==================== block 1
### Placement density heat map, block 1

8 x 8 tiles, from white (low) to dark blue (high), 0 to 100% covered.
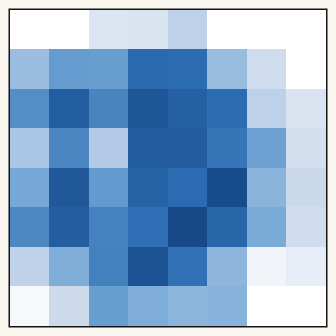

### config.mk
export PLATFORM = sky130hd
export DESIGN_NAME = risc16_boot_sequencer
export DESIGN_NICKNAME = d
export VERILOG_FILES = /design/src/rtl/risc16_boot_pkg.sv /design/src/rtl/risc16_cycle_timer.sv /design/src/rtl/risc16_boot_sequencer.sv
export SDC_FILE = /design/constraint.sdc
export NUM_CORES = 1
export LEC_CHECK = 0
export ABC_AREA = 1
export CAP_MARGIN = 20
export CORE_MARGIN = 2
export CORE_UTILIZATION = 35
export CTS_BUF_LIST = sky130_fd_sc_hd__clkbuf_4
export DETAILED_ROUTE_END_ITERATION = 16
export GPL_ROUTABILITY_DRIVEN = 1
export GPL_TIMING_DRIVEN = 0
export HOLD_SLACK_MARGIN = 0.03
export PLACE_DENSITY = 0.75
export SYNTH_ARGS = -nofsm -noshare
export SYNTH_HDL_FRONTEND = slang
export SYNTH_SLANG_ARGS = --single-unit
### constraint.sdc
create_clock -name clk -period 1.6 [get_ports clk]
set_input_delay 0.16 -clock clk [delete_from_list [all_inputs] [get_ports clk]]
set_output_delay 0.16 -clock clk [all_outputs]
set_load 0.1 [all_outputs]
### src/rtl/risc16_boot_pkg.sv
// Shared definitions for the RiSC16 boot sequencer: state encoding, default
// timing and RiSC16 opcodes for building program words.
package risc16_boot_pkg;

  typedef enum logic [2:0] {
    ST_IDLE  = 3'd0,
    ST_PURGE = 3'd1,
    ST_LOAD  = 3'd2,
    ST_DRAIN = 3'd3,
    ST_BOOT  = 3'd4,
    ST_RUN   = 3'd5,
    ST_ERROR = 3'd6
  } state_t;

  localparam int DEFAULT_RESET_CYCLES = 2;

  localparam logic [2:0] OP_ADD  = 3'b000;
  localparam logic [2:0] OP_ADDI = 3'b001;
  localparam logic [2:0] OP_NAND = 3'b010;
  localparam logic [2:0] OP_LUI  = 3'b011;
  localparam logic [2:0] OP_SW   = 3'b100;
  localparam logic [2:0] OP_LW   = 3'b101;
  localparam logic [2:0] OP_BEQ  = 3'b110;
  localparam logic [2:0] OP_JALR = 3'b111;

  // RRI-format word: opcode, regA, regB, signed 7-bit immediate
  function automatic logic [15:0] rri_word(input logic [2:0] op, input logic [2:0] ra,
                                           input logic [2:0] rb, input logic [6:0] imm);
    return {op, ra, rb, imm};
  endfunction

endpackage

### src/rtl/risc16_cycle_timer.sv
// Loadable down-counter; done is high while the count equals one, so a state
// that loads it exits after exactly load_value cycles.
module risc16_cycle_timer #(
  parameter int WIDTH = 2
) (
  input  logic             clk,
  input  logic             rst,
  input  logic             load,
  input  logic [WIDTH-1:0] load_value,
  output logic             done
);

  logic [WIDTH-1:0] count_reg;

  always_ff @(posedge clk or negedge rst) begin
    if (!rst) begin
      count_reg <= '0;
    end else if (load) begin
      count_reg <= load_value;
    end else if (count_reg != '0) begin
      count_reg <= count_reg - WIDTH'(1);
    end
  end

  assign done = (count_reg == WIDTH'(1));

endmodule

### src/rtl/risc16_boot_sequencer.sv
// Programs, resets and releases a RiSC16 system: purge under reset, stream
// host words onto pen/instr, pulse a boot reset, then hold the system running.
module risc16_boot_sequencer
  import risc16_boot_pkg::*;
#(
  parameter int WORD_LENGTH  = 16,
  parameter int MAX_WORDS    = 256,
  parameter int RESET_CYCLES = DEFAULT_RESET_CYCLES
) (
  input  logic                           clk,
  input  logic                           rst,
  input  logic                           start,
  input  logic                           wr_valid,
  input  logic [WORD_LENGTH-1:0]         wr_data,
  input  logic                           wr_last,
  output logic                           wr_ready,
  output logic                           sys_pen,
  output logic [WORD_LENGTH-1:0]         sys_instr,
  output logic                           sys_rst,
  output logic [$clog2(MAX_WORDS+1)-1:0] word_count,
  output logic                           busy,
  output logic                           running,
  output logic                           error
);

  localparam int CW = $clog2(MAX_WORDS + 1);
  localparam int TW = $clog2(RESET_CYCLES + 1);
  localparam logic [CW-1:0] MAX_CNT = CW'(MAX_WORDS);

  state_t                  state_reg, state_next;
  logic                    sys_rst_reg, sys_rst_next;
  logic                    sys_pen_reg, sys_pen_next;
  logic [WORD_LENGTH-1:0]  sys_instr_reg, sys_instr_next;
  logic [CW-1:0]           word_count_reg, word_count_next;
  logic                    error_reg, error_next;
  logic                    timer_load;
  logic                    timer_done;
  logic                    xfer;

  risc16_cycle_timer #(
    .WIDTH(TW)
  ) u_timer (
    .clk       (clk),
    .rst       (rst),
    .load      (timer_load),
    .load_value(TW'(RESET_CYCLES)),
    .done      (timer_done)
  );

  assign wr_ready = (state_reg == ST_LOAD);
  assign busy     = (state_reg == ST_PURGE) || (state_reg == ST_LOAD) ||
                    (state_reg == ST_DRAIN) || (state_reg == ST_BOOT);
  assign running  = (state_reg == ST_RUN);
  assign xfer     = wr_valid && wr_ready;

  always_ff @(posedge clk or negedge rst) begin
    if (!rst) begin
      state_reg      <= ST_IDLE;
      sys_rst_reg    <= 1'b1;
      sys_pen_reg    <= 1'b0;
      sys_instr_reg  <= '0;
      word_count_reg <= '0;
      error_reg      <= 1'b0;
    end else begin
      state_reg      <= state_next;
      sys_rst_reg    <= sys_rst_next;
      sys_pen_reg    <= sys_pen_next;
      sys_instr_reg  <= sys_instr_next;
      word_count_reg <= word_count_next;
      error_reg      <= error_next;
    end
  end

  always_comb begin
    state_next      = state_reg;
    sys_rst_next    = sys_rst_reg;
    sys_pen_next    = 1'b0;
    sys_instr_next  = sys_instr_reg;
    word_count_next = word_count_reg;
    error_next      = error_reg;
    timer_load      = 1'b0;

    case (state_reg)
      ST_IDLE, ST_RUN, ST_ERROR: begin
        sys_rst_next = (state_reg != ST_RUN);
        if (start) begin
          state_next      = ST_PURGE;
          word_count_next = '0;
          error_next      = 1'b0;
          timer_load      = 1'b1;
          sys_rst_next    = 1'b1;
          sys_pen_next    = 1'b1;
        end
      end
      ST_PURGE: begin
        sys_rst_next = 1'b1;
        sys_pen_next = 1'b1;
        if (timer_done) begin
          state_next   = ST_LOAD;
          sys_rst_next = 1'b0;
          sys_pen_next = 1'b0;
        end
      end
      ST_LOAD: begin
        sys_rst_next = 1'b0;
        if (xfer) begin
          // A full program plus one more word is an overflow: drop it, park in ERROR
          if (word_count_reg == MAX_CNT) begin
            state_next   = ST_ERROR;
            error_next   = 1'b1;
            sys_rst_next = 1'b1;
          end else begin
            sys_pen_next    = 1'b1;
            sys_instr_next  = wr_data;
            word_count_next = word_count_reg + CW'(1);
            if (wr_last) begin
              state_next = ST_DRAIN;
            end
          end
        end
      end
      ST_DRAIN: begin
        state_next   = ST_BOOT;
        sys_rst_next = 1'b1;
        timer_load   = 1'b1;
      end
      ST_BOOT: begin
        sys_rst_next = 1'b1;
        if (timer_done) begin
          state_next   = ST_RUN;
          sys_rst_next = 1'b0;
        end
      end
      default: begin
        state_next   = ST_IDLE;
        sys_rst_next = 1'b1;
      end
    endcase
  end

  assign sys_rst    = sys_rst_reg;
  assign sys_pen    = sys_pen_reg;
  assign sys_instr  = sys_instr_reg;
  assign word_count = word_count_reg;
  assign error      = error_reg;

endmodule

==================== block 2
**config.mk**
```make
export PLATFORM = sky130hd
export DESIGN_NAME = mux4_rr_arbiter_flat
export DESIGN_NICKNAME = d
export VERILOG_FILES = /design/src/rtl/mux4_rr_arbiter_if.sv /design/src/rtl/mux4_rr_arbiter.sv /design/src/flat_wrapper.sv
export SDC_FILE = /design/constraint.sdc
export NUM_CORES = 1
export LEC_CHECK = 0
export CAP_MARGIN = 20
export CORE_ASPECT_RATIO = 1.75
export CORE_MARGIN = 2
export CORE_UTILIZATION = 35
export CTS_CLUSTER_DIAMETER = 60
export CTS_CLUSTER_SIZE = 30
export DETAILED_ROUTE_END_ITERATION = 6
export GPL_ROUTABILITY_DRIVEN = 1
export PLACE_DENSITY_LB_ADDON = 0.2
export SKIP_LAST_GASP = 1
export SYNTH_ARGS = -nofsm -noshare
export SYNTH_HDL_FRONTEND = slang
export SYNTH_SLANG_ARGS = --single-unit
```
**constraint.sdc**
```tcl
create_clock -name clk -period 3.4 [get_ports clk]
set_clock_uncertainty 0.05 [all_clocks]
set_input_delay 0.68 -clock clk [delete_from_list [all_inputs] [get_ports clk]]
set_output_delay 0.68 -clock clk [all_outputs]
set_load 0.01 [all_outputs]
```
**src/rtl/mux4_rr_arbiter_if.sv**
```systemverilog
// -----------------------------------------------------------------------------
// mux4_rr_arbiter_if
//
// Bundles the request/grant handshake and the mux select outputs of the
// four-way round-robin arbiter into a single interface.
//
// Signals:
//   req       [3:0]  request vector, bit i = requester i wants the shared mux
//   gnt       [3:0]  registered one-hot grant (all-zero when nobody owns the mux)
//   s1, s0           registered mux select, {s1,s0} = owner index
//   busy             registered, high while gnt is non-zero
//   switch_p         registered one-cycle pulse when a new owner takes the mux
//
// Modports:
//   slave   - the arbiter side (consumes req, produces grant/select)
//   master  - the requester / datapath side (produces req, consumes grant)
// -----------------------------------------------------------------------------
interface mux4_rr_arbiter_if;

   logic [3:0] req;
   logic [3:0] gnt;
   logic       s1;
   logic       s0;
   logic       busy;
   logic       switch_p;

   // The arbiter reads requests and drives every registered output.
   modport slave (
      input  req,
      output gnt,
      output s1,
      output s0,
      output busy,
      output switch_p
   );

   // The requester side drives requests and watches the grant and select.
   modport master (
      output req,
      input  gnt,
      input  s1,
      input  s0,
      input  busy,
      input  switch_p
   );

endinterface

```
**src/rtl/mux4_rr_arbiter.sv**
```systemverilog
// -----------------------------------------------------------------------------
// mux4_rr_arbiter
//
// Round-robin arbiter sharing one 4-to-1 multiplexer between four requesters.
// The owner keeps the mux while its request stays high, but is forced to hand
// over after MAX_HOLD consecutive cycles whenever somebody else is waiting.
//
// Parameters:
//   MAX_HOLD  maximum consecutive grant cycles while others wait (1..255)
//
// Ports:
//   clk    system clock, all state changes on the rising edge
//   reset  synchronous active-high reset
//   bus    mux4_rr_arbiter_if.slave: req in; gnt, s1, s0, busy, switch_p out
// -----------------------------------------------------------------------------
module mux4_rr_arbiter #(
   parameter int unsigned MAX_HOLD = 8
) (
   input logic              clk,
   input logic              reset,
   mux4_rr_arbiter_if.slave bus
);

   typedef enum logic {
      IDLE,
      GRANT
   } state_t;

   // The hold counter only ever counts up to this value before wrapping or rotating.
   localparam logic [7:0] HOLD_LIMIT = 8'(MAX_HOLD - 1);

   state_t     state_q, state_d;
   logic [3:0] gnt_q, gnt_d;
   logic [1:0] sel_q, sel_d;
   logic       busy_q, busy_d;
   logic       switch_q, switch_d;
   logic [7:0] holdCnt_q, holdCnt_d;
   logic [1:0] last_q, last_d;

   logic [3:0] ownerMask;
   logic [3:0] otherReq;
   logic       doGrant;
   logic       goIdle;
   logic [1:0] grantIdx;

   // Round-robin search starting just after lastIdx and wrapping back to lastIdx
   // itself. The loop runs from the farthest candidate to the nearest so that
   // the nearest requester set in candidates overwrites the result last.
   function automatic logic [1:0] rrPick(input logic [3:0] candidates,
                                         input logic [1:0] lastIdx);
      logic [1:0] idx;
      rrPick = lastIdx;
      for (int k = 4; k >= 1; k--) begin
         idx = lastIdx + 2'(k);
         if (candidates[idx]) begin
            rrPick = idx;
         end
      end
   endfunction

   // While granted, last_q is the current owner. Removing the owner from the
   // request vector lets a hand-off skip the owner and land on the next
   // waiting requester in round-robin order.
   always_comb begin
      ownerMask = 4'b0001 << last_q;
      otherReq  = bus.req & ~ownerMask;
   end

   // Next-state decision. IDLE grants to whoever wins the round-robin search.
   // GRANT handles release, the hold limit, and normal holding. Release is
   // checked first, so a release on the same edge as the hold limit counts as
   // a release. Both paths end in doGrant (new owner) or goIdle (drop the grant).
   always_comb begin
      state_d   = state_q;
      gnt_d     = gnt_q;
      sel_d     = sel_q;
      busy_d    = busy_q;
      switch_d  = 1'b0;
      holdCnt_d = holdCnt_q;
      last_d    = last_q;
      doGrant   = 1'b0;
      goIdle    = 1'b0;
      grantIdx  = last_q;

      case (state_q)
         IDLE: begin
            if (|bus.req) begin
               doGrant  = 1'b1;
               grantIdx = rrPick(bus.req, last_q);
            end
         end

         GRANT: begin
            if (!bus.req[last_q]) begin
               if (|otherReq) begin
                  doGrant  = 1'b1;
                  grantIdx = rrPick(otherReq, last_q);
               end else begin
                  goIdle = 1'b1;
               end
            end else if (holdCnt_q == HOLD_LIMIT) begin
               if (|otherReq) begin
                  doGrant  = 1'b1;
                  grantIdx = rrPick(otherReq, last_q);
               end else begin
                  holdCnt_d = 8'd0;
               end
            end else begin
               holdCnt_d = holdCnt_q + 8'd1;
            end
         end

         default: begin
            goIdle = 1'b1;
         end
      endcase

      if (doGrant) begin
         state_d   = GRANT;
         gnt_d     = 4'b0001 << grantIdx;
         sel_d     = grantIdx;
         busy_d    = 1'b1;
         switch_d  = 1'b1;
         holdCnt_d = 8'd0;
         last_d    = grantIdx;
      end else if (goIdle) begin
         state_d   = IDLE;
         gnt_d     = 4'b0000;
         busy_d    = 1'b0;
         holdCnt_d = 8'd0;
      end
   end

   // State and output registers. After reset last_q is 3, so the first
   // round-robin search starts at requester 0. The select register is not
   // changed when the arbiter goes idle, so it keeps the last owner's index.
   always_ff @(posedge clk) begin
      if (reset) begin
         state_q   <= IDLE;
         gnt_q     <= 4'b0000;
         sel_q     <= 2'd0;
         busy_q    <= 1'b0;
         switch_q  <= 1'b0;
         holdCnt_q <= 8'd0;
         last_q    <= 2'd3;
      end else begin
         state_q   <= state_d;
         gnt_q     <= gnt_d;
         sel_q     <= sel_d;
         busy_q    <= busy_d;
         switch_q  <= switch_d;
         holdCnt_q <= holdCnt_d;
         last_q    <= last_d;
      end
   end

   // Every output comes straight from a register, so the mux select lines
   // have no combinational path from req.
   always_comb begin
      bus.gnt      = gnt_q;
      bus.s1       = sel_q[1];
      bus.s0       = sel_q[0];
      bus.busy     = busy_q;
      bus.switch_p = switch_q;
   end

endmodule

```
**src/flat_wrapper.sv**
```systemverilog
// flat-port wrapper written by rule: the top's interface ports become plain ports
module mux4_rr_arbiter_flat 
#(
   parameter int unsigned MAX_HOLD = 8
)
  (clk, reset, bus_req, bus_gnt, bus_s1, bus_s0, bus_busy, bus_switch_p);
  mux4_rr_arbiter_if bus_i ();
  input logic clk;
  input logic reset;
  input wire logic [$bits(bus_i.req)-1:0] bus_req;
  output wire logic [$bits(bus_i.gnt)-1:0] bus_gnt;
  output wire logic [$bits(bus_i.s1)-1:0] bus_s1;
  output wire logic [$bits(bus_i.s0)-1:0] bus_s0;
  output wire logic [$bits(bus_i.busy)-1:0] bus_busy;
  output wire logic [$bits(bus_i.switch_p)-1:0] bus_switch_p;
  assign bus_i.req = bus_req;
  assign bus_gnt = bus_i.gnt;
  assign bus_s1 = bus_i.s1;
  assign bus_s0 = bus_i.s0;
  assign bus_busy = bus_i.busy;
  assign bus_switch_p = bus_i.switch_p;
  mux4_rr_arbiter #(.MAX_HOLD(MAX_HOLD)) u_core (.clk(clk), .reset(reset), .bus(bus_i));
endmodule
```
==================== block 3
**config.mk**
```make
export PLATFORM = sky130hd
export DESIGN_NAME = galaga_missile_fsm
export DESIGN_NICKNAME = d
export VERILOG_FILES = /design/src/rtl/galaga_missile_fsm.sv
export SDC_FILE = /design/constraint.sdc
export NUM_CORES = 1
export LEC_CHECK = 0
export CAP_MARGIN = 0
export CORE_UTILIZATION = 48
export DETAILED_ROUTE_END_ITERATION = 16
export PLACE_DENSITY = 0.78
export REMOVE_ABC_BUFFERS = 1
export SYNTH_ARGS = -nofsm -noshare
export SYNTH_HDL_FRONTEND = slang
export SYNTH_SLANG_ARGS = --single-unit
```
**constraint.sdc**
```tcl
create_clock -name clk -period 2.13 [get_ports clk]
set_input_delay 0.426 -clock clk [delete_from_list [all_inputs] [get_ports clk]]
set_output_delay 0.426 -clock clk [all_outputs]
set_load 0.005 [all_outputs]
```
**src/rtl/galaga_missile_fsm.sv**
```systemverilog
// galaga_missile_fsm: single-missile launcher for the Galaga-style playfield.
// Takes the one-hot ship column and a FIRE button. It launches one missile,
// moves it up ROWS rows (STEP_DIV cycles per row), and resolves hit or miss
// against the top-row enemy mask. After that it waits COOLDOWN cycles before
// it accepts another launch. All outputs come straight from registers.
module galaga_missile_fsm #(
  parameter int ROWS     = 4,
  parameter int STEP_DIV = 2,
  parameter int COOLDOWN = 3
) (
  input  logic       clk,
  input  logic       rst_n,
  input  logic       fire,
  input  logic       l,
  input  logic       c,
  input  logic       r,
  input  logic [2:0] enemy,
  output logic       active,
  output logic [2:0] col,
  output logic [2:0] row,
  output logic       hit,
  output logic       miss,
  output logic [2:0] kill,
  output logic [1:0] sp
);

  typedef enum logic [1:0] {
    IDLE    = 2'b00,
    FLY     = 2'b01,
    RESOLVE = 2'b10,
    COOL    = 2'b11
  } state_t;

  // Counter widths stay at least 1 bit, so STEP_DIV = 1 and COOLDOWN = 0 are legal.
  localparam int SW = (STEP_DIV > 1) ? $clog2(STEP_DIV) : 1;
  localparam int CW = (COOLDOWN > 1) ? $clog2(COOLDOWN) : 1;
  localparam logic [SW-1:0] STEP_LAST = SW'(STEP_DIV - 1);
  localparam logic [CW-1:0] COOL_LAST = CW'((COOLDOWN > 0) ? COOLDOWN - 1 : 0);
  localparam logic [2:0]    ROW_TOP   = 3'(ROWS);

  state_t          state_reg, state_next;
  logic [SW-1:0]   step_reg, step_next;
  logic [CW-1:0]   cool_reg, cool_next;
  logic            fire_q_reg;
  logic            active_reg, active_next;
  logic [2:0]      col_reg, col_next;
  logic [2:0]      row_reg, row_next;
  logic            hit_reg, hit_next;
  logic            miss_reg, miss_next;
  logic [2:0]      kill_reg, kill_next;

  logic [2:0]      lcr;
  logic            lcr_onehot;
  logic            fire_edge;
  logic [2:0]      strike;

  assign lcr        = {l, c, r};
  assign lcr_onehot = (lcr == 3'b100) || (lcr == 3'b010) || (lcr == 3'b001);
  assign fire_edge  = fire & ~fire_q_reg;

  // Per-column overlap of the missile column with the live-enemy mask.
  generate
    for (genvar gi = 0; gi < 3; gi++) begin : g_strike
      assign strike[gi] = enemy[gi] & col_reg[gi];
    end
  endgenerate

  // State, counters, fire history and all output registers.
  always_ff @(posedge clk or negedge rst_n) begin
    if (!rst_n) begin
      state_reg  <= IDLE;
      step_reg   <= '0;
      cool_reg   <= '0;
      fire_q_reg <= 1'b0;
      active_reg <= 1'b0;
      col_reg    <= 3'b000;
      row_reg    <= 3'd0;
      hit_reg    <= 1'b0;
      miss_reg   <= 1'b0;
      kill_reg   <= 3'b000;
    end else begin
      state_reg  <= state_next;
      step_reg   <= step_next;
      cool_reg   <= cool_next;
      fire_q_reg <= fire;
      active_reg <= active_next;
      col_reg    <= col_next;
      row_reg    <= row_next;
      hit_reg    <= hit_next;
      miss_reg   <= miss_next;
      kill_reg   <= kill_next;
    end
  end

  // Next-state and next-output logic. The result pulses default to zero.
  always_comb begin
    state_next  = state_reg;
    step_next   = step_reg;
    cool_next   = cool_reg;
    active_next = active_reg;
    col_next    = col_reg;
    row_next    = row_reg;
    hit_next    = 1'b0;
    miss_next   = 1'b0;
    kill_next   = 3'b000;

    case (state_reg)
      IDLE: begin
        // Only a clean press with an unambiguous ship column launches.
        if (fire_edge && lcr_onehot) begin
          state_next  = FLY;
          col_next    = lcr;
          row_next    = 3'd1;
          active_next = 1'b1;
          step_next   = '0;
        end
      end

      FLY: begin
        // Each row is held for STEP_DIV cycles. From the top row the missile goes to resolution.
        if (step_reg == STEP_LAST) begin
          step_next = '0;
          if (row_reg == ROW_TOP) begin
            state_next = RESOLVE;
          end else begin
            row_next = row_reg + 3'd1;
          end
        end else begin
          step_next = step_reg + SW'(1);
        end
      end

      RESOLVE: begin
        if (|strike) begin
          hit_next  = 1'b1;
          kill_next = col_reg;
        end else begin
          miss_next = 1'b1;
        end
        active_next = 1'b0;
        col_next    = 3'b000;
        row_next    = 3'd0;
        cool_next   = '0;
        if (COOLDOWN == 0) begin
          state_next = IDLE;
        end else begin
          state_next = COOL;
        end
      end

      COOL: begin
        // Fire edges seen here are dropped. They are not carried into IDLE.
        if (cool_reg == COOL_LAST) begin
          cool_next  = '0;
          state_next = IDLE;
        end else begin
          cool_next = cool_reg + CW'(1);
        end
      end

      default: begin
        state_next = IDLE;
      end
    endcase
  end

  assign active = active_reg;
  assign col    = col_reg;
  assign row    = row_reg;
  assign hit    = hit_reg;
  assign miss   = miss_reg;
  assign kill   = kill_reg;
  assign sp     = state_reg;

endmodule
```
==================== block 4
## config.mk

```make
export PLATFORM = sky130hd
export DESIGN_NAME = tail_light_input_cond
export DESIGN_NICKNAME = d
export VERILOG_FILES = /design/src/rtl/tail_light_input_cond.sv
export SDC_FILE = /design/constraint.sdc
export NUM_CORES = 1
export LEC_CHECK = 0
export CORE_MARGIN = 2
export CORE_UTILIZATION = 40
export CTS_CLUSTER_DIAMETER = 150
export DETAILED_ROUTE_END_ITERATION = 16
export PLACE_DENSITY_LB_ADDON = 0.1
export SETUP_SLACK_MARGIN = 0.15
export SYNTH_ARGS = -nofsm -noshare
export SYNTH_HDL_FRONTEND = slang
export SYNTH_SLANG_ARGS = --single-unit
```

## constraint.sdc

```tcl
create_clock -name clk -period 1.35 [get_ports clk]
set_clock_uncertainty 0.2 [all_clocks]
set_input_delay 0.405 -clock clk [delete_from_list [all_inputs] [get_ports clk]]
set_output_delay 0.405 -clock clk [all_outputs]
set_load 0.02 [all_outputs]
```

## src/rtl/tail_light_input_cond.sv

```systemverilog
// Input conditioning for the tail-light sequencer: synchronizes and debounces the raw
// stalk and hazard contacts, resolves stalk conflicts and latches the hazard toggle.
module tail_light_input_cond #(
    parameter int unsigned DB_CYCLES = 8,
    parameter int unsigned CNT_W     = 4
) (
    input  logic clk,
    input  logic reset,
    input  logic left_sw,
    input  logic right_sw,
    input  logic haz_btn,
    output logic LEFT,
    output logic RIGHT,
    output logic HAZ
);

    localparam int unsigned NumIn = 3;
    localparam logic [CNT_W-1:0] CntMax = CNT_W'(DB_CYCLES - 1);

    // Bit order for all per-input vectors: 0 = left, 1 = right, 2 = hazard.
    logic [NumIn-1:0] raw;
    logic [NumIn-1:0] s1_q, s1_d;
    logic [NumIn-1:0] s2_q, s2_d;
    logic [NumIn-1:0] db_q, db_d;
    logic [CNT_W-1:0] cnt_q [NumIn];
    logic [CNT_W-1:0] cnt_d [NumIn];
    logic             haz_dly_q, haz_dly_d;
    logic             haz_latch_q, haz_latch_d;
    logic             left_q, left_d;
    logic             right_q, right_d;

    assign raw = {haz_btn, right_sw, left_sw};

    always_comb begin
        s1_d = raw;
        s2_d = s1_q;
        db_d = db_q;
        for (int i = 0; i < NumIn; i++) begin
            cnt_d[i] = '0;
            // A new level is accepted only after DB_CYCLES consecutive mismatching samples.
            if (s2_q[i] != db_q[i]) begin
                if (cnt_q[i] == CntMax) begin
                    db_d[i] = ~db_q[i];
                end else begin
                    cnt_d[i] = cnt_q[i] + 1'b1;
                end
            end
        end
        left_d      = db_q[0] & ~db_q[1];
        right_d     = db_q[1] & ~db_q[0];
        haz_dly_d   = db_q[2];
        haz_latch_d = haz_latch_q ^ (db_q[2] & ~haz_dly_q);
    end

    always_ff @(posedge clk) begin
        if (!reset) begin
            s1_q        <= '0;
            s2_q        <= '0;
            db_q        <= '0;
            for (int i = 0; i < NumIn; i++) begin
                cnt_q[i] <= '0;
            end
            haz_dly_q   <= 1'b0;
            haz_latch_q <= 1'b0;
            left_q      <= 1'b0;
            right_q     <= 1'b0;
        end else begin
            s1_q        <= s1_d;
            s2_q        <= s2_d;
            db_q        <= db_d;
            for (int i = 0; i < NumIn; i++) begin
                cnt_q[i] <= cnt_d[i];
            end
            haz_dly_q   <= haz_dly_d;
            haz_latch_q <= haz_latch_d;
            left_q      <= left_d;
            right_q     <= right_d;
        end
    end

    assign LEFT  = left_q;
    assign RIGHT = right_q;
    assign HAZ   = haz_latch_q;

endmodule

```

### Placement view, block 1

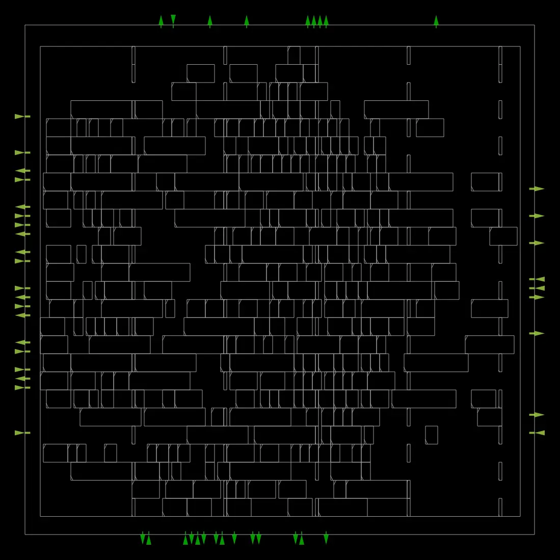
post-route insts no fill: 392
flip-flop and latch share of the layout cell area: 30.0%

Notes on 'Placement density heat map' of block 1 above:
nearly empty tiles = 13%
mean over tiles = 47%
tiles over 75% full = 25%
core region area: 5110 µm²
core utilization before placement: 36.2%
post-layout util: 55.3%

==> run summary, block 1 <==
The implementation run finished. The share of the Yosys chip area taken by registers is 44.8%. Setup repair after global routing could not meet its margin everywhere. No sink is reached through more buffers than the 2 on the longest clock path.

HPWL after detailed placement landed at 3.10 mm. The run finished, with violations left. Tally of filler cells in the layout landed at 461. Final tally of max-slew violations landed at 0.

Measured in cells, the most critical reg-to-reg path has a length of 8. Fraction of final layout cells with drive strength greater than 1 landed at 32.6%. The slowest stage of the critical path is the dfrtp_2 cell. The initial antenna violation count is 0.

The final layout contains routed wiring with a total length of 4.90 mm. On the worst path, the slowest cell contributes a delay of 0.46 ns.

The via count of the first global-routing pass was 1753. Largest fanout of any net on the critical path landed at 6.

Static timing analysis puts the maximum clock frequency at 620 MHz. Total global routing overflow landed at 0. The checks that failed: setup timing.

With fillers left out, the area of the finished cells amounts to 2820 µm². Wire length of the first global-routing pass landed at 7.67 mm. The synthesized instance count is 247. In this run the tools logged warnings totalling 31. Number of rows in the core area landed at 26. The critical path crosses 4 cells after its start point. The report puts the hold buffer count at CTS at 1. STA reports a reg2reg setup slack of 0.02 ns.

CTS clock-pin slew for the worst setup and hold paths landed at 0.11 ns. The final timing report gives a worst setup slack of -0.0138 ns. Counting both buffers and inverters, the worst setup path holds a total of 2. The last timing report of the flow puts the setup violation total at 2. Area share of the largest cell type after synthesis landed at 43.3%. Number of buffers added for setup after CTS landed at 4. Count of input and output buffers landed at 51. Sink count of the clock tree landed at 33. The capture point of the critical path was reported as wr_ready.
## block 1: per-stage QoR
stage / util, % / hold slack [ns] / cells
finish: 55.3 / 0.332 / 392
global route: 55.3 / 0.342 / 392
CTS: 51.5 / 0.332 / 380
detailed placement: 48.4 / 0.260 / 368
global placement: 48.5 / 0.483 / 368
floorplan: - / -0.136 / 247
## block 1: layout make-up
cell class | instances | area share, %
flip-flops and latches | 33 | 30.0
multi-input cells | 184 | 35.6
plain buffers | 5 | 1.91
repair buffers | 64 | 23.4
inverters | 28 | 4.03
clock buffers | 6 | 1.60
clock inverters | 2 | 0.399
well taps | 70 | 3.10
## block 1: routing by layer
| metal | routed length [µm] | track usage, % |
|---|---|---|
| met5 | 0 | 0 |
| met4 | 105 | 6.55 |
| met3 | 308 | 4.12 |
| met2 | 2330 | 27.0 |
| met1 | 2150 | 19.9 |
## block 1: cell families after synthesis
logic type | after synthesis | share of synthesized area, %
adders and majority gates | 4 | 2.71
xor gates and xnor gates | 1 | 0.474
DFF | 33 | 44.8
AOI/OAI and AO/OA | 37 | 10.7
buffers and inverters | 34 | 8.60
and+or+nand+nor | 138 | 32.8
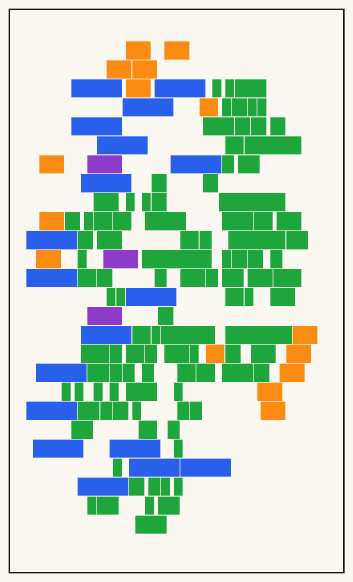
*Placement by cell class, block 2*
orange -> other buffers and delay cells  # cells 15
green -> combinational and other logic  # cells 102
purple -> clock drivers  # cells 3
blue -> flops  # cells 18
number of rows created at floorplan: 27
Finished Cell Area: 1380 µm²
post-layout util: 43.6%
flip-flop and latch share of the layout cell area: 26.0%
core region area: 3180 µm²

==> run summary, block 2 <==
The implementation run finished. Number of register bits inferred by synthesis landed at 18. The global routing report lists met3 layer usage as 1.57%. Overall via count from detail_route landed at 978. Slew at the pin closest to its max-slew limit landed at 0.402 ns. For this design, the sink count on the clock tree is 18. Signal routing reaches up to met4. The final critical path takes up 83.5% of the cycle.

The layout report lists the clock-cell share of area as 2.98%. Setup repair after global routing left no endpoint under its margin. Per the post-CTS timing run, clock transition at the registers of the reported paths is 0.06 ns. The flow ran to the end, and the final reports show no timing, DRC or antenna violations.

TritonRoute reported its final design rule violation total as 0. Worst stage delay on the critical path landed at 0.62 ns. Count of input and output buffers landed at 13. Together, buffers and inverters on the worst path number 1. The required time at the worst endpoint is listed as 3.50 ns. Tap cell count landed at 43.
==> block 2: final timing paths <==
path / cells after the start / start / slack, ns / to
worst max-delay path: 7 / u_core.last_q[1] / 0.56 / u_core.bus.gnt[3]
worst min-delay path: 1 / u_core.bus.gnt[0] / 0.44 / u_core.bus.gnt[0]
worst max register to register: 7 / u_core.last_q[1] / 0.56 / u_core.bus.gnt[3]
worst min register to register: 1 / u_core.bus.gnt[0] / 0.44 / u_core.bus.gnt[0]
==> block 2: sequential cells by signal (all words and copies together) (netlist names) <==
name / cells
u_core.bus.busy: 1
u_core.bus.gnt: 4
u_core.bus.switch_p: 1
u_core.holdCnt_q: 8
u_core.last_q: 2
u_core.sel_q: 2
==> block 2: through the flow <==
stage          setup slack [ns]  util (%)  hold slack, ns  instances  cell area (µm²)
4_1_cts                   0.583      43.6           0.445        181             1380
5_1_grt                   0.442      43.6           0.460        181             1380
6_report                  0.560      43.6           0.441        181             1380
3_3_place_gp              0.499      42.3           0.423        178             1340
3_5_place_dp              0.483      42.3           0.431        178             1340
2_1_floorplan             0.872         -           0.432        123             1170
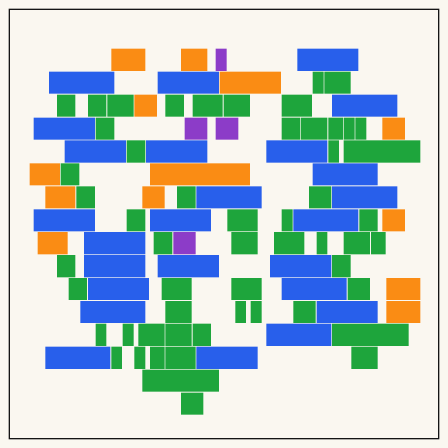
*Placement by cell class, block 4*
green -> combinational and other logic  # cells 55
orange -> other buffers and delay cells  # cells 13
purple -> clock drivers and dummy loads  # cells 4
blue -> flops  # cells 25
post-layout util: 56.9%
number of rows created at floorplan: 16

### Placement density heat map, block 4

10 x 10 tiles, from white (low) to dark blue (high), 0 to 100% covered.
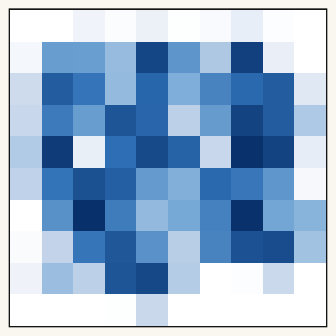
fullest tile = 100%
tiles over 75% full = 26%
emptiest ninth of the die = south-west
nearly empty tiles = 20%
core region area: 2020 µm²
core utilization before placement: 43.3%

==> run summary, block 4 <==
The implementation run finished. Proportion of synthesized chip area in sequential cells landed at 57.1%. Total of clock buffers placed in the layout landed at 4. The final reports fail on setup timing. The first detailed-routing pass ran for 2 iterations. Wires add up to 1.27 mm.

Post-synthesis share of cell area spent on and, or, nand and nor gates landed at 22.7%. The synthesized design spends more area on one cell type than any other, namely dfxtp_1. In the detailed route, the total length drawn on met2 is 588 µm.

In the per-layer summary, the met1 wirelength comes to 648 µm. Mapped cell area landed at 876 µm². The flow ran to the end, but the final reports show violations. Average wire length per cell after detail routing landed at 10.3 µm. In the synthesized netlist, mux cells make up 3.43% of the area. In the final layout, non-clock buffers account for 13.5% of the cell area.

From left edge to right edge, the die measures 50.8 µm. Buffer levels on the longest clock path landed at 2. With fillers left out, the area of the finished cells amounts to 1150 µm². After the flow finishes, the layout carries non-filler instances totaling 124. Fraction of the mapped netlist area in compound gates landed at 0%. Average cell area after synthesis landed at 10.7 µm². Tightest slew margin relative to the limit landed at 86.3%. Share of the final layout cell area in multi-input gates landed at 35.8%. After filler insertion, the fill cell instance count of the layout stands at 168. Pre-CTS setup slack landed at -0.223 ns. In the synthesis report, Yosys lists the chip area as 876 µm². Grouping stages by cell kind, the critical path spends the most delay in flip-flops.

For reference, the final report shows the max-slew violation count at 0. The slowest stage of the critical path is the dfxtp_2 cell. From bottom edge to top edge, the die measures 50.8 µm. Detailed placement ended at an HPWL of 783 µm. The final report lists the setup-violating endpoint count as 3. Final setup slack of the worst path landed at -0.0201 ns. Fraction of registers with async set or reset after synthesis landed at 0%.

Met2 usage in global routing landed at 18.2%. The initial antenna violation count came to 0.

Number of logged tool warnings landed at 28. The via count of the first global-routing pass was 529. CTS saw 25 sinks.
==> block 4: cells by family (layout without fill, tap and decap cells) <==
| logic type | Yosys count | after routing |
|---|---|---|
| and+or+nand+nor | 36 | 36 |
| DFF | 25 | 25 |
| xor gates and xnor gates | 10 | 10 |
| buffers and inverters | 5 | 20 |
| adders and majority gates | 3 | 3 |
| muxes | 3 | 3 |
==> block 4: state kept, by name, summed over array words and instances, names as in the netlist <==
name	cells
HAZ	1
cnt_q	12
haz_dly_q	1
db_q	3
s2_q	3
RIGHT	1
s1_q	3
LEFT	1
==> block 4: timing repair <==
action / CTS / global route
resized: 33 / 7
endpoints found under the setup margin: 16 / 12
buffers inserted: 3 / 0
pin swaps: 2 / 3
gates cloned: 1 / 0
==> block 4: path summary, 6_finish.rpt <==
kind / slack, ns / start / depth (start not counted) / to
setup / recovery: -0.02 / HAZ / 1 / HAZ
hold reg to reg: 0.24 / db_q[1] / 1 / LEFT
setup reg to reg: 0.14 / cnt_q[0][4] / 4 / db_q[1]
hold / removal: 0.24 / db_q[1] / 1 / LEFT
### Sequential cells colored by netlist name, block 3

The bar under the picture is 10 µm long. Other sequential cells in the stronger gray, the rest of the logic in the fainter gray.
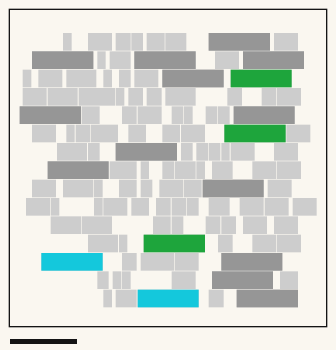
green -> col  # sequential cells 3
cyan -> cool_reg  # sequential cells 2
not colored = 13
storage element area: 450 µm²
post-layout util: 70.2%
flip-flop and latch share of the layout cell area: 35.6%

### Placement by cell class, block 3

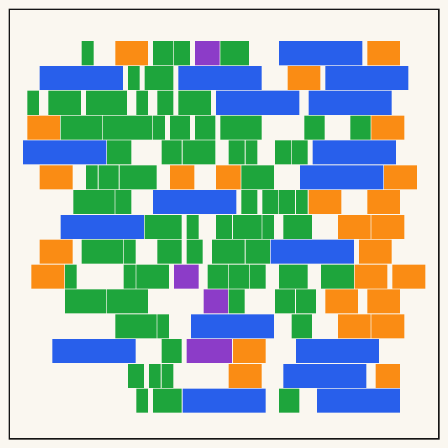
green -> combinational and other logic  # cells 72
purple -> clock drivers and dummy loads  # cells 4
orange -> other buffers and delay cells  # cells 25
blue -> flops  # cells 18
core region area: 1800 µm²
number of rows created at floorplan: 15

==> run summary, block 3 <==
The implementation run finished. CTS placed an instance of clkbuf_4 at the clock tree root. Across all hold checks on the routed design, the worst slack comes to 0.461 ns. The via count of the first global-routing pass was 740. STA classifies the critical path startpoint as a flop. The run finished with clean final reports. Minimum clock period landed at 1.77 ns.

Fraction of final layout cells with drive strength greater than 1 landed at 10.1%. H-tree depth landed at 1. The longest clock path from root to sink contains 2 buffers. The share of synthesized area in the top cell type comes to 46.6%. In the Yosys report the total cell count is 93.

Largest clock skew in the final design landed at 0.00421 ns. The placement stage leaves a total instance area of 1230 µm². Yosys mapped a number of flops with a built-in enable equal to 0. By area the synthesized netlist is led by dfrtp_1 (47%), ha_1 (9.1%), mux2i_1 (3.1%). Required arrival time at the worst endpoint landed at 2.32 ns. Proportion of synthesized chip area in sequential cells landed at 46.6%. The endpoint identified for the worst register-to-register timing path is sp[1].

Per the run report, area growth between synthesis and finish was 30.8%. Average cell area after synthesis landed at 10.4 µm². The largest total area in the synthesized netlist belongs to dfrtp_1.

Pin count of the biggest net entering global routing landed at 19. Clock latency reported for the late side of the worst-skew pair landed at 0.29 ns. OpenROAD reports that the post-layout worst path occupies 83.3% of the period. From bottom edge to top edge, the die measures 46.9 µm.

The initial antenna violation count was 0. According to the Yosys statistics, the synthesized design has a chip area of 967 µm². For the worst reg-to-reg path, the startpoint reported by OpenROAD is sp[1].

Hold buffer count at cts landed at 0. Initial core utilization landed at 53.7%. Highest clock frequency the design can meet landed at 564 MHz.
## block 3: final cells by class
class / instances / area, µm² / area share, %
Tap cell: 25 / 31.3 / 2.47
Clock buffer: 4 / 36.3 / 2.87
Inverter: 8 / 30.0 / 2.37
Multi-Input combinational cell: 64 / 474 / 37.5
Timing Repair Buffer: 25 / 243 / 19.2
Sequential cell: 18 / 450 / 35.6
## block 3: critical path: stages, from the launching register on
cell and delay (ns):
dfrtp_1 0.45, inv_1 0.12, ha_1 0.43, a22oi_1 0.15, o21ai_1 0.16, mux2_2 0.36
## block 3: per-stage QoR
stage,util [%],setup slack [ns]
2_1_floorplan,-,0.403
3_3_place_gp,68.2,0.0966
3_5_place_dp,68.2,0.0537
4_1_cts,70.2,0.357
5_1_grt,70.2,0.223
6_report,70.2,0.357
## block 3: per-layer routing
layer | track usage, % | routed length [µm] | vias to the layer above
met5 | 0 | 0 | -
met4 | 14.3 | 68 | 0
met3 | 4.23 | 147 | 8
met2 | 31.7 | 943 | 38
met1 | 23.6 | 863 | 384
li1 | - | - | 386

==================== block 5
### The metal 3 layer, block 5

The bar under the picture is 10 µm long.
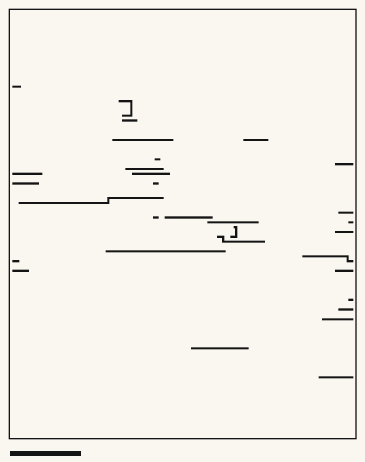

File: src/rtl/piso_pkg.sv
// Shared encodings for the PISO serializer: FSM states and per-word bit order.
package piso_pkg;

  localparam logic STATE_IDLE  = 1'b0;
  localparam logic STATE_SHIFT = 1'b1;

  localparam logic MSB_FIRST = 1'b0;
  localparam logic LSB_FIRST = 1'b1;

  typedef enum logic {
    ST_IDLE  = STATE_IDLE,
    ST_SHIFT = STATE_SHIFT
  } state_t;

endpackage

File: src/rtl/piso_serializer_if.sv
// Word-side handshake and serial-side signals of the PISO serializer.
interface piso_serializer_if #(
  parameter int DATA_WIDTH = 8
);

  logic [DATA_WIDTH-1:0] Parallel_Data_In;
  logic                  Data_Valid_In;
  logic                  Lsb_First_In;
  logic                  Data_Ready_Out;
  logic                  Shift_En_In;
  logic                  Serial_Data_Out;
  logic                  Serial_Valid_Out;
  logic                  Frame_Last_Out;
  logic                  Busy_Out;
  logic [DATA_WIDTH-1:0] PISO_Shift_Register;

  modport master (
    output Parallel_Data_In, Data_Valid_In, Lsb_First_In, Shift_En_In,
    input  Data_Ready_Out, Serial_Data_Out, Serial_Valid_Out, Frame_Last_Out,
    input  Busy_Out, PISO_Shift_Register
  );

  modport slave (
    input  Parallel_Data_In, Data_Valid_In, Lsb_First_In, Shift_En_In,
    output Data_Ready_Out, Serial_Data_Out, Serial_Valid_Out, Frame_Last_Out,
    output Busy_Out, PISO_Shift_Register
  );

endinterface

File: src/rtl/piso_hold_buffer.sv
// One-entry holding register (word + bit order) that lets the next frame
// follow the current one with no idle gap.
module piso_hold_buffer
  import piso_pkg::*;
#(
  parameter int DATA_WIDTH = 8
) (
  input  logic                  clk_sys,
  input  logic                  rst_b,
  input  logic                  wr,
  input  logic                  rd,
  input  logic [DATA_WIDTH-1:0] wr_data,
  input  logic                  wr_order,
  output logic [DATA_WIDTH-1:0] rd_data,
  output logic                  rd_order,
  output logic                  full
);

  always_ff @(posedge clk_sys or negedge rst_b) begin
    if (!rst_b) begin
      rd_data  <= '0;
      rd_order <= MSB_FIRST;
      full     <= 1'b0;
    end else begin
      if (wr) begin
        rd_data  <= wr_data;
        rd_order <= wr_order;
      end
      // A read and a write on the same edge leave the buffer occupied.
      if (wr)
        full <= 1'b1;
      else if (rd)
        full <= 1'b0;
    end
  end

endmodule

File: src/rtl/piso_serializer.sv
// Parametrised parallel-in/serial-out serializer with a valid/ready word
// input, per-word bit order, shift stall and frame markers.
//
// state    | meaning
// ---------+----------------------------------------------------------
// ST_IDLE  | no frame on the link; waiting for a word
// ST_SHIFT | a frame bit is on Serial_Data_Out; advances on Shift_En_In
module piso_serializer
  import piso_pkg::*;
#(
  parameter int DATA_WIDTH = 8
) (
  input logic              Clk_In,
  input logic              Reset_n_In,
  piso_serializer_if.slave bus
);

  localparam int CW = $clog2(DATA_WIDTH);
  localparam logic [CW-1:0] LAST_BIT = CW'(DATA_WIDTH - 1);

  state_t                state_q, state_d;
  logic [DATA_WIDTH-1:0] sreg_q, sreg_d, sreg_shift;
  logic [CW-1:0]         cnt_q, cnt_d;
  logic                  order_q, order_d;

  logic                  hold_wr, hold_rd, hold_full, hold_order;
  logic [DATA_WIDTH-1:0] hold_data;
  logic                  accept, consume;

  piso_hold_buffer #(.DATA_WIDTH(DATA_WIDTH)) u_hold (
    .clk_sys  (Clk_In),
    .rst_b    (Reset_n_In),
    .wr       (hold_wr),
    .rd       (hold_rd),
    .wr_data  (bus.Parallel_Data_In),
    .wr_order (bus.Lsb_First_In),
    .rd_data  (hold_data),
    .rd_order (hold_order),
    .full     (hold_full)
  );

  assign accept     = bus.Data_Valid_In && !hold_full;
  assign consume    = (state_q == ST_SHIFT) && bus.Shift_En_In;
  assign sreg_shift = (order_q == LSB_FIRST) ? (sreg_q >> 1) : (sreg_q << 1);

  always_ff @(posedge Clk_In or negedge Reset_n_In) begin
    if (!Reset_n_In) begin
      state_q <= ST_IDLE;
      sreg_q  <= '0;
      cnt_q   <= '0;
      order_q <= MSB_FIRST;
    end else begin
      state_q <= state_d;
      sreg_q  <= sreg_d;
      cnt_q   <= cnt_d;
      order_q <= order_d;
    end
  end

  always_comb begin
    state_d = state_q;
    sreg_d  = sreg_q;
    cnt_d   = cnt_q;
    order_d = order_q;
    hold_wr = 1'b0;
    hold_rd = 1'b0;
    case (state_q)
      ST_IDLE: begin
        if (hold_full) begin
          sreg_d  = hold_data;
          order_d = hold_order;
          hold_rd = 1'b1;
          cnt_d   = '0;
          state_d = ST_SHIFT;
        end else if (accept) begin
          sreg_d  = bus.Parallel_Data_In;
          order_d = bus.Lsb_First_In;
          cnt_d   = '0;
          state_d = ST_SHIFT;
        end
      end
      ST_SHIFT: begin
        // Mid-frame accepts park in the hold buffer unless taken directly below.
        hold_wr = accept;
        if (consume) begin
          if (cnt_q != LAST_BIT) begin
            sreg_d = sreg_shift;
            cnt_d  = cnt_q + 1'b1;
          end else if (hold_full) begin
            sreg_d  = hold_data;
            order_d = hold_order;
            hold_rd = 1'b1;
            cnt_d   = '0;
          end else if (accept) begin
            sreg_d  = bus.Parallel_Data_In;
            order_d = bus.Lsb_First_In;
            hold_wr = 1'b0;
            cnt_d   = '0;
          end else begin
            sreg_d  = sreg_shift;
            cnt_d   = '0;
            state_d = ST_IDLE;
          end
        end
      end
      default: state_d = ST_IDLE;
    endcase
  end

  assign bus.Data_Ready_Out      = !hold_full;
  assign bus.Serial_Valid_Out    = (state_q == ST_SHIFT);
  assign bus.Serial_Data_Out     = (state_q == ST_SHIFT) &&
                                   ((order_q == LSB_FIRST) ? sreg_q[0] : sreg_q[DATA_WIDTH-1]);
  assign bus.Frame_Last_Out      = (state_q == ST_SHIFT) && (cnt_q == LAST_BIT);
  assign bus.Busy_Out            = (state_q == ST_SHIFT) || hold_full;
  assign bus.PISO_Shift_Register = sreg_q;

endmodule
File: src/flat_wrapper.sv
// flat-port wrapper written by rule: the top's interface ports become plain ports
module piso_serializer_flat import piso_pkg::*;
#(
  parameter int DATA_WIDTH = 8
)
  (Clk_In, Reset_n_In, bus_Parallel_Data_In, bus_Data_Valid_In, bus_Lsb_First_In, bus_Shift_En_In, bus_Data_Ready_Out, bus_Serial_Data_Out, bus_Serial_Valid_Out, bus_Frame_Last_Out, bus_Busy_Out, bus_PISO_Shift_Register);
  piso_serializer_if #(.DATA_WIDTH(DATA_WIDTH)) bus_i ();
  input logic Clk_In;
  input logic Reset_n_In;
  input wire logic [$bits(bus_i.Parallel_Data_In)-1:0] bus_Parallel_Data_In;
  input wire logic [$bits(bus_i.Data_Valid_In)-1:0] bus_Data_Valid_In;
  input wire logic [$bits(bus_i.Lsb_First_In)-1:0] bus_Lsb_First_In;
  input wire logic [$bits(bus_i.Shift_En_In)-1:0] bus_Shift_En_In;
  output wire logic [$bits(bus_i.Data_Ready_Out)-1:0] bus_Data_Ready_Out;
  output wire logic [$bits(bus_i.Serial_Data_Out)-1:0] bus_Serial_Data_Out;
  output wire logic [$bits(bus_i.Serial_Valid_Out)-1:0] bus_Serial_Valid_Out;
  output wire logic [$bits(bus_i.Frame_Last_Out)-1:0] bus_Frame_Last_Out;
  output wire logic [$bits(bus_i.Busy_Out)-1:0] bus_Busy_Out;
  output wire logic [$bits(bus_i.PISO_Shift_Register)-1:0] bus_PISO_Shift_Register;
  assign bus_i.Parallel_Data_In = bus_Parallel_Data_In;
  assign bus_i.Data_Valid_In = bus_Data_Valid_In;
  assign bus_i.Lsb_First_In = bus_Lsb_First_In;
  assign bus_i.Shift_En_In = bus_Shift_En_In;
  assign bus_Data_Ready_Out = bus_i.Data_Ready_Out;
  assign bus_Serial_Data_Out = bus_i.Serial_Data_Out;
  assign bus_Serial_Valid_Out = bus_i.Serial_Valid_Out;
  assign bus_Frame_Last_Out = bus_i.Frame_Last_Out;
  assign bus_Busy_Out = bus_i.Busy_Out;
  assign bus_PISO_Shift_Register = bus_i.PISO_Shift_Register;
  piso_serializer #(.DATA_WIDTH(DATA_WIDTH)) u_core (.Clk_In(Clk_In), .Reset_n_In(Reset_n_In), .bus(bus_i));
endmodule
File: config.mk
export PLATFORM = sky130hd
export DESIGN_NAME = piso_serializer_flat
export DESIGN_NICKNAME = d
export VERILOG_FILES = /design/src/rtl/piso_pkg.sv /design/src/rtl/piso_serializer_if.sv /design/src/rtl/piso_hold_buffer.sv /design/src/rtl/piso_serializer.sv /design/src/flat_wrapper.sv
export SDC_FILE = /design/constraint.sdc
export NUM_CORES = 1
export LEC_CHECK = 0
export CAP_MARGIN = 15
export CORE_ASPECT_RATIO = 1.25
export CORE_UTILIZATION = 44
export CTS_CLUSTER_SIZE = 8
export DETAILED_ROUTE_END_ITERATION = 16
export PLACE_DENSITY = 0.81
export SKIP_LAST_GASP = 1
export SYNTH_ARGS = -nofsm -noshare
export SYNTH_HDL_FRONTEND = slang
export SYNTH_SLANG_ARGS = --single-unit
File: constraint.sdc
create_clock -name Clk_In -period 1.7 [get_ports Clk_In]
set_input_delay 0.425 -clock Clk_In [delete_from_list [all_inputs] [get_ports Clk_In]]
set_output_delay 0.425 -clock Clk_In [all_outputs]
set_load 0.05 [all_outputs]
==================== block 6
--- src/rtl/vdcmul_16b_pipe_if.sv ---
// Handshake and data bundle for the 16x16 pipelined Vedic multiplier.
// The producer and consumer both drive through the master side; the multiplier sits on the slave side.
interface vdcmul_16b_pipe_if;
    logic        in_valid;
    logic        in_ready;
    logic [15:0] x;
    logic [15:0] y;
    logic        out_valid;
    logic        out_ready;
    logic [31:0] prod;
    logic        busy;

    modport master (
        output in_valid, x, y, out_ready,
        input  in_ready, out_valid, prod, busy
    );

    modport slave (
        input  in_valid, x, y, out_ready,
        output in_ready, out_valid, prod, busy
    );
endinterface

--- src/rtl/vdcmul_16b_pipe.sv ---
// 16x16 unsigned multiplier built from four 8x8 Vedic (Urdhva Tiryagbhyam) partial products.
// Three-stage pipeline with one global advance: a stalled output freezes every stage.
module vdcmul_16b_pipe (
    input  logic                    clk,
    input  logic                    rst,
    vdcmul_16b_pipe_if.slave        bus
);

    function automatic logic [3:0] vedic2(input logic [1:0] a, input logic [1:0] b);
        logic c1, c2, cy, t;
        logic [3:0] p;
        p[0] = a[0] & b[0];
        c1   = a[1] & b[0];
        c2   = a[0] & b[1];
        p[1] = c1 ^ c2;
        cy   = c1 & c2;
        t    = a[1] & b[1];
        p[2] = t ^ cy;
        p[3] = t & cy;
        return p;
    endfunction

    function automatic logic [7:0] vedic4(input logic [3:0] a, input logic [3:0] b);
        logic [3:0] q0, q1, q2, q3;
        logic [4:0] mid;
        q0  = vedic2(a[1:0], b[1:0]);
        q1  = vedic2(a[1:0], b[3:2]);
        q2  = vedic2(a[3:2], b[1:0]);
        q3  = vedic2(a[3:2], b[3:2]);
        mid = {1'b0, q1} + {1'b0, q2};
        return {q3, q0} + {1'b0, mid, 2'b00};
    endfunction

    function automatic logic [15:0] vedic8(input logic [7:0] a, input logic [7:0] b);
        logic [7:0] q0, q1, q2, q3;
        logic [8:0] mid;
        q0  = vedic4(a[3:0], b[3:0]);
        q1  = vedic4(a[3:0], b[7:4]);
        q2  = vedic4(a[7:4], b[3:0]);
        q3  = vedic4(a[7:4], b[7:4]);
        mid = {1'b0, q1} + {1'b0, q2};
        return {q3, q0} + {3'b000, mid, 4'b0000};
    endfunction

    logic        adv;
    logic        v1_q, v1_d, v2_q, v2_d, v3_q, v3_d;
    logic [15:0] pp1_q, pp1_d, pp2_q, pp2_d, pp3_q, pp3_d, pp4_q, pp4_d;
    logic [15:0] s2_pp1_q, s2_pp1_d, s2_pp4_q, s2_pp4_d;
    logic [16:0] mid_q, mid_d;
    logic [31:0] prod_q, prod_d;

    assign adv = ~v3_q | bus.out_ready;

    // Pipeline is empty after any reset edge, so accepting during rst is harmless upstream.
    assign bus.in_ready  = adv | rst;
    assign bus.out_valid = v3_q;
    assign bus.prod      = prod_q;
    assign bus.busy      = v1_q | v2_q | v3_q;

    always_comb begin
        v1_d     = v1_q;
        v2_d     = v2_q;
        v3_d     = v3_q;
        pp1_d    = pp1_q;
        pp2_d    = pp2_q;
        pp3_d    = pp3_q;
        pp4_d    = pp4_q;
        mid_d    = mid_q;
        s2_pp1_d = s2_pp1_q;
        s2_pp4_d = s2_pp4_q;
        prod_d   = prod_q;
        if (adv) begin
            v1_d     = bus.in_valid;
            pp1_d    = vedic8(bus.x[7:0],  bus.y[7:0]);
            pp2_d    = vedic8(bus.x[7:0],  bus.y[15:8]);
            pp3_d    = vedic8(bus.x[15:8], bus.y[7:0]);
            pp4_d    = vedic8(bus.x[15:8], bus.y[15:8]);
            v2_d     = v1_q;
            mid_d    = {1'b0, pp2_q} + {1'b0, pp3_q};
            s2_pp1_d = pp1_q;
            s2_pp4_d = pp4_q;
            v3_d     = v2_q;
            prod_d   = {s2_pp4_q, 16'h0000} + {7'b0, mid_q, 8'h00} + {16'h0000, s2_pp1_q};
        end
    end

    always_ff @(posedge clk) begin
        if (rst) begin
            v1_q     <= 1'b0;
            v2_q     <= 1'b0;
            v3_q     <= 1'b0;
            pp1_q    <= '0;
            pp2_q    <= '0;
            pp3_q    <= '0;
            pp4_q    <= '0;
            mid_q    <= '0;
            s2_pp1_q <= '0;
            s2_pp4_q <= '0;
            prod_q   <= '0;
        end else begin
            v1_q     <= v1_d;
            v2_q     <= v2_d;
            v3_q     <= v3_d;
            pp1_q    <= pp1_d;
            pp2_q    <= pp2_d;
            pp3_q    <= pp3_d;
            pp4_q    <= pp4_d;
            mid_q    <= mid_d;
            s2_pp1_q <= s2_pp1_d;
            s2_pp4_q <= s2_pp4_d;
            prod_q   <= prod_d;
        end
    end

endmodule
--- src/flat_wrapper.sv ---
// flat-port wrapper written by rule: the top's interface ports become plain ports
module vdcmul_16b_pipe_flat 
  (clk, rst, bus_in_valid, bus_x, bus_y, bus_out_ready, bus_in_ready, bus_out_valid, bus_prod, bus_busy);
  vdcmul_16b_pipe_if bus_i ();
  input  logic clk;
  input  logic rst;
  input wire logic [$bits(bus_i.in_valid)-1:0] bus_in_valid;
  input wire logic [$bits(bus_i.x)-1:0] bus_x;
  input wire logic [$bits(bus_i.y)-1:0] bus_y;
  input wire logic [$bits(bus_i.out_ready)-1:0] bus_out_ready;
  output wire logic [$bits(bus_i.in_ready)-1:0] bus_in_ready;
  output wire logic [$bits(bus_i.out_valid)-1:0] bus_out_valid;
  output wire logic [$bits(bus_i.prod)-1:0] bus_prod;
  output wire logic [$bits(bus_i.busy)-1:0] bus_busy;
  assign bus_i.in_valid = bus_in_valid;
  assign bus_i.x = bus_x;
  assign bus_i.y = bus_y;
  assign bus_i.out_ready = bus_out_ready;
  assign bus_in_ready = bus_i.in_ready;
  assign bus_out_valid = bus_i.out_valid;
  assign bus_prod = bus_i.prod;
  assign bus_busy = bus_i.busy;
  vdcmul_16b_pipe u_core (.clk(clk), .rst(rst), .bus(bus_i));
endmodule
--- config.mk ---
export PLATFORM = sky130hd
export DESIGN_NAME = vdcmul_16b_pipe_flat
export DESIGN_NICKNAME = d
export VERILOG_FILES = /design/src/rtl/vdcmul_16b_pipe_if.sv /design/src/rtl/vdcmul_16b_pipe.sv /design/src/flat_wrapper.sv
export SDC_FILE = /design/constraint.sdc
export NUM_CORES = 1
export LEC_CHECK = 0
export CAP_MARGIN = 10
export CELL_PAD_IN_SITES_DETAIL_PLACEMENT = 0
export CELL_PAD_IN_SITES_GLOBAL_PLACEMENT = 1
export CORE_MARGIN = 3
export CORE_UTILIZATION = 38
export CTS_BUF_LIST = sky130_fd_sc_hd__clkbuf_8
export CTS_CLUSTER_SIZE = 12
export DETAILED_ROUTE_END_ITERATION = 8
export PLACE_DENSITY_LB_ADDON = 0.2
export SLEW_MARGIN = 0
export SYNTH_ARGS = -nofsm -noshare
export SYNTH_HDL_FRONTEND = slang
export SYNTH_SLANG_ARGS = --single-unit
--- constraint.sdc ---
create_clock -name clk -period 5.1 [get_ports clk]
set_input_delay 1.275 -clock clk [delete_from_list [all_inputs] [get_ports clk]]
set_output_delay 1.275 -clock clk [all_outputs]
set_load 0.01 [all_outputs]
==================== block 7
$ cat src/rtl/alu_arbiter.sv
// alu_arbiter: shares one external combinational ALU between two requesters.
// Requests are arbitrated round-robin, each accepted op drives the ALU for a
// single cycle, and the result lands in a one-deep response buffer per port.
module alu_arbiter #(
  parameter int DATA_W = 32,
  parameter int CNT_W  = 16
) (
  input  logic              clk,
  input  logic              rst,
  input  logic              req0_valid,
  output logic              req0_ready,
  input  logic [3:0]        req0_type,
  input  logic [DATA_W-1:0] req0_src1,
  input  logic [DATA_W-1:0] req0_src2,
  input  logic              req1_valid,
  output logic              req1_ready,
  input  logic [3:0]        req1_type,
  input  logic [DATA_W-1:0] req1_src1,
  input  logic [DATA_W-1:0] req1_src2,
  output logic              rsp0_valid,
  input  logic              rsp0_ready,
  output logic [DATA_W-1:0] rsp0_data,
  output logic              rsp0_err,
  output logic              rsp1_valid,
  input  logic              rsp1_ready,
  output logic [DATA_W-1:0] rsp1_data,
  output logic              rsp1_err,
  output logic [3:0]        alu_type,
  output logic [DATA_W-1:0] alu_src1,
  output logic [DATA_W-1:0] alu_src2,
  input  logic [DATA_W-1:0] alu_result,
  output logic [CNT_W-1:0]  gnt_cnt0,
  output logic [CNT_W-1:0]  gnt_cnt1
);

  // Op code presented to the ALU when nobody is granted.
  localparam logic [3:0] OP_NDEF = 4'd8;

  // Port that won the most recent handshake; the other port wins the next tie.
  logic last_grant;
  logic elig0;
  logic elig1;
  logic grant0;
  logic grant1;

  // A port is eligible when it requests and its buffer is empty or being drained;
  // ties go to the port that did not win last time, and reset blocks all grants.
  always_comb begin
    elig0  = req0_valid & (~rsp0_valid | rsp0_ready);
    elig1  = req1_valid & (~rsp1_valid | rsp1_ready);
    grant0 = 1'b0;
    grant1 = 1'b0;
    if (!rst) begin
      if (elig0 && elig1) begin
        grant0 = last_grant;
        grant1 = ~last_grant;
      end else begin
        grant0 = elig0;
        grant1 = elig1;
      end
    end
  end

  assign req0_ready = grant0;
  assign req1_ready = grant1;

  // Steer the granted port's operation onto the shared ALU, or park it on NDEF.
  always_comb begin
    alu_type = OP_NDEF;
    alu_src1 = '0;
    alu_src2 = '0;
    if (grant0) begin
      alu_type = req0_type;
      alu_src1 = req0_src1;
      alu_src2 = req0_src2;
    end else if (grant1) begin
      alu_type = req1_type;
      alu_src1 = req1_src1;
      alu_src2 = req1_src2;
    end
  end

  // Remember the winner of each handshake for round-robin tie breaking.
  always_ff @(posedge clk or posedge rst) begin
    if (rst) begin
      last_grant <= 1'b1;
    end else if (grant0) begin
      last_grant <= 1'b0;
    end else if (grant1) begin
      last_grant <= 1'b1;
    end
  end

  // Port 0 response buffer: a new load beats a simultaneous pop.
  always_ff @(posedge clk or posedge rst) begin
    if (rst) begin
      rsp0_valid <= 1'b0;
      rsp0_data  <= '0;
      rsp0_err   <= 1'b0;
    end else if (grant0) begin
      rsp0_valid <= 1'b1;
      rsp0_data  <= alu_result;
      rsp0_err   <= req0_type[3];
    end else if (rsp0_valid && rsp0_ready) begin
      rsp0_valid <= 1'b0;
    end
  end

  // Port 1 response buffer: a new load beats a simultaneous pop.
  always_ff @(posedge clk or posedge rst) begin
    if (rst) begin
      rsp1_valid <= 1'b0;
      rsp1_data  <= '0;
      rsp1_err   <= 1'b0;
    end else if (grant1) begin
      rsp1_valid <= 1'b1;
      rsp1_data  <= alu_result;
      rsp1_err   <= req1_type[3];
    end else if (rsp1_valid && rsp1_ready) begin
      rsp1_valid <= 1'b0;
    end
  end

  // Per-port handshake counters, free-running and wrapping.
  always_ff @(posedge clk or posedge rst) begin
    if (rst) begin
      gnt_cnt0 <= '0;
      gnt_cnt1 <= '0;
    end else begin
      if (grant0) gnt_cnt0 <= gnt_cnt0 + 1'b1;
      if (grant1) gnt_cnt1 <= gnt_cnt1 + 1'b1;
    end
  end

endmodule

$ cat config.mk
export PLATFORM = sky130hd
export DESIGN_NAME = alu_arbiter
export DESIGN_NICKNAME = d
export VERILOG_FILES = /design/src/rtl/alu_arbiter.sv
export SDC_FILE = /design/constraint.sdc
export NUM_CORES = 1
export LEC_CHECK = 0
export ABC_AREA = 1
export ABC_CLOCK_PERIOD_IN_PS = 3530
export CORE_AREA = 3 3 132 134
export CTS_BUF_LIST = sky130_fd_sc_hd__clkbuf_8
export CTS_CLUSTER_SIZE = 30
export DETAILED_ROUTE_END_ITERATION = 8
export DIE_AREA = 0 0 135 137
export PLACE_DENSITY = 0.75
export SLEW_MARGIN = 20
export SYNTH_ARGS = -nofsm -noshare
export SYNTH_HDL_FRONTEND = slang
export SYNTH_SLANG_ARGS = --single-unit
$ cat constraint.sdc
create_clock -name clk -period 3.53 [get_ports clk]
set_input_delay 0.706 -clock clk [delete_from_list [all_inputs] [get_ports clk]]
set_output_delay 0.706 -clock clk [all_outputs]
set_load 0.05 [all_outputs]
==================== block 8
`src/rtl/instr_loader_pkg.sv`:
```
// Shared widths and FSM state encoding for the boot-time instruction loader.
package instr_loader_pkg;

  localparam int INSTR_W         = 24;
  localparam int ADDR_W          = 8;
  localparam int BYTES_PER_INSTR = 3;

  typedef enum logic [2:0] {
    ST_IDLE  = 3'd0,
    ST_COUNT = 3'd1,
    ST_B0    = 3'd2,
    ST_B1    = 3'd3,
    ST_B2    = 3'd4,
    ST_CKSUM = 3'd5,
    ST_DONE  = 3'd6,
    ST_ERR   = 3'd7
  } state_e;

  // States in which the loader accepts a host byte.
  function automatic logic is_rx_state(input state_e s);
    return (s == ST_COUNT) || (s == ST_B0) || (s == ST_B1) ||
           (s == ST_B2) || (s == ST_CKSUM);
  endfunction

endpackage

```
`src/rtl/loader_byte_packer.sv`:
```
// Shifts accepted payload bytes into a big-endian 24-bit word and flags the
// cycle in which the third byte of a word arrives.
module loader_byte_packer
  import instr_loader_pkg::*;
(
  input  logic               clk,
  input  logic               rst_n,
  input  logic               clear_i,
  input  logic               byte_valid_i,
  input  logic [7:0]         byte_i,
  output logic [INSTR_W-1:0] word_o,
  output logic               word_done_o
);

  localparam logic [1:0] LAST_LANE = 2'(BYTES_PER_INSTR - 1);

  logic [15:0] hold_q;
  logic [1:0]  lane_q;

  always_ff @(posedge clk or negedge rst_n) begin
    if (!rst_n) begin
      hold_q <= '0;
      lane_q <= '0;
    end else if (clear_i) begin
      lane_q <= '0;
    end else if (byte_valid_i) begin
      hold_q <= {hold_q[7:0], byte_i};
      lane_q <= (lane_q == LAST_LANE) ? 2'd0 : lane_q + 2'd1;
    end
  end

  // The completed word includes the byte arriving now, so the top can register it directly.
  assign word_o      = {hold_q, byte_i};
  assign word_done_o = byte_valid_i && (lane_q == LAST_LANE);

endmodule

```
`src/rtl/instr_loader.sv`:
```
// Boot loader: receives count/payload/checksum frame, writes 24-bit words into
// instruction memory and keeps the CPU held until a verified load completes.
//
// state | meaning
// IDLE  | after reset, waiting for start, CPU held
// COUNT | waiting for word count N
// B0    | waiting for instr[23:16]
// B1    | waiting for instr[15:8]
// B2    | waiting for instr[7:0], issues the memory write
// CKSUM | waiting for checksum byte
// DONE  | good load, CPU released, start reloads
// ERR   | bad checksum, CPU held, start reloads
module instr_loader
  import instr_loader_pkg::*;
#(
  parameter logic [ADDR_W-1:0] BASE_ADDR = 8'h00
) (
  input  logic               clk,
  input  logic               rst_n,
  input  logic               start,
  input  logic               in_valid,
  input  logic [7:0]         in_data,
  output logic               in_ready,
  output logic               mem_we,
  output logic [ADDR_W-1:0]  mem_addr,
  output logic [INSTR_W-1:0] mem_wdata,
  output logic               cpu_hold,
  output logic               done,
  output logic               err
);

  state_e             state_q;
  logic [7:0]         n_q;
  logic [8:0]         idx_q;
  logic [8:0]         idx_d;
  logic [7:0]         xor_q;
  logic               in_ready_q;
  logic               mem_we_q;
  logic [ADDR_W-1:0]  mem_addr_q;
  logic [INSTR_W-1:0] mem_wdata_q;
  logic               cpu_hold_q;
  logic               done_q;
  logic               err_q;

  logic               xfer;
  logic               pk_valid;
  logic               pk_clear;
  logic [INSTR_W-1:0] pk_word;
  logic               pk_done;

  assign xfer     = in_valid && in_ready_q;
  assign pk_valid = xfer && ((state_q == ST_B0) || (state_q == ST_B1) || (state_q == ST_B2));
  assign pk_clear = (state_q == ST_COUNT);
  assign idx_d    = idx_q + 9'd1;

  loader_byte_packer u_packer (
    .clk          (clk),
    .rst_n        (rst_n),
    .clear_i      (pk_clear),
    .byte_valid_i (pk_valid),
    .byte_i       (in_data),
    .word_o       (pk_word),
    .word_done_o  (pk_done)
  );

  always_ff @(posedge clk or negedge rst_n) begin
    if (!rst_n) begin
      state_q     <= ST_IDLE;
      n_q         <= '0;
      idx_q       <= '0;
      xor_q       <= '0;
      in_ready_q  <= 1'b0;
      mem_we_q    <= 1'b0;
      mem_addr_q  <= BASE_ADDR;
      mem_wdata_q <= '0;
      cpu_hold_q  <= 1'b1;
      done_q      <= 1'b0;
      err_q       <= 1'b0;
    end else begin
      mem_we_q <= 1'b0;
      case (state_q)
        ST_IDLE, ST_DONE, ST_ERR: begin
          if (start) begin
            state_q    <= ST_COUNT;
            in_ready_q <= 1'b1;
            cpu_hold_q <= 1'b1;
            done_q     <= 1'b0;
            err_q      <= 1'b0;
            idx_q      <= '0;
          end
        end
        ST_COUNT: begin
          if (xfer) begin
            n_q     <= in_data;
            xor_q   <= in_data;
            state_q <= (in_data == 8'd0) ? ST_CKSUM : ST_B0;
          end
        end
        ST_B0: begin
          if (xfer) begin
            xor_q   <= xor_q ^ in_data;
            state_q <= ST_B1;
          end
        end
        ST_B1: begin
          if (xfer) begin
            xor_q   <= xor_q ^ in_data;
            state_q <= ST_B2;
          end
        end
        ST_B2: begin
          if (xfer) begin
            xor_q       <= xor_q ^ in_data;
            mem_we_q    <= pk_done;
            // Address arithmetic is 8-bit, so BASE_ADDR + index wraps FF -> 00.
            mem_addr_q  <= BASE_ADDR + idx_q[7:0];
            mem_wdata_q <= pk_word;
            idx_q       <= idx_d;
            state_q     <= (idx_d == {1'b0, n_q}) ? ST_CKSUM : ST_B0;
          end
        end
        ST_CKSUM: begin
          if (xfer) begin
            in_ready_q <= 1'b0;
            if (in_data == xor_q) begin
              state_q    <= ST_DONE;
              done_q     <= 1'b1;
              cpu_hold_q <= 1'b0;
            end else begin
              state_q <= ST_ERR;
              err_q   <= 1'b1;
            end
          end
        end
        default: begin
          state_q    <= ST_IDLE;
          in_ready_q <= 1'b0;
        end
      endcase
    end
  end

  assign in_ready  = in_ready_q;
  assign mem_we    = mem_we_q;
  assign mem_addr  = mem_addr_q;
  assign mem_wdata = mem_wdata_q;
  assign cpu_hold  = cpu_hold_q;
  assign done      = done_q;
  assign err       = err_q;

endmodule

```
`config.mk`:
```
export PLATFORM = sky130hd
export DESIGN_NAME = instr_loader
export DESIGN_NICKNAME = d
export VERILOG_FILES = /design/src/rtl/instr_loader_pkg.sv /design/src/rtl/loader_byte_packer.sv /design/src/rtl/instr_loader.sv
export SDC_FILE = /design/constraint.sdc
export NUM_CORES = 1
export LEC_CHECK = 0
export ABC_AREA = 1
export CORE_MARGIN = 5
export CORE_UTILIZATION = 56
export CTS_CLUSTER_DIAMETER = 60
export CTS_CLUSTER_SIZE = 20
export DETAILED_ROUTE_END_ITERATION = 12
export GPL_ROUTABILITY_DRIVEN = 0
export GPL_TIMING_DRIVEN = 0
export PLACE_DENSITY = 0.8
export REMOVE_ABC_BUFFERS = 1
export SYNTH_ARGS = -nofsm -noshare
export SYNTH_HDL_FRONTEND = slang
export SYNTH_HIERARCHICAL = 1
export SYNTH_SLANG_ARGS = --single-unit
```
`constraint.sdc`:
```
create_clock -name clk -period 1.8 [get_ports clk]
set_input_delay 0.36 -clock clk [delete_from_list [all_inputs] [get_ports clk]]
set_output_delay 0.36 -clock clk [all_outputs]
set_load 0.02 [all_outputs]
```
### Placement density heat map, block 6

22 x 22 tiles, from white (low) to dark blue (high), 0 to 100% covered.
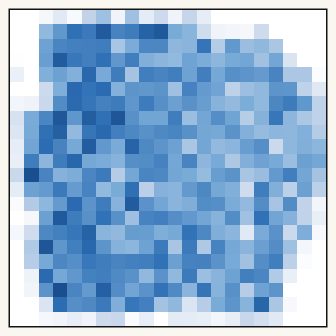
mean over tiles = 44%
fullest tile = 88%
nearly empty tiles = 11%
tiles over 75% full = 6.0%
post-layout util: 49.5%
core region area: 45900 µm²

### The metal 3 layer, block 6

The bar under the picture is 50 µm long.
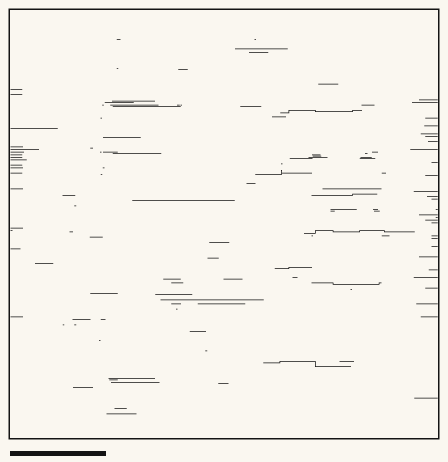
longest straight run = 53.4 µm
main direction = horizontal
share of all routed wire = 2.6%
Total Wirelength: 48.9 mm
via count of the routed design: 15784
GR Layer Usage met3: 2.06%

==> run summary, block 6 <==
The implementation run finished. The flow ran to the end, and the final reports show no timing, DRC or antenna violations. After the flow finishes, the layout carries non-filler instances totaling 3068. For this run the top cell type by instance count after synthesis was ha_1.

Area used by sequential logic in the layout landed at 2960 µm². Power density over the cells landed at 382 nW/µm². Total setup violations reported at the end of the flow landed at 0. Share of the clock period used by the worst path after layout landed at 98.8%. Ranked by power, first place goes to combinational cells.

OpenROAD emitted warnings numbering 32. Minimum clock period landed at 5.04 ns. Final total negative setup slack landed at 0 ns. The run reported a max-capacitance violation count of 0. The timing report attributes the biggest portion of critical-path delay to adder cells. Buffer levels on the longest clock path landed at 2. Sequential share of power landed at 18.9%.

Global placement routability congestion landed at 0.839. The routed design uses 1.28 mm of met3 wire. For this run, global-route usage on met1 was measured as 27.6%.

Nets still carrying antenna violations after routing amount to 0. Wire segments on met2 add up to 22.2 mm in the final route. For the worst setup path, the data arrival time is 5.44 ns. Leaving out fill and tap cells, the most frequent cells in the layout are ha_1 (314), buf_4 (247), and2_1 (234). Tightest slew margin relative to the limit landed at 40.7%. The flow reports that combinational logic draws 69.9% of the design power.

Among all stages on the critical path, the largest delay is contributed by fa_2.
==> block 6: area by class of cell <==
cell class | count | share of cell area, %
inverter | 135 | 2.23
timing repair buffer | 337 | 12.2
sequential | 148 | 13.0
clock inverter | 15 | 0.810
multi-input combinational | 1815 | 67.4
antenna | 1 | 0.0110
clock buffer | 17 | 1.03
tap | 600 | 3.31
==> block 6: flip-flops by register name, indices dropped and copies added (netlist names) <==
name                  count
u_core.pp2_q             16
u_core.bus.out_valid      1
u_core.v2_q               1
u_core.bus.prod          32
u_core.s2_pp4_q          16
u_core.pp4_q             16
u_core.pp1_q             16
u_core.v1_q               1
u_core.pp3_q             16
u_core.s2_pp1_q          16
u_core.mid_q             17
==> block 6: timing repair <==
action | CTS | global route
gates resized | 162 | 211
endpoints found under the setup margin | 27 | 27
pin swaps | 96 | 181
gates cloned | 2 | 0
buffers inserted | 20 | 20
hold buffers | 0 | 0
==> block 6: worst paths after layout <==
kind,to,slack (ns),cells past startpoint
setup / recovery,u_core.pp2_q[15],0.06,20
hold / removal,u_core.bus.prod[10],0.45,2
setup reg to reg,u_core.bus.prod[30],2.57,9
hold reg to reg,u_core.bus.prod[10],0.45,2
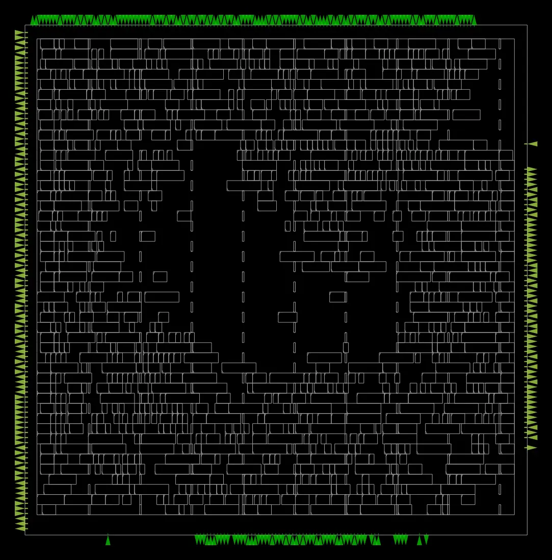
*Placement view, block 7*
flip-flop and latch share of the layout cell area: 26.0%
post-layout util: 59.3%

==> run summary, block 7 <==
The implementation run finished. The kind of cell with the highest combined delay along the critical path is buffers and inverters. Parity-gate share of the synthesized area counting xor and xnor cells landed at 3.04%. In this run the maximum-capacitance check reported violations numbering 0. Clock latency reported for the late side of the worst-skew pair landed at 0.37 ns. Largest fanout of any net on the critical path landed at 91. Area enclosed by the die boundary landed at 18500 µm². Row generation in the floorplan step produced 47 rows. Setup repair after global routing left no endpoint under its margin. Standard cell core area landed at 16400 µm². Leaving out fill and tap cells, the most frequent cells in the layout are nand2_1 (356), clkdlybuf4s50_1 (273), dfrtp_1 (100). The routed layout has 5616 vias. The dominant power group in this design is combinational cells.

The flow ran to the end, and the final reports show no timing, DRC or antenna violations. Summing all non-filler instances in the final layout gives an area of 9720 µm². The die is 135 µm wide. The switching portion of total power comes to 45.5%.
## block 7: state kept, by name, indices dropped and copies added, names as in the netlist
name / cells
rsp0_valid: 1
last_grant: 1
gnt_cnt1: 16
gnt_cnt0: 16
rsp0_err: 1
rsp1_data: 32
rsp0_data: 32
rsp1_valid: 1
rsp1_err: 1
## block 7: per-stage QoR
stage          setup slack [ns]  power [µW]  std cells  hold WS, ns
5_1_grt                   0.281        5350       1267        0.515
3_5_place_dp              0.386        4370       1251        0.472
6_report                  0.382        5090       1267        0.489
2_1_floorplan            0.0539        3160        713        0.479
4_1_cts                   0.384        5150       1267        0.494
3_3_place_gp              0.412        4330       1251        0.457
## block 7: area by class of cell
| cell class | instances | area (µm²) | share of cell area [%] |
|---|---|---|---|
| Clock buffer | 10 | 138 | 1.42 |
| Clock inverter | 6 | 70.1 | 0.721 |
| Inverter | 67 | 254 | 2.61 |
| Multi-Input combinational cell | 512 | 2220 | 22.9 |
| Sequential cell | 101 | 2530 | 26.0 |
| Tap cell | 220 | 275 | 2.83 |
| Timing Repair Buffer | 351 | 4230 | 43.5 |
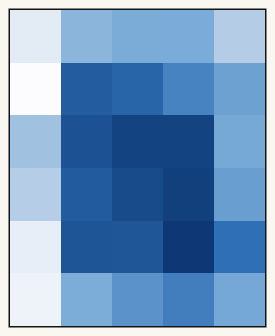
*Placement density heat map, block 5*
5 x 6 tiles, from white (low) to dark blue (high), 0 to 100% covered.
mean over tiles = 59%
tiles over 75% full = 37%
nearly empty tiles = 3.3%
fullest tile = 97%
densest ninth of the die = center
core region area: 2500 µm²
post-layout util: 70.1%
core utilization before placement: 47.4%

## Picture notes: 'The metal 3 layer' of block 5
nets with wire on the layer = 28
wire length on this layer = 135 µm
longest straight run = 16.6 µm
share of all routed wire = 5.0%
Total Wirelength: 2.70 mm
GR Layer Usage met3: 4.33%

==> run summary, block 5 <==
The implementation run finished. The flow ran to the end, but the final reports show violations. The routed layout reports a DRC error count of 0. Area share of the largest cell type after synthesis landed at 48.5%. The worst setup path is captured at a primary output. The startpoint identified for the worst register-to-register timing path is u_core.cnt_q[0]. The most common logic cell in the final layout is dfrtp_1.

The checks that failed: setup timing. Final setup slack of the worst path landed at -0.0590 ns. Slack of the worst reg-to-reg path landed at 0.03 ns. After technology mapping, the gate count stands at 101.

After synthesis, the design contains 101 cells according to Yosys. The path class of the tightest hold or removal check is primary input to async pin. In this run the deepest clock path goes through 2 buffers. The overall die size recorded for this design is 2910 µm². TritonCTS built the clock tree.

Detailed routing inserted a total of 997 vias. Die extent in x landed at 48.4 µm. Total setup violations reported at the end of the flow landed at 1. Area of the synthesized netlist per yosys stat landed at 1190 µm².
-- block 5: area by class of cell --
cell class | instances | area, µm²
Timing Repair Buffer | 41 | 485
Fill cell | 174 | 749
Sequential cell | 23 | 581
Clock buffer | 4 | 26.3
Tap cell | 33 | 41.3
Inverter | 8 | 30.0
Multi-Input combinational cell | 64 | 589
-- block 5: sequential cells by signal, summed over array words and instances, names as in the netlist --
name	count
u_core.bus.PISO_Shift_Register	8
u_core.order_q	1
u_core.u_hold.rd_data	8
u_core.cnt_q	3
u_core.u_hold.full	1
u_core.u_hold.rd_order	1
u_core.bus.Serial_Valid_Out	1
-- block 5: worst reg2reg max path: stages (launching register included) --
cell,delay [ns]
dfrtp_1,0.40
ha_2,0.20
ha_4,0.15
buf_4,0.15
a21boi_4,0.21
buf_4,0.15
a21oi_1,0.05
a221o_1,0.26
-- block 5: routing by layer --
metal  routed length [µm]  part of all wire (%)
met5                    0                     0
met1                 1140                    42
met3                  135                   5.0
met4                   24                  0.89
met2                 1410                    52
-- block 5: power by group --
part	total, µW	internal [µW]	switching, µW
logic	1740	907	837
clock network	251	91.4	160
registers	1040	790	246
total	3030	1790	1240
### Placement density heat map, block 8

10 x 10 tiles, from white (low) to dark blue (high), 0 to 100% covered.
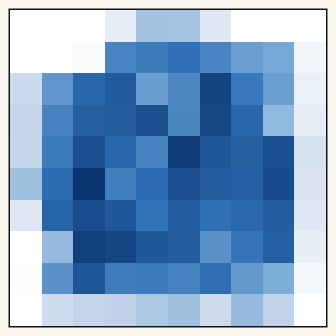
fullest tile = 98%
mean over tiles = 52%
nearly empty tiles = 12%
core region area: 7140 µm²
post-layout util: 67.3%
core utilization before placement: 56.7%

==> run summary, block 8 <==
The implementation run finished. Worst stage delay on the critical path landed at 0.44 ns. For this run, the detailed router reports a per-instance via density of 5.14. After routing, the total negative slack on setup checks comes to 0 ns. The flow ran to the end, and the final reports show no timing, DRC or antenna violations. Summing over every cut layer, the via total after detailed routing is 3255.

Share of synthesized cell area in full adder, half adder and majority cells landed at 0.309%. In this run the worst setup path terminates at xor_q[6]. Largest clock skew in the final design landed at 0.00819 ns. The layer flagged by global routing as most heavily used is met2. Summing all non-filler instances in the final layout gives an area of 4800 µm². The tightest min-delay check is of the flop to flop type. Looking at the critical path, the highest net fanout was 17. Leaving out fill and tap cells, the most frequent cells in the layout are nand2_1 (194), dfrtp_1 (80), clkdlybuf4s50_1 (46). The synthesized netlist handed to floorplanning was reported with a cell count of 481.

Clock latency reported for the late side of the worst-skew pair landed at 0.35 ns. Number of rows in the core area landed at 31. First-pass iteration count of the detailed router landed at 4. Post-synthesis share of cell area spent on and, or, nand and nor gates landed at 29.7%. Pre-CTS setup slack landed at -0.830 ns. Number of different library cells in the post-synthesis netlist landed at 38.
[block 8: worst max-delay path: cells and delay by family (launching register included)]
family                 cells  cell delay [ns]
AND/OR/NAND/NOR            5             0.97
flip-flops                 1             0.44
AND-OR/OR-AND              1             0.12
buffers and inverters      1             0.13
[block 8: layout make-up]
type / instances / area, µm² / area share (%)
clock inverter: 5 / 58.8 / 1.23
tap: 99 / 124 / 2.58
inverter: 39 / 163 / 3.39
clock buffer: 11 / 151 / 3.15
timing repair inverter: 1 / 7.51 / 0.156
timing repair buffer: 57 / 567 / 11.8
sequential: 83 / 2080 / 43.4
multi-input combinational: 338 / 1650 / 34.3
[block 8: power breakdown]
group / internal (µW) / switching (µW)
sequential: 2520 / 453
clock: 719 / 665
combinational: 1320 / 1940
[block 8: state kept, by name, indices dropped and copies added, names as in the netlist]
signal           flops
mem_we               1
u_packer/lane_q      2
state_q              3
err                  1
mem_wdata           24
n_q                  8
done                 1
cpu_hold             1
u_packer/hold_q     16
mem_addr             8
xor_q                8
idx_q                9
in_ready             1

==> layout pictures side by side <==
Placement by cell class.
panel A
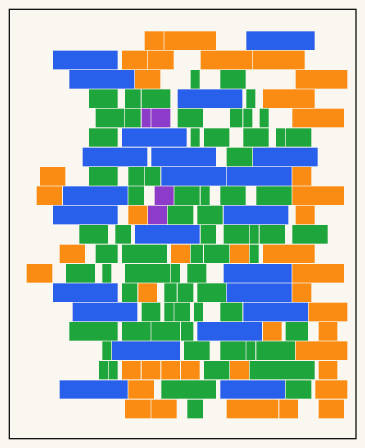
panel B
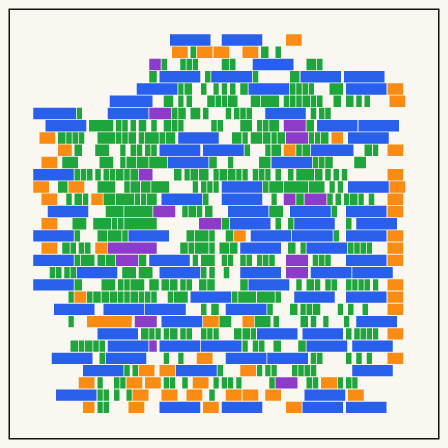
panel C
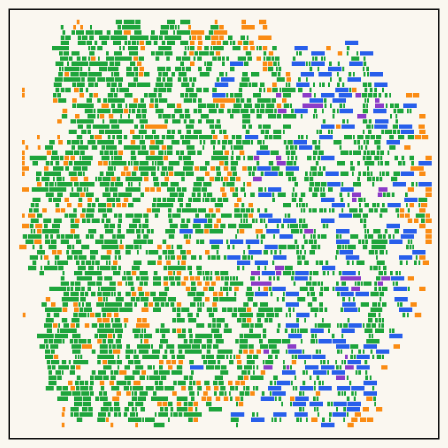
panel D
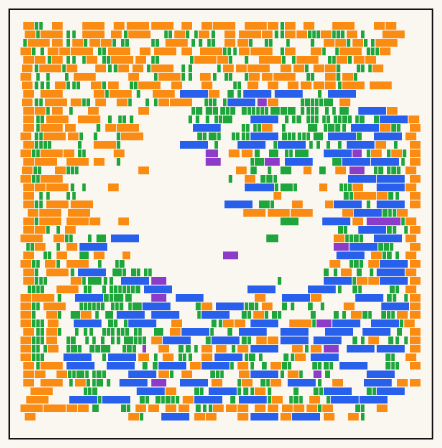
Of these, fewest sequential cells: panel A
Of these, most sequential cells: panel C
For block 7, see panel D.
For block 6, see panel C.
For block 8, see panel B.
For block 5, see panel A.



==> notes/layouts.md <==
Pictures saved along the way, in no particular order.

Placement view.
image #1
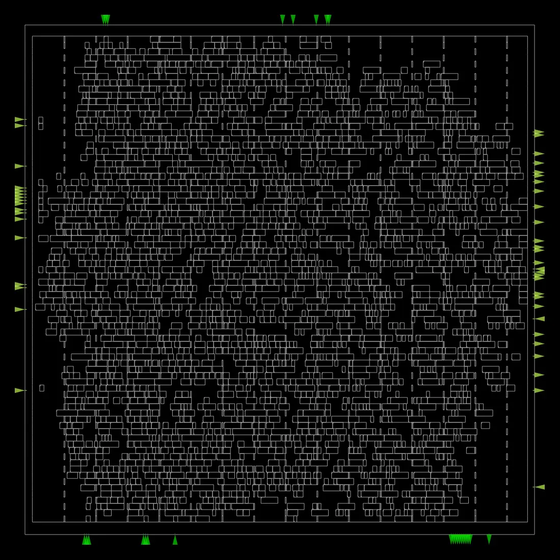
image #2
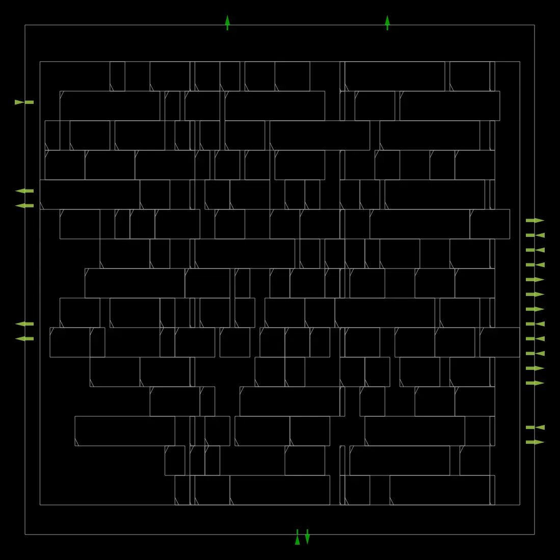
image #3
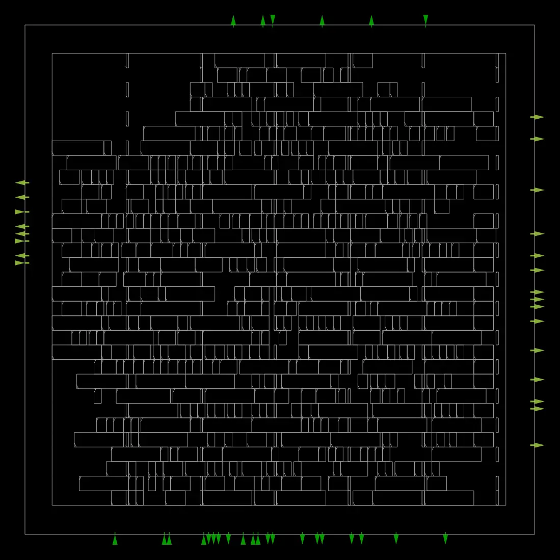
image #4
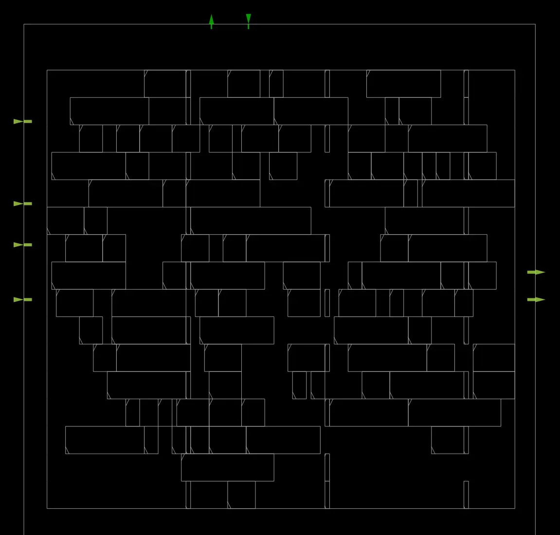
image #5
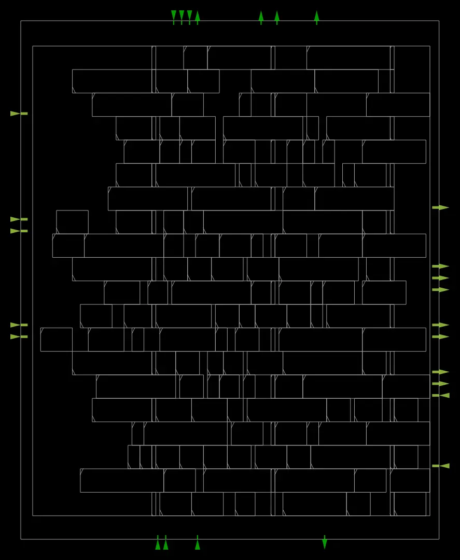
Of these, fewest cells: image #4
Of these, most cells: image #1
Block 6 is image #1.
Block 3 is image #2.
Block 5 is image #5.
Block 8 is image #3.
Block 4 is image #4.


## Gallery

Sequential cells colored by netlist name.
shot_01.png
The bar under the picture is 10 µm long. Other sequential cells in the stronger gray, the rest of the logic in the fainter gray.
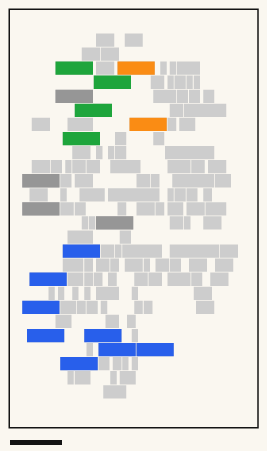
shot_02.png
The bar under the picture is 50 µm long. Other sequential cells in the stronger gray, the rest of the logic in the fainter gray.
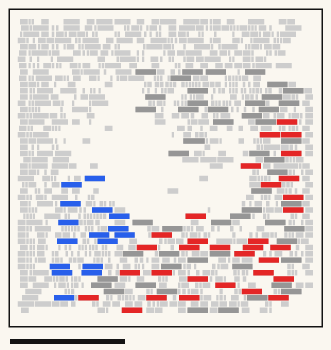
shot_03.png
The bar under the picture is 20 µm long. Other sequential cells in the stronger gray, the rest of the logic in the fainter gray.
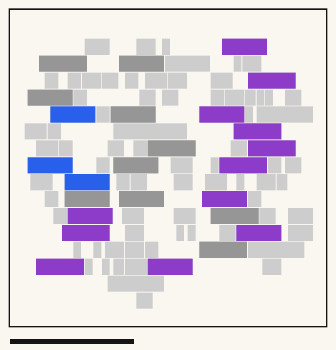
shot_04.png
The bar under the picture is 20 µm long. Other sequential cells in the stronger gray, the rest of the logic in the fainter gray.
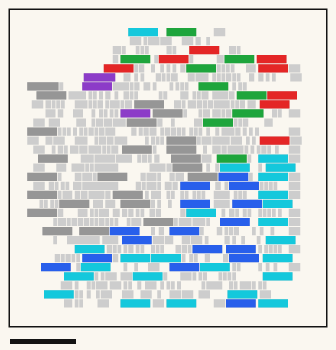
shot_05.png
The bar under the picture is 10 µm long. Other sequential cells in the stronger gray, the rest of the logic in the fainter gray.
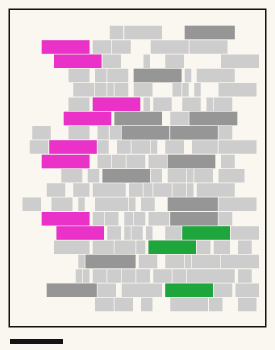
shot_06.png
The bar under the picture is 50 µm long. Other sequential cells in the stronger gray, the rest of the logic in the fainter gray.
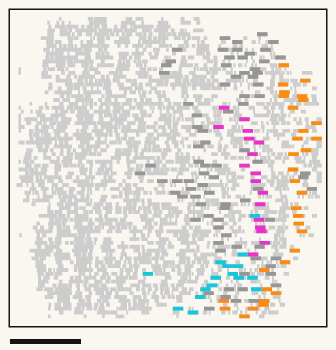
shot_04.png -> block 8
shot_03.png -> block 4
shot_01.png -> block 2
shot_02.png -> block 7
shot_06.png -> block 6
shot_05.png -> block 5
Of these, fewest cells: shot_03.png
Of these, largest die: shot_06.png

Power is estimated from default activity; no workload was simulated.
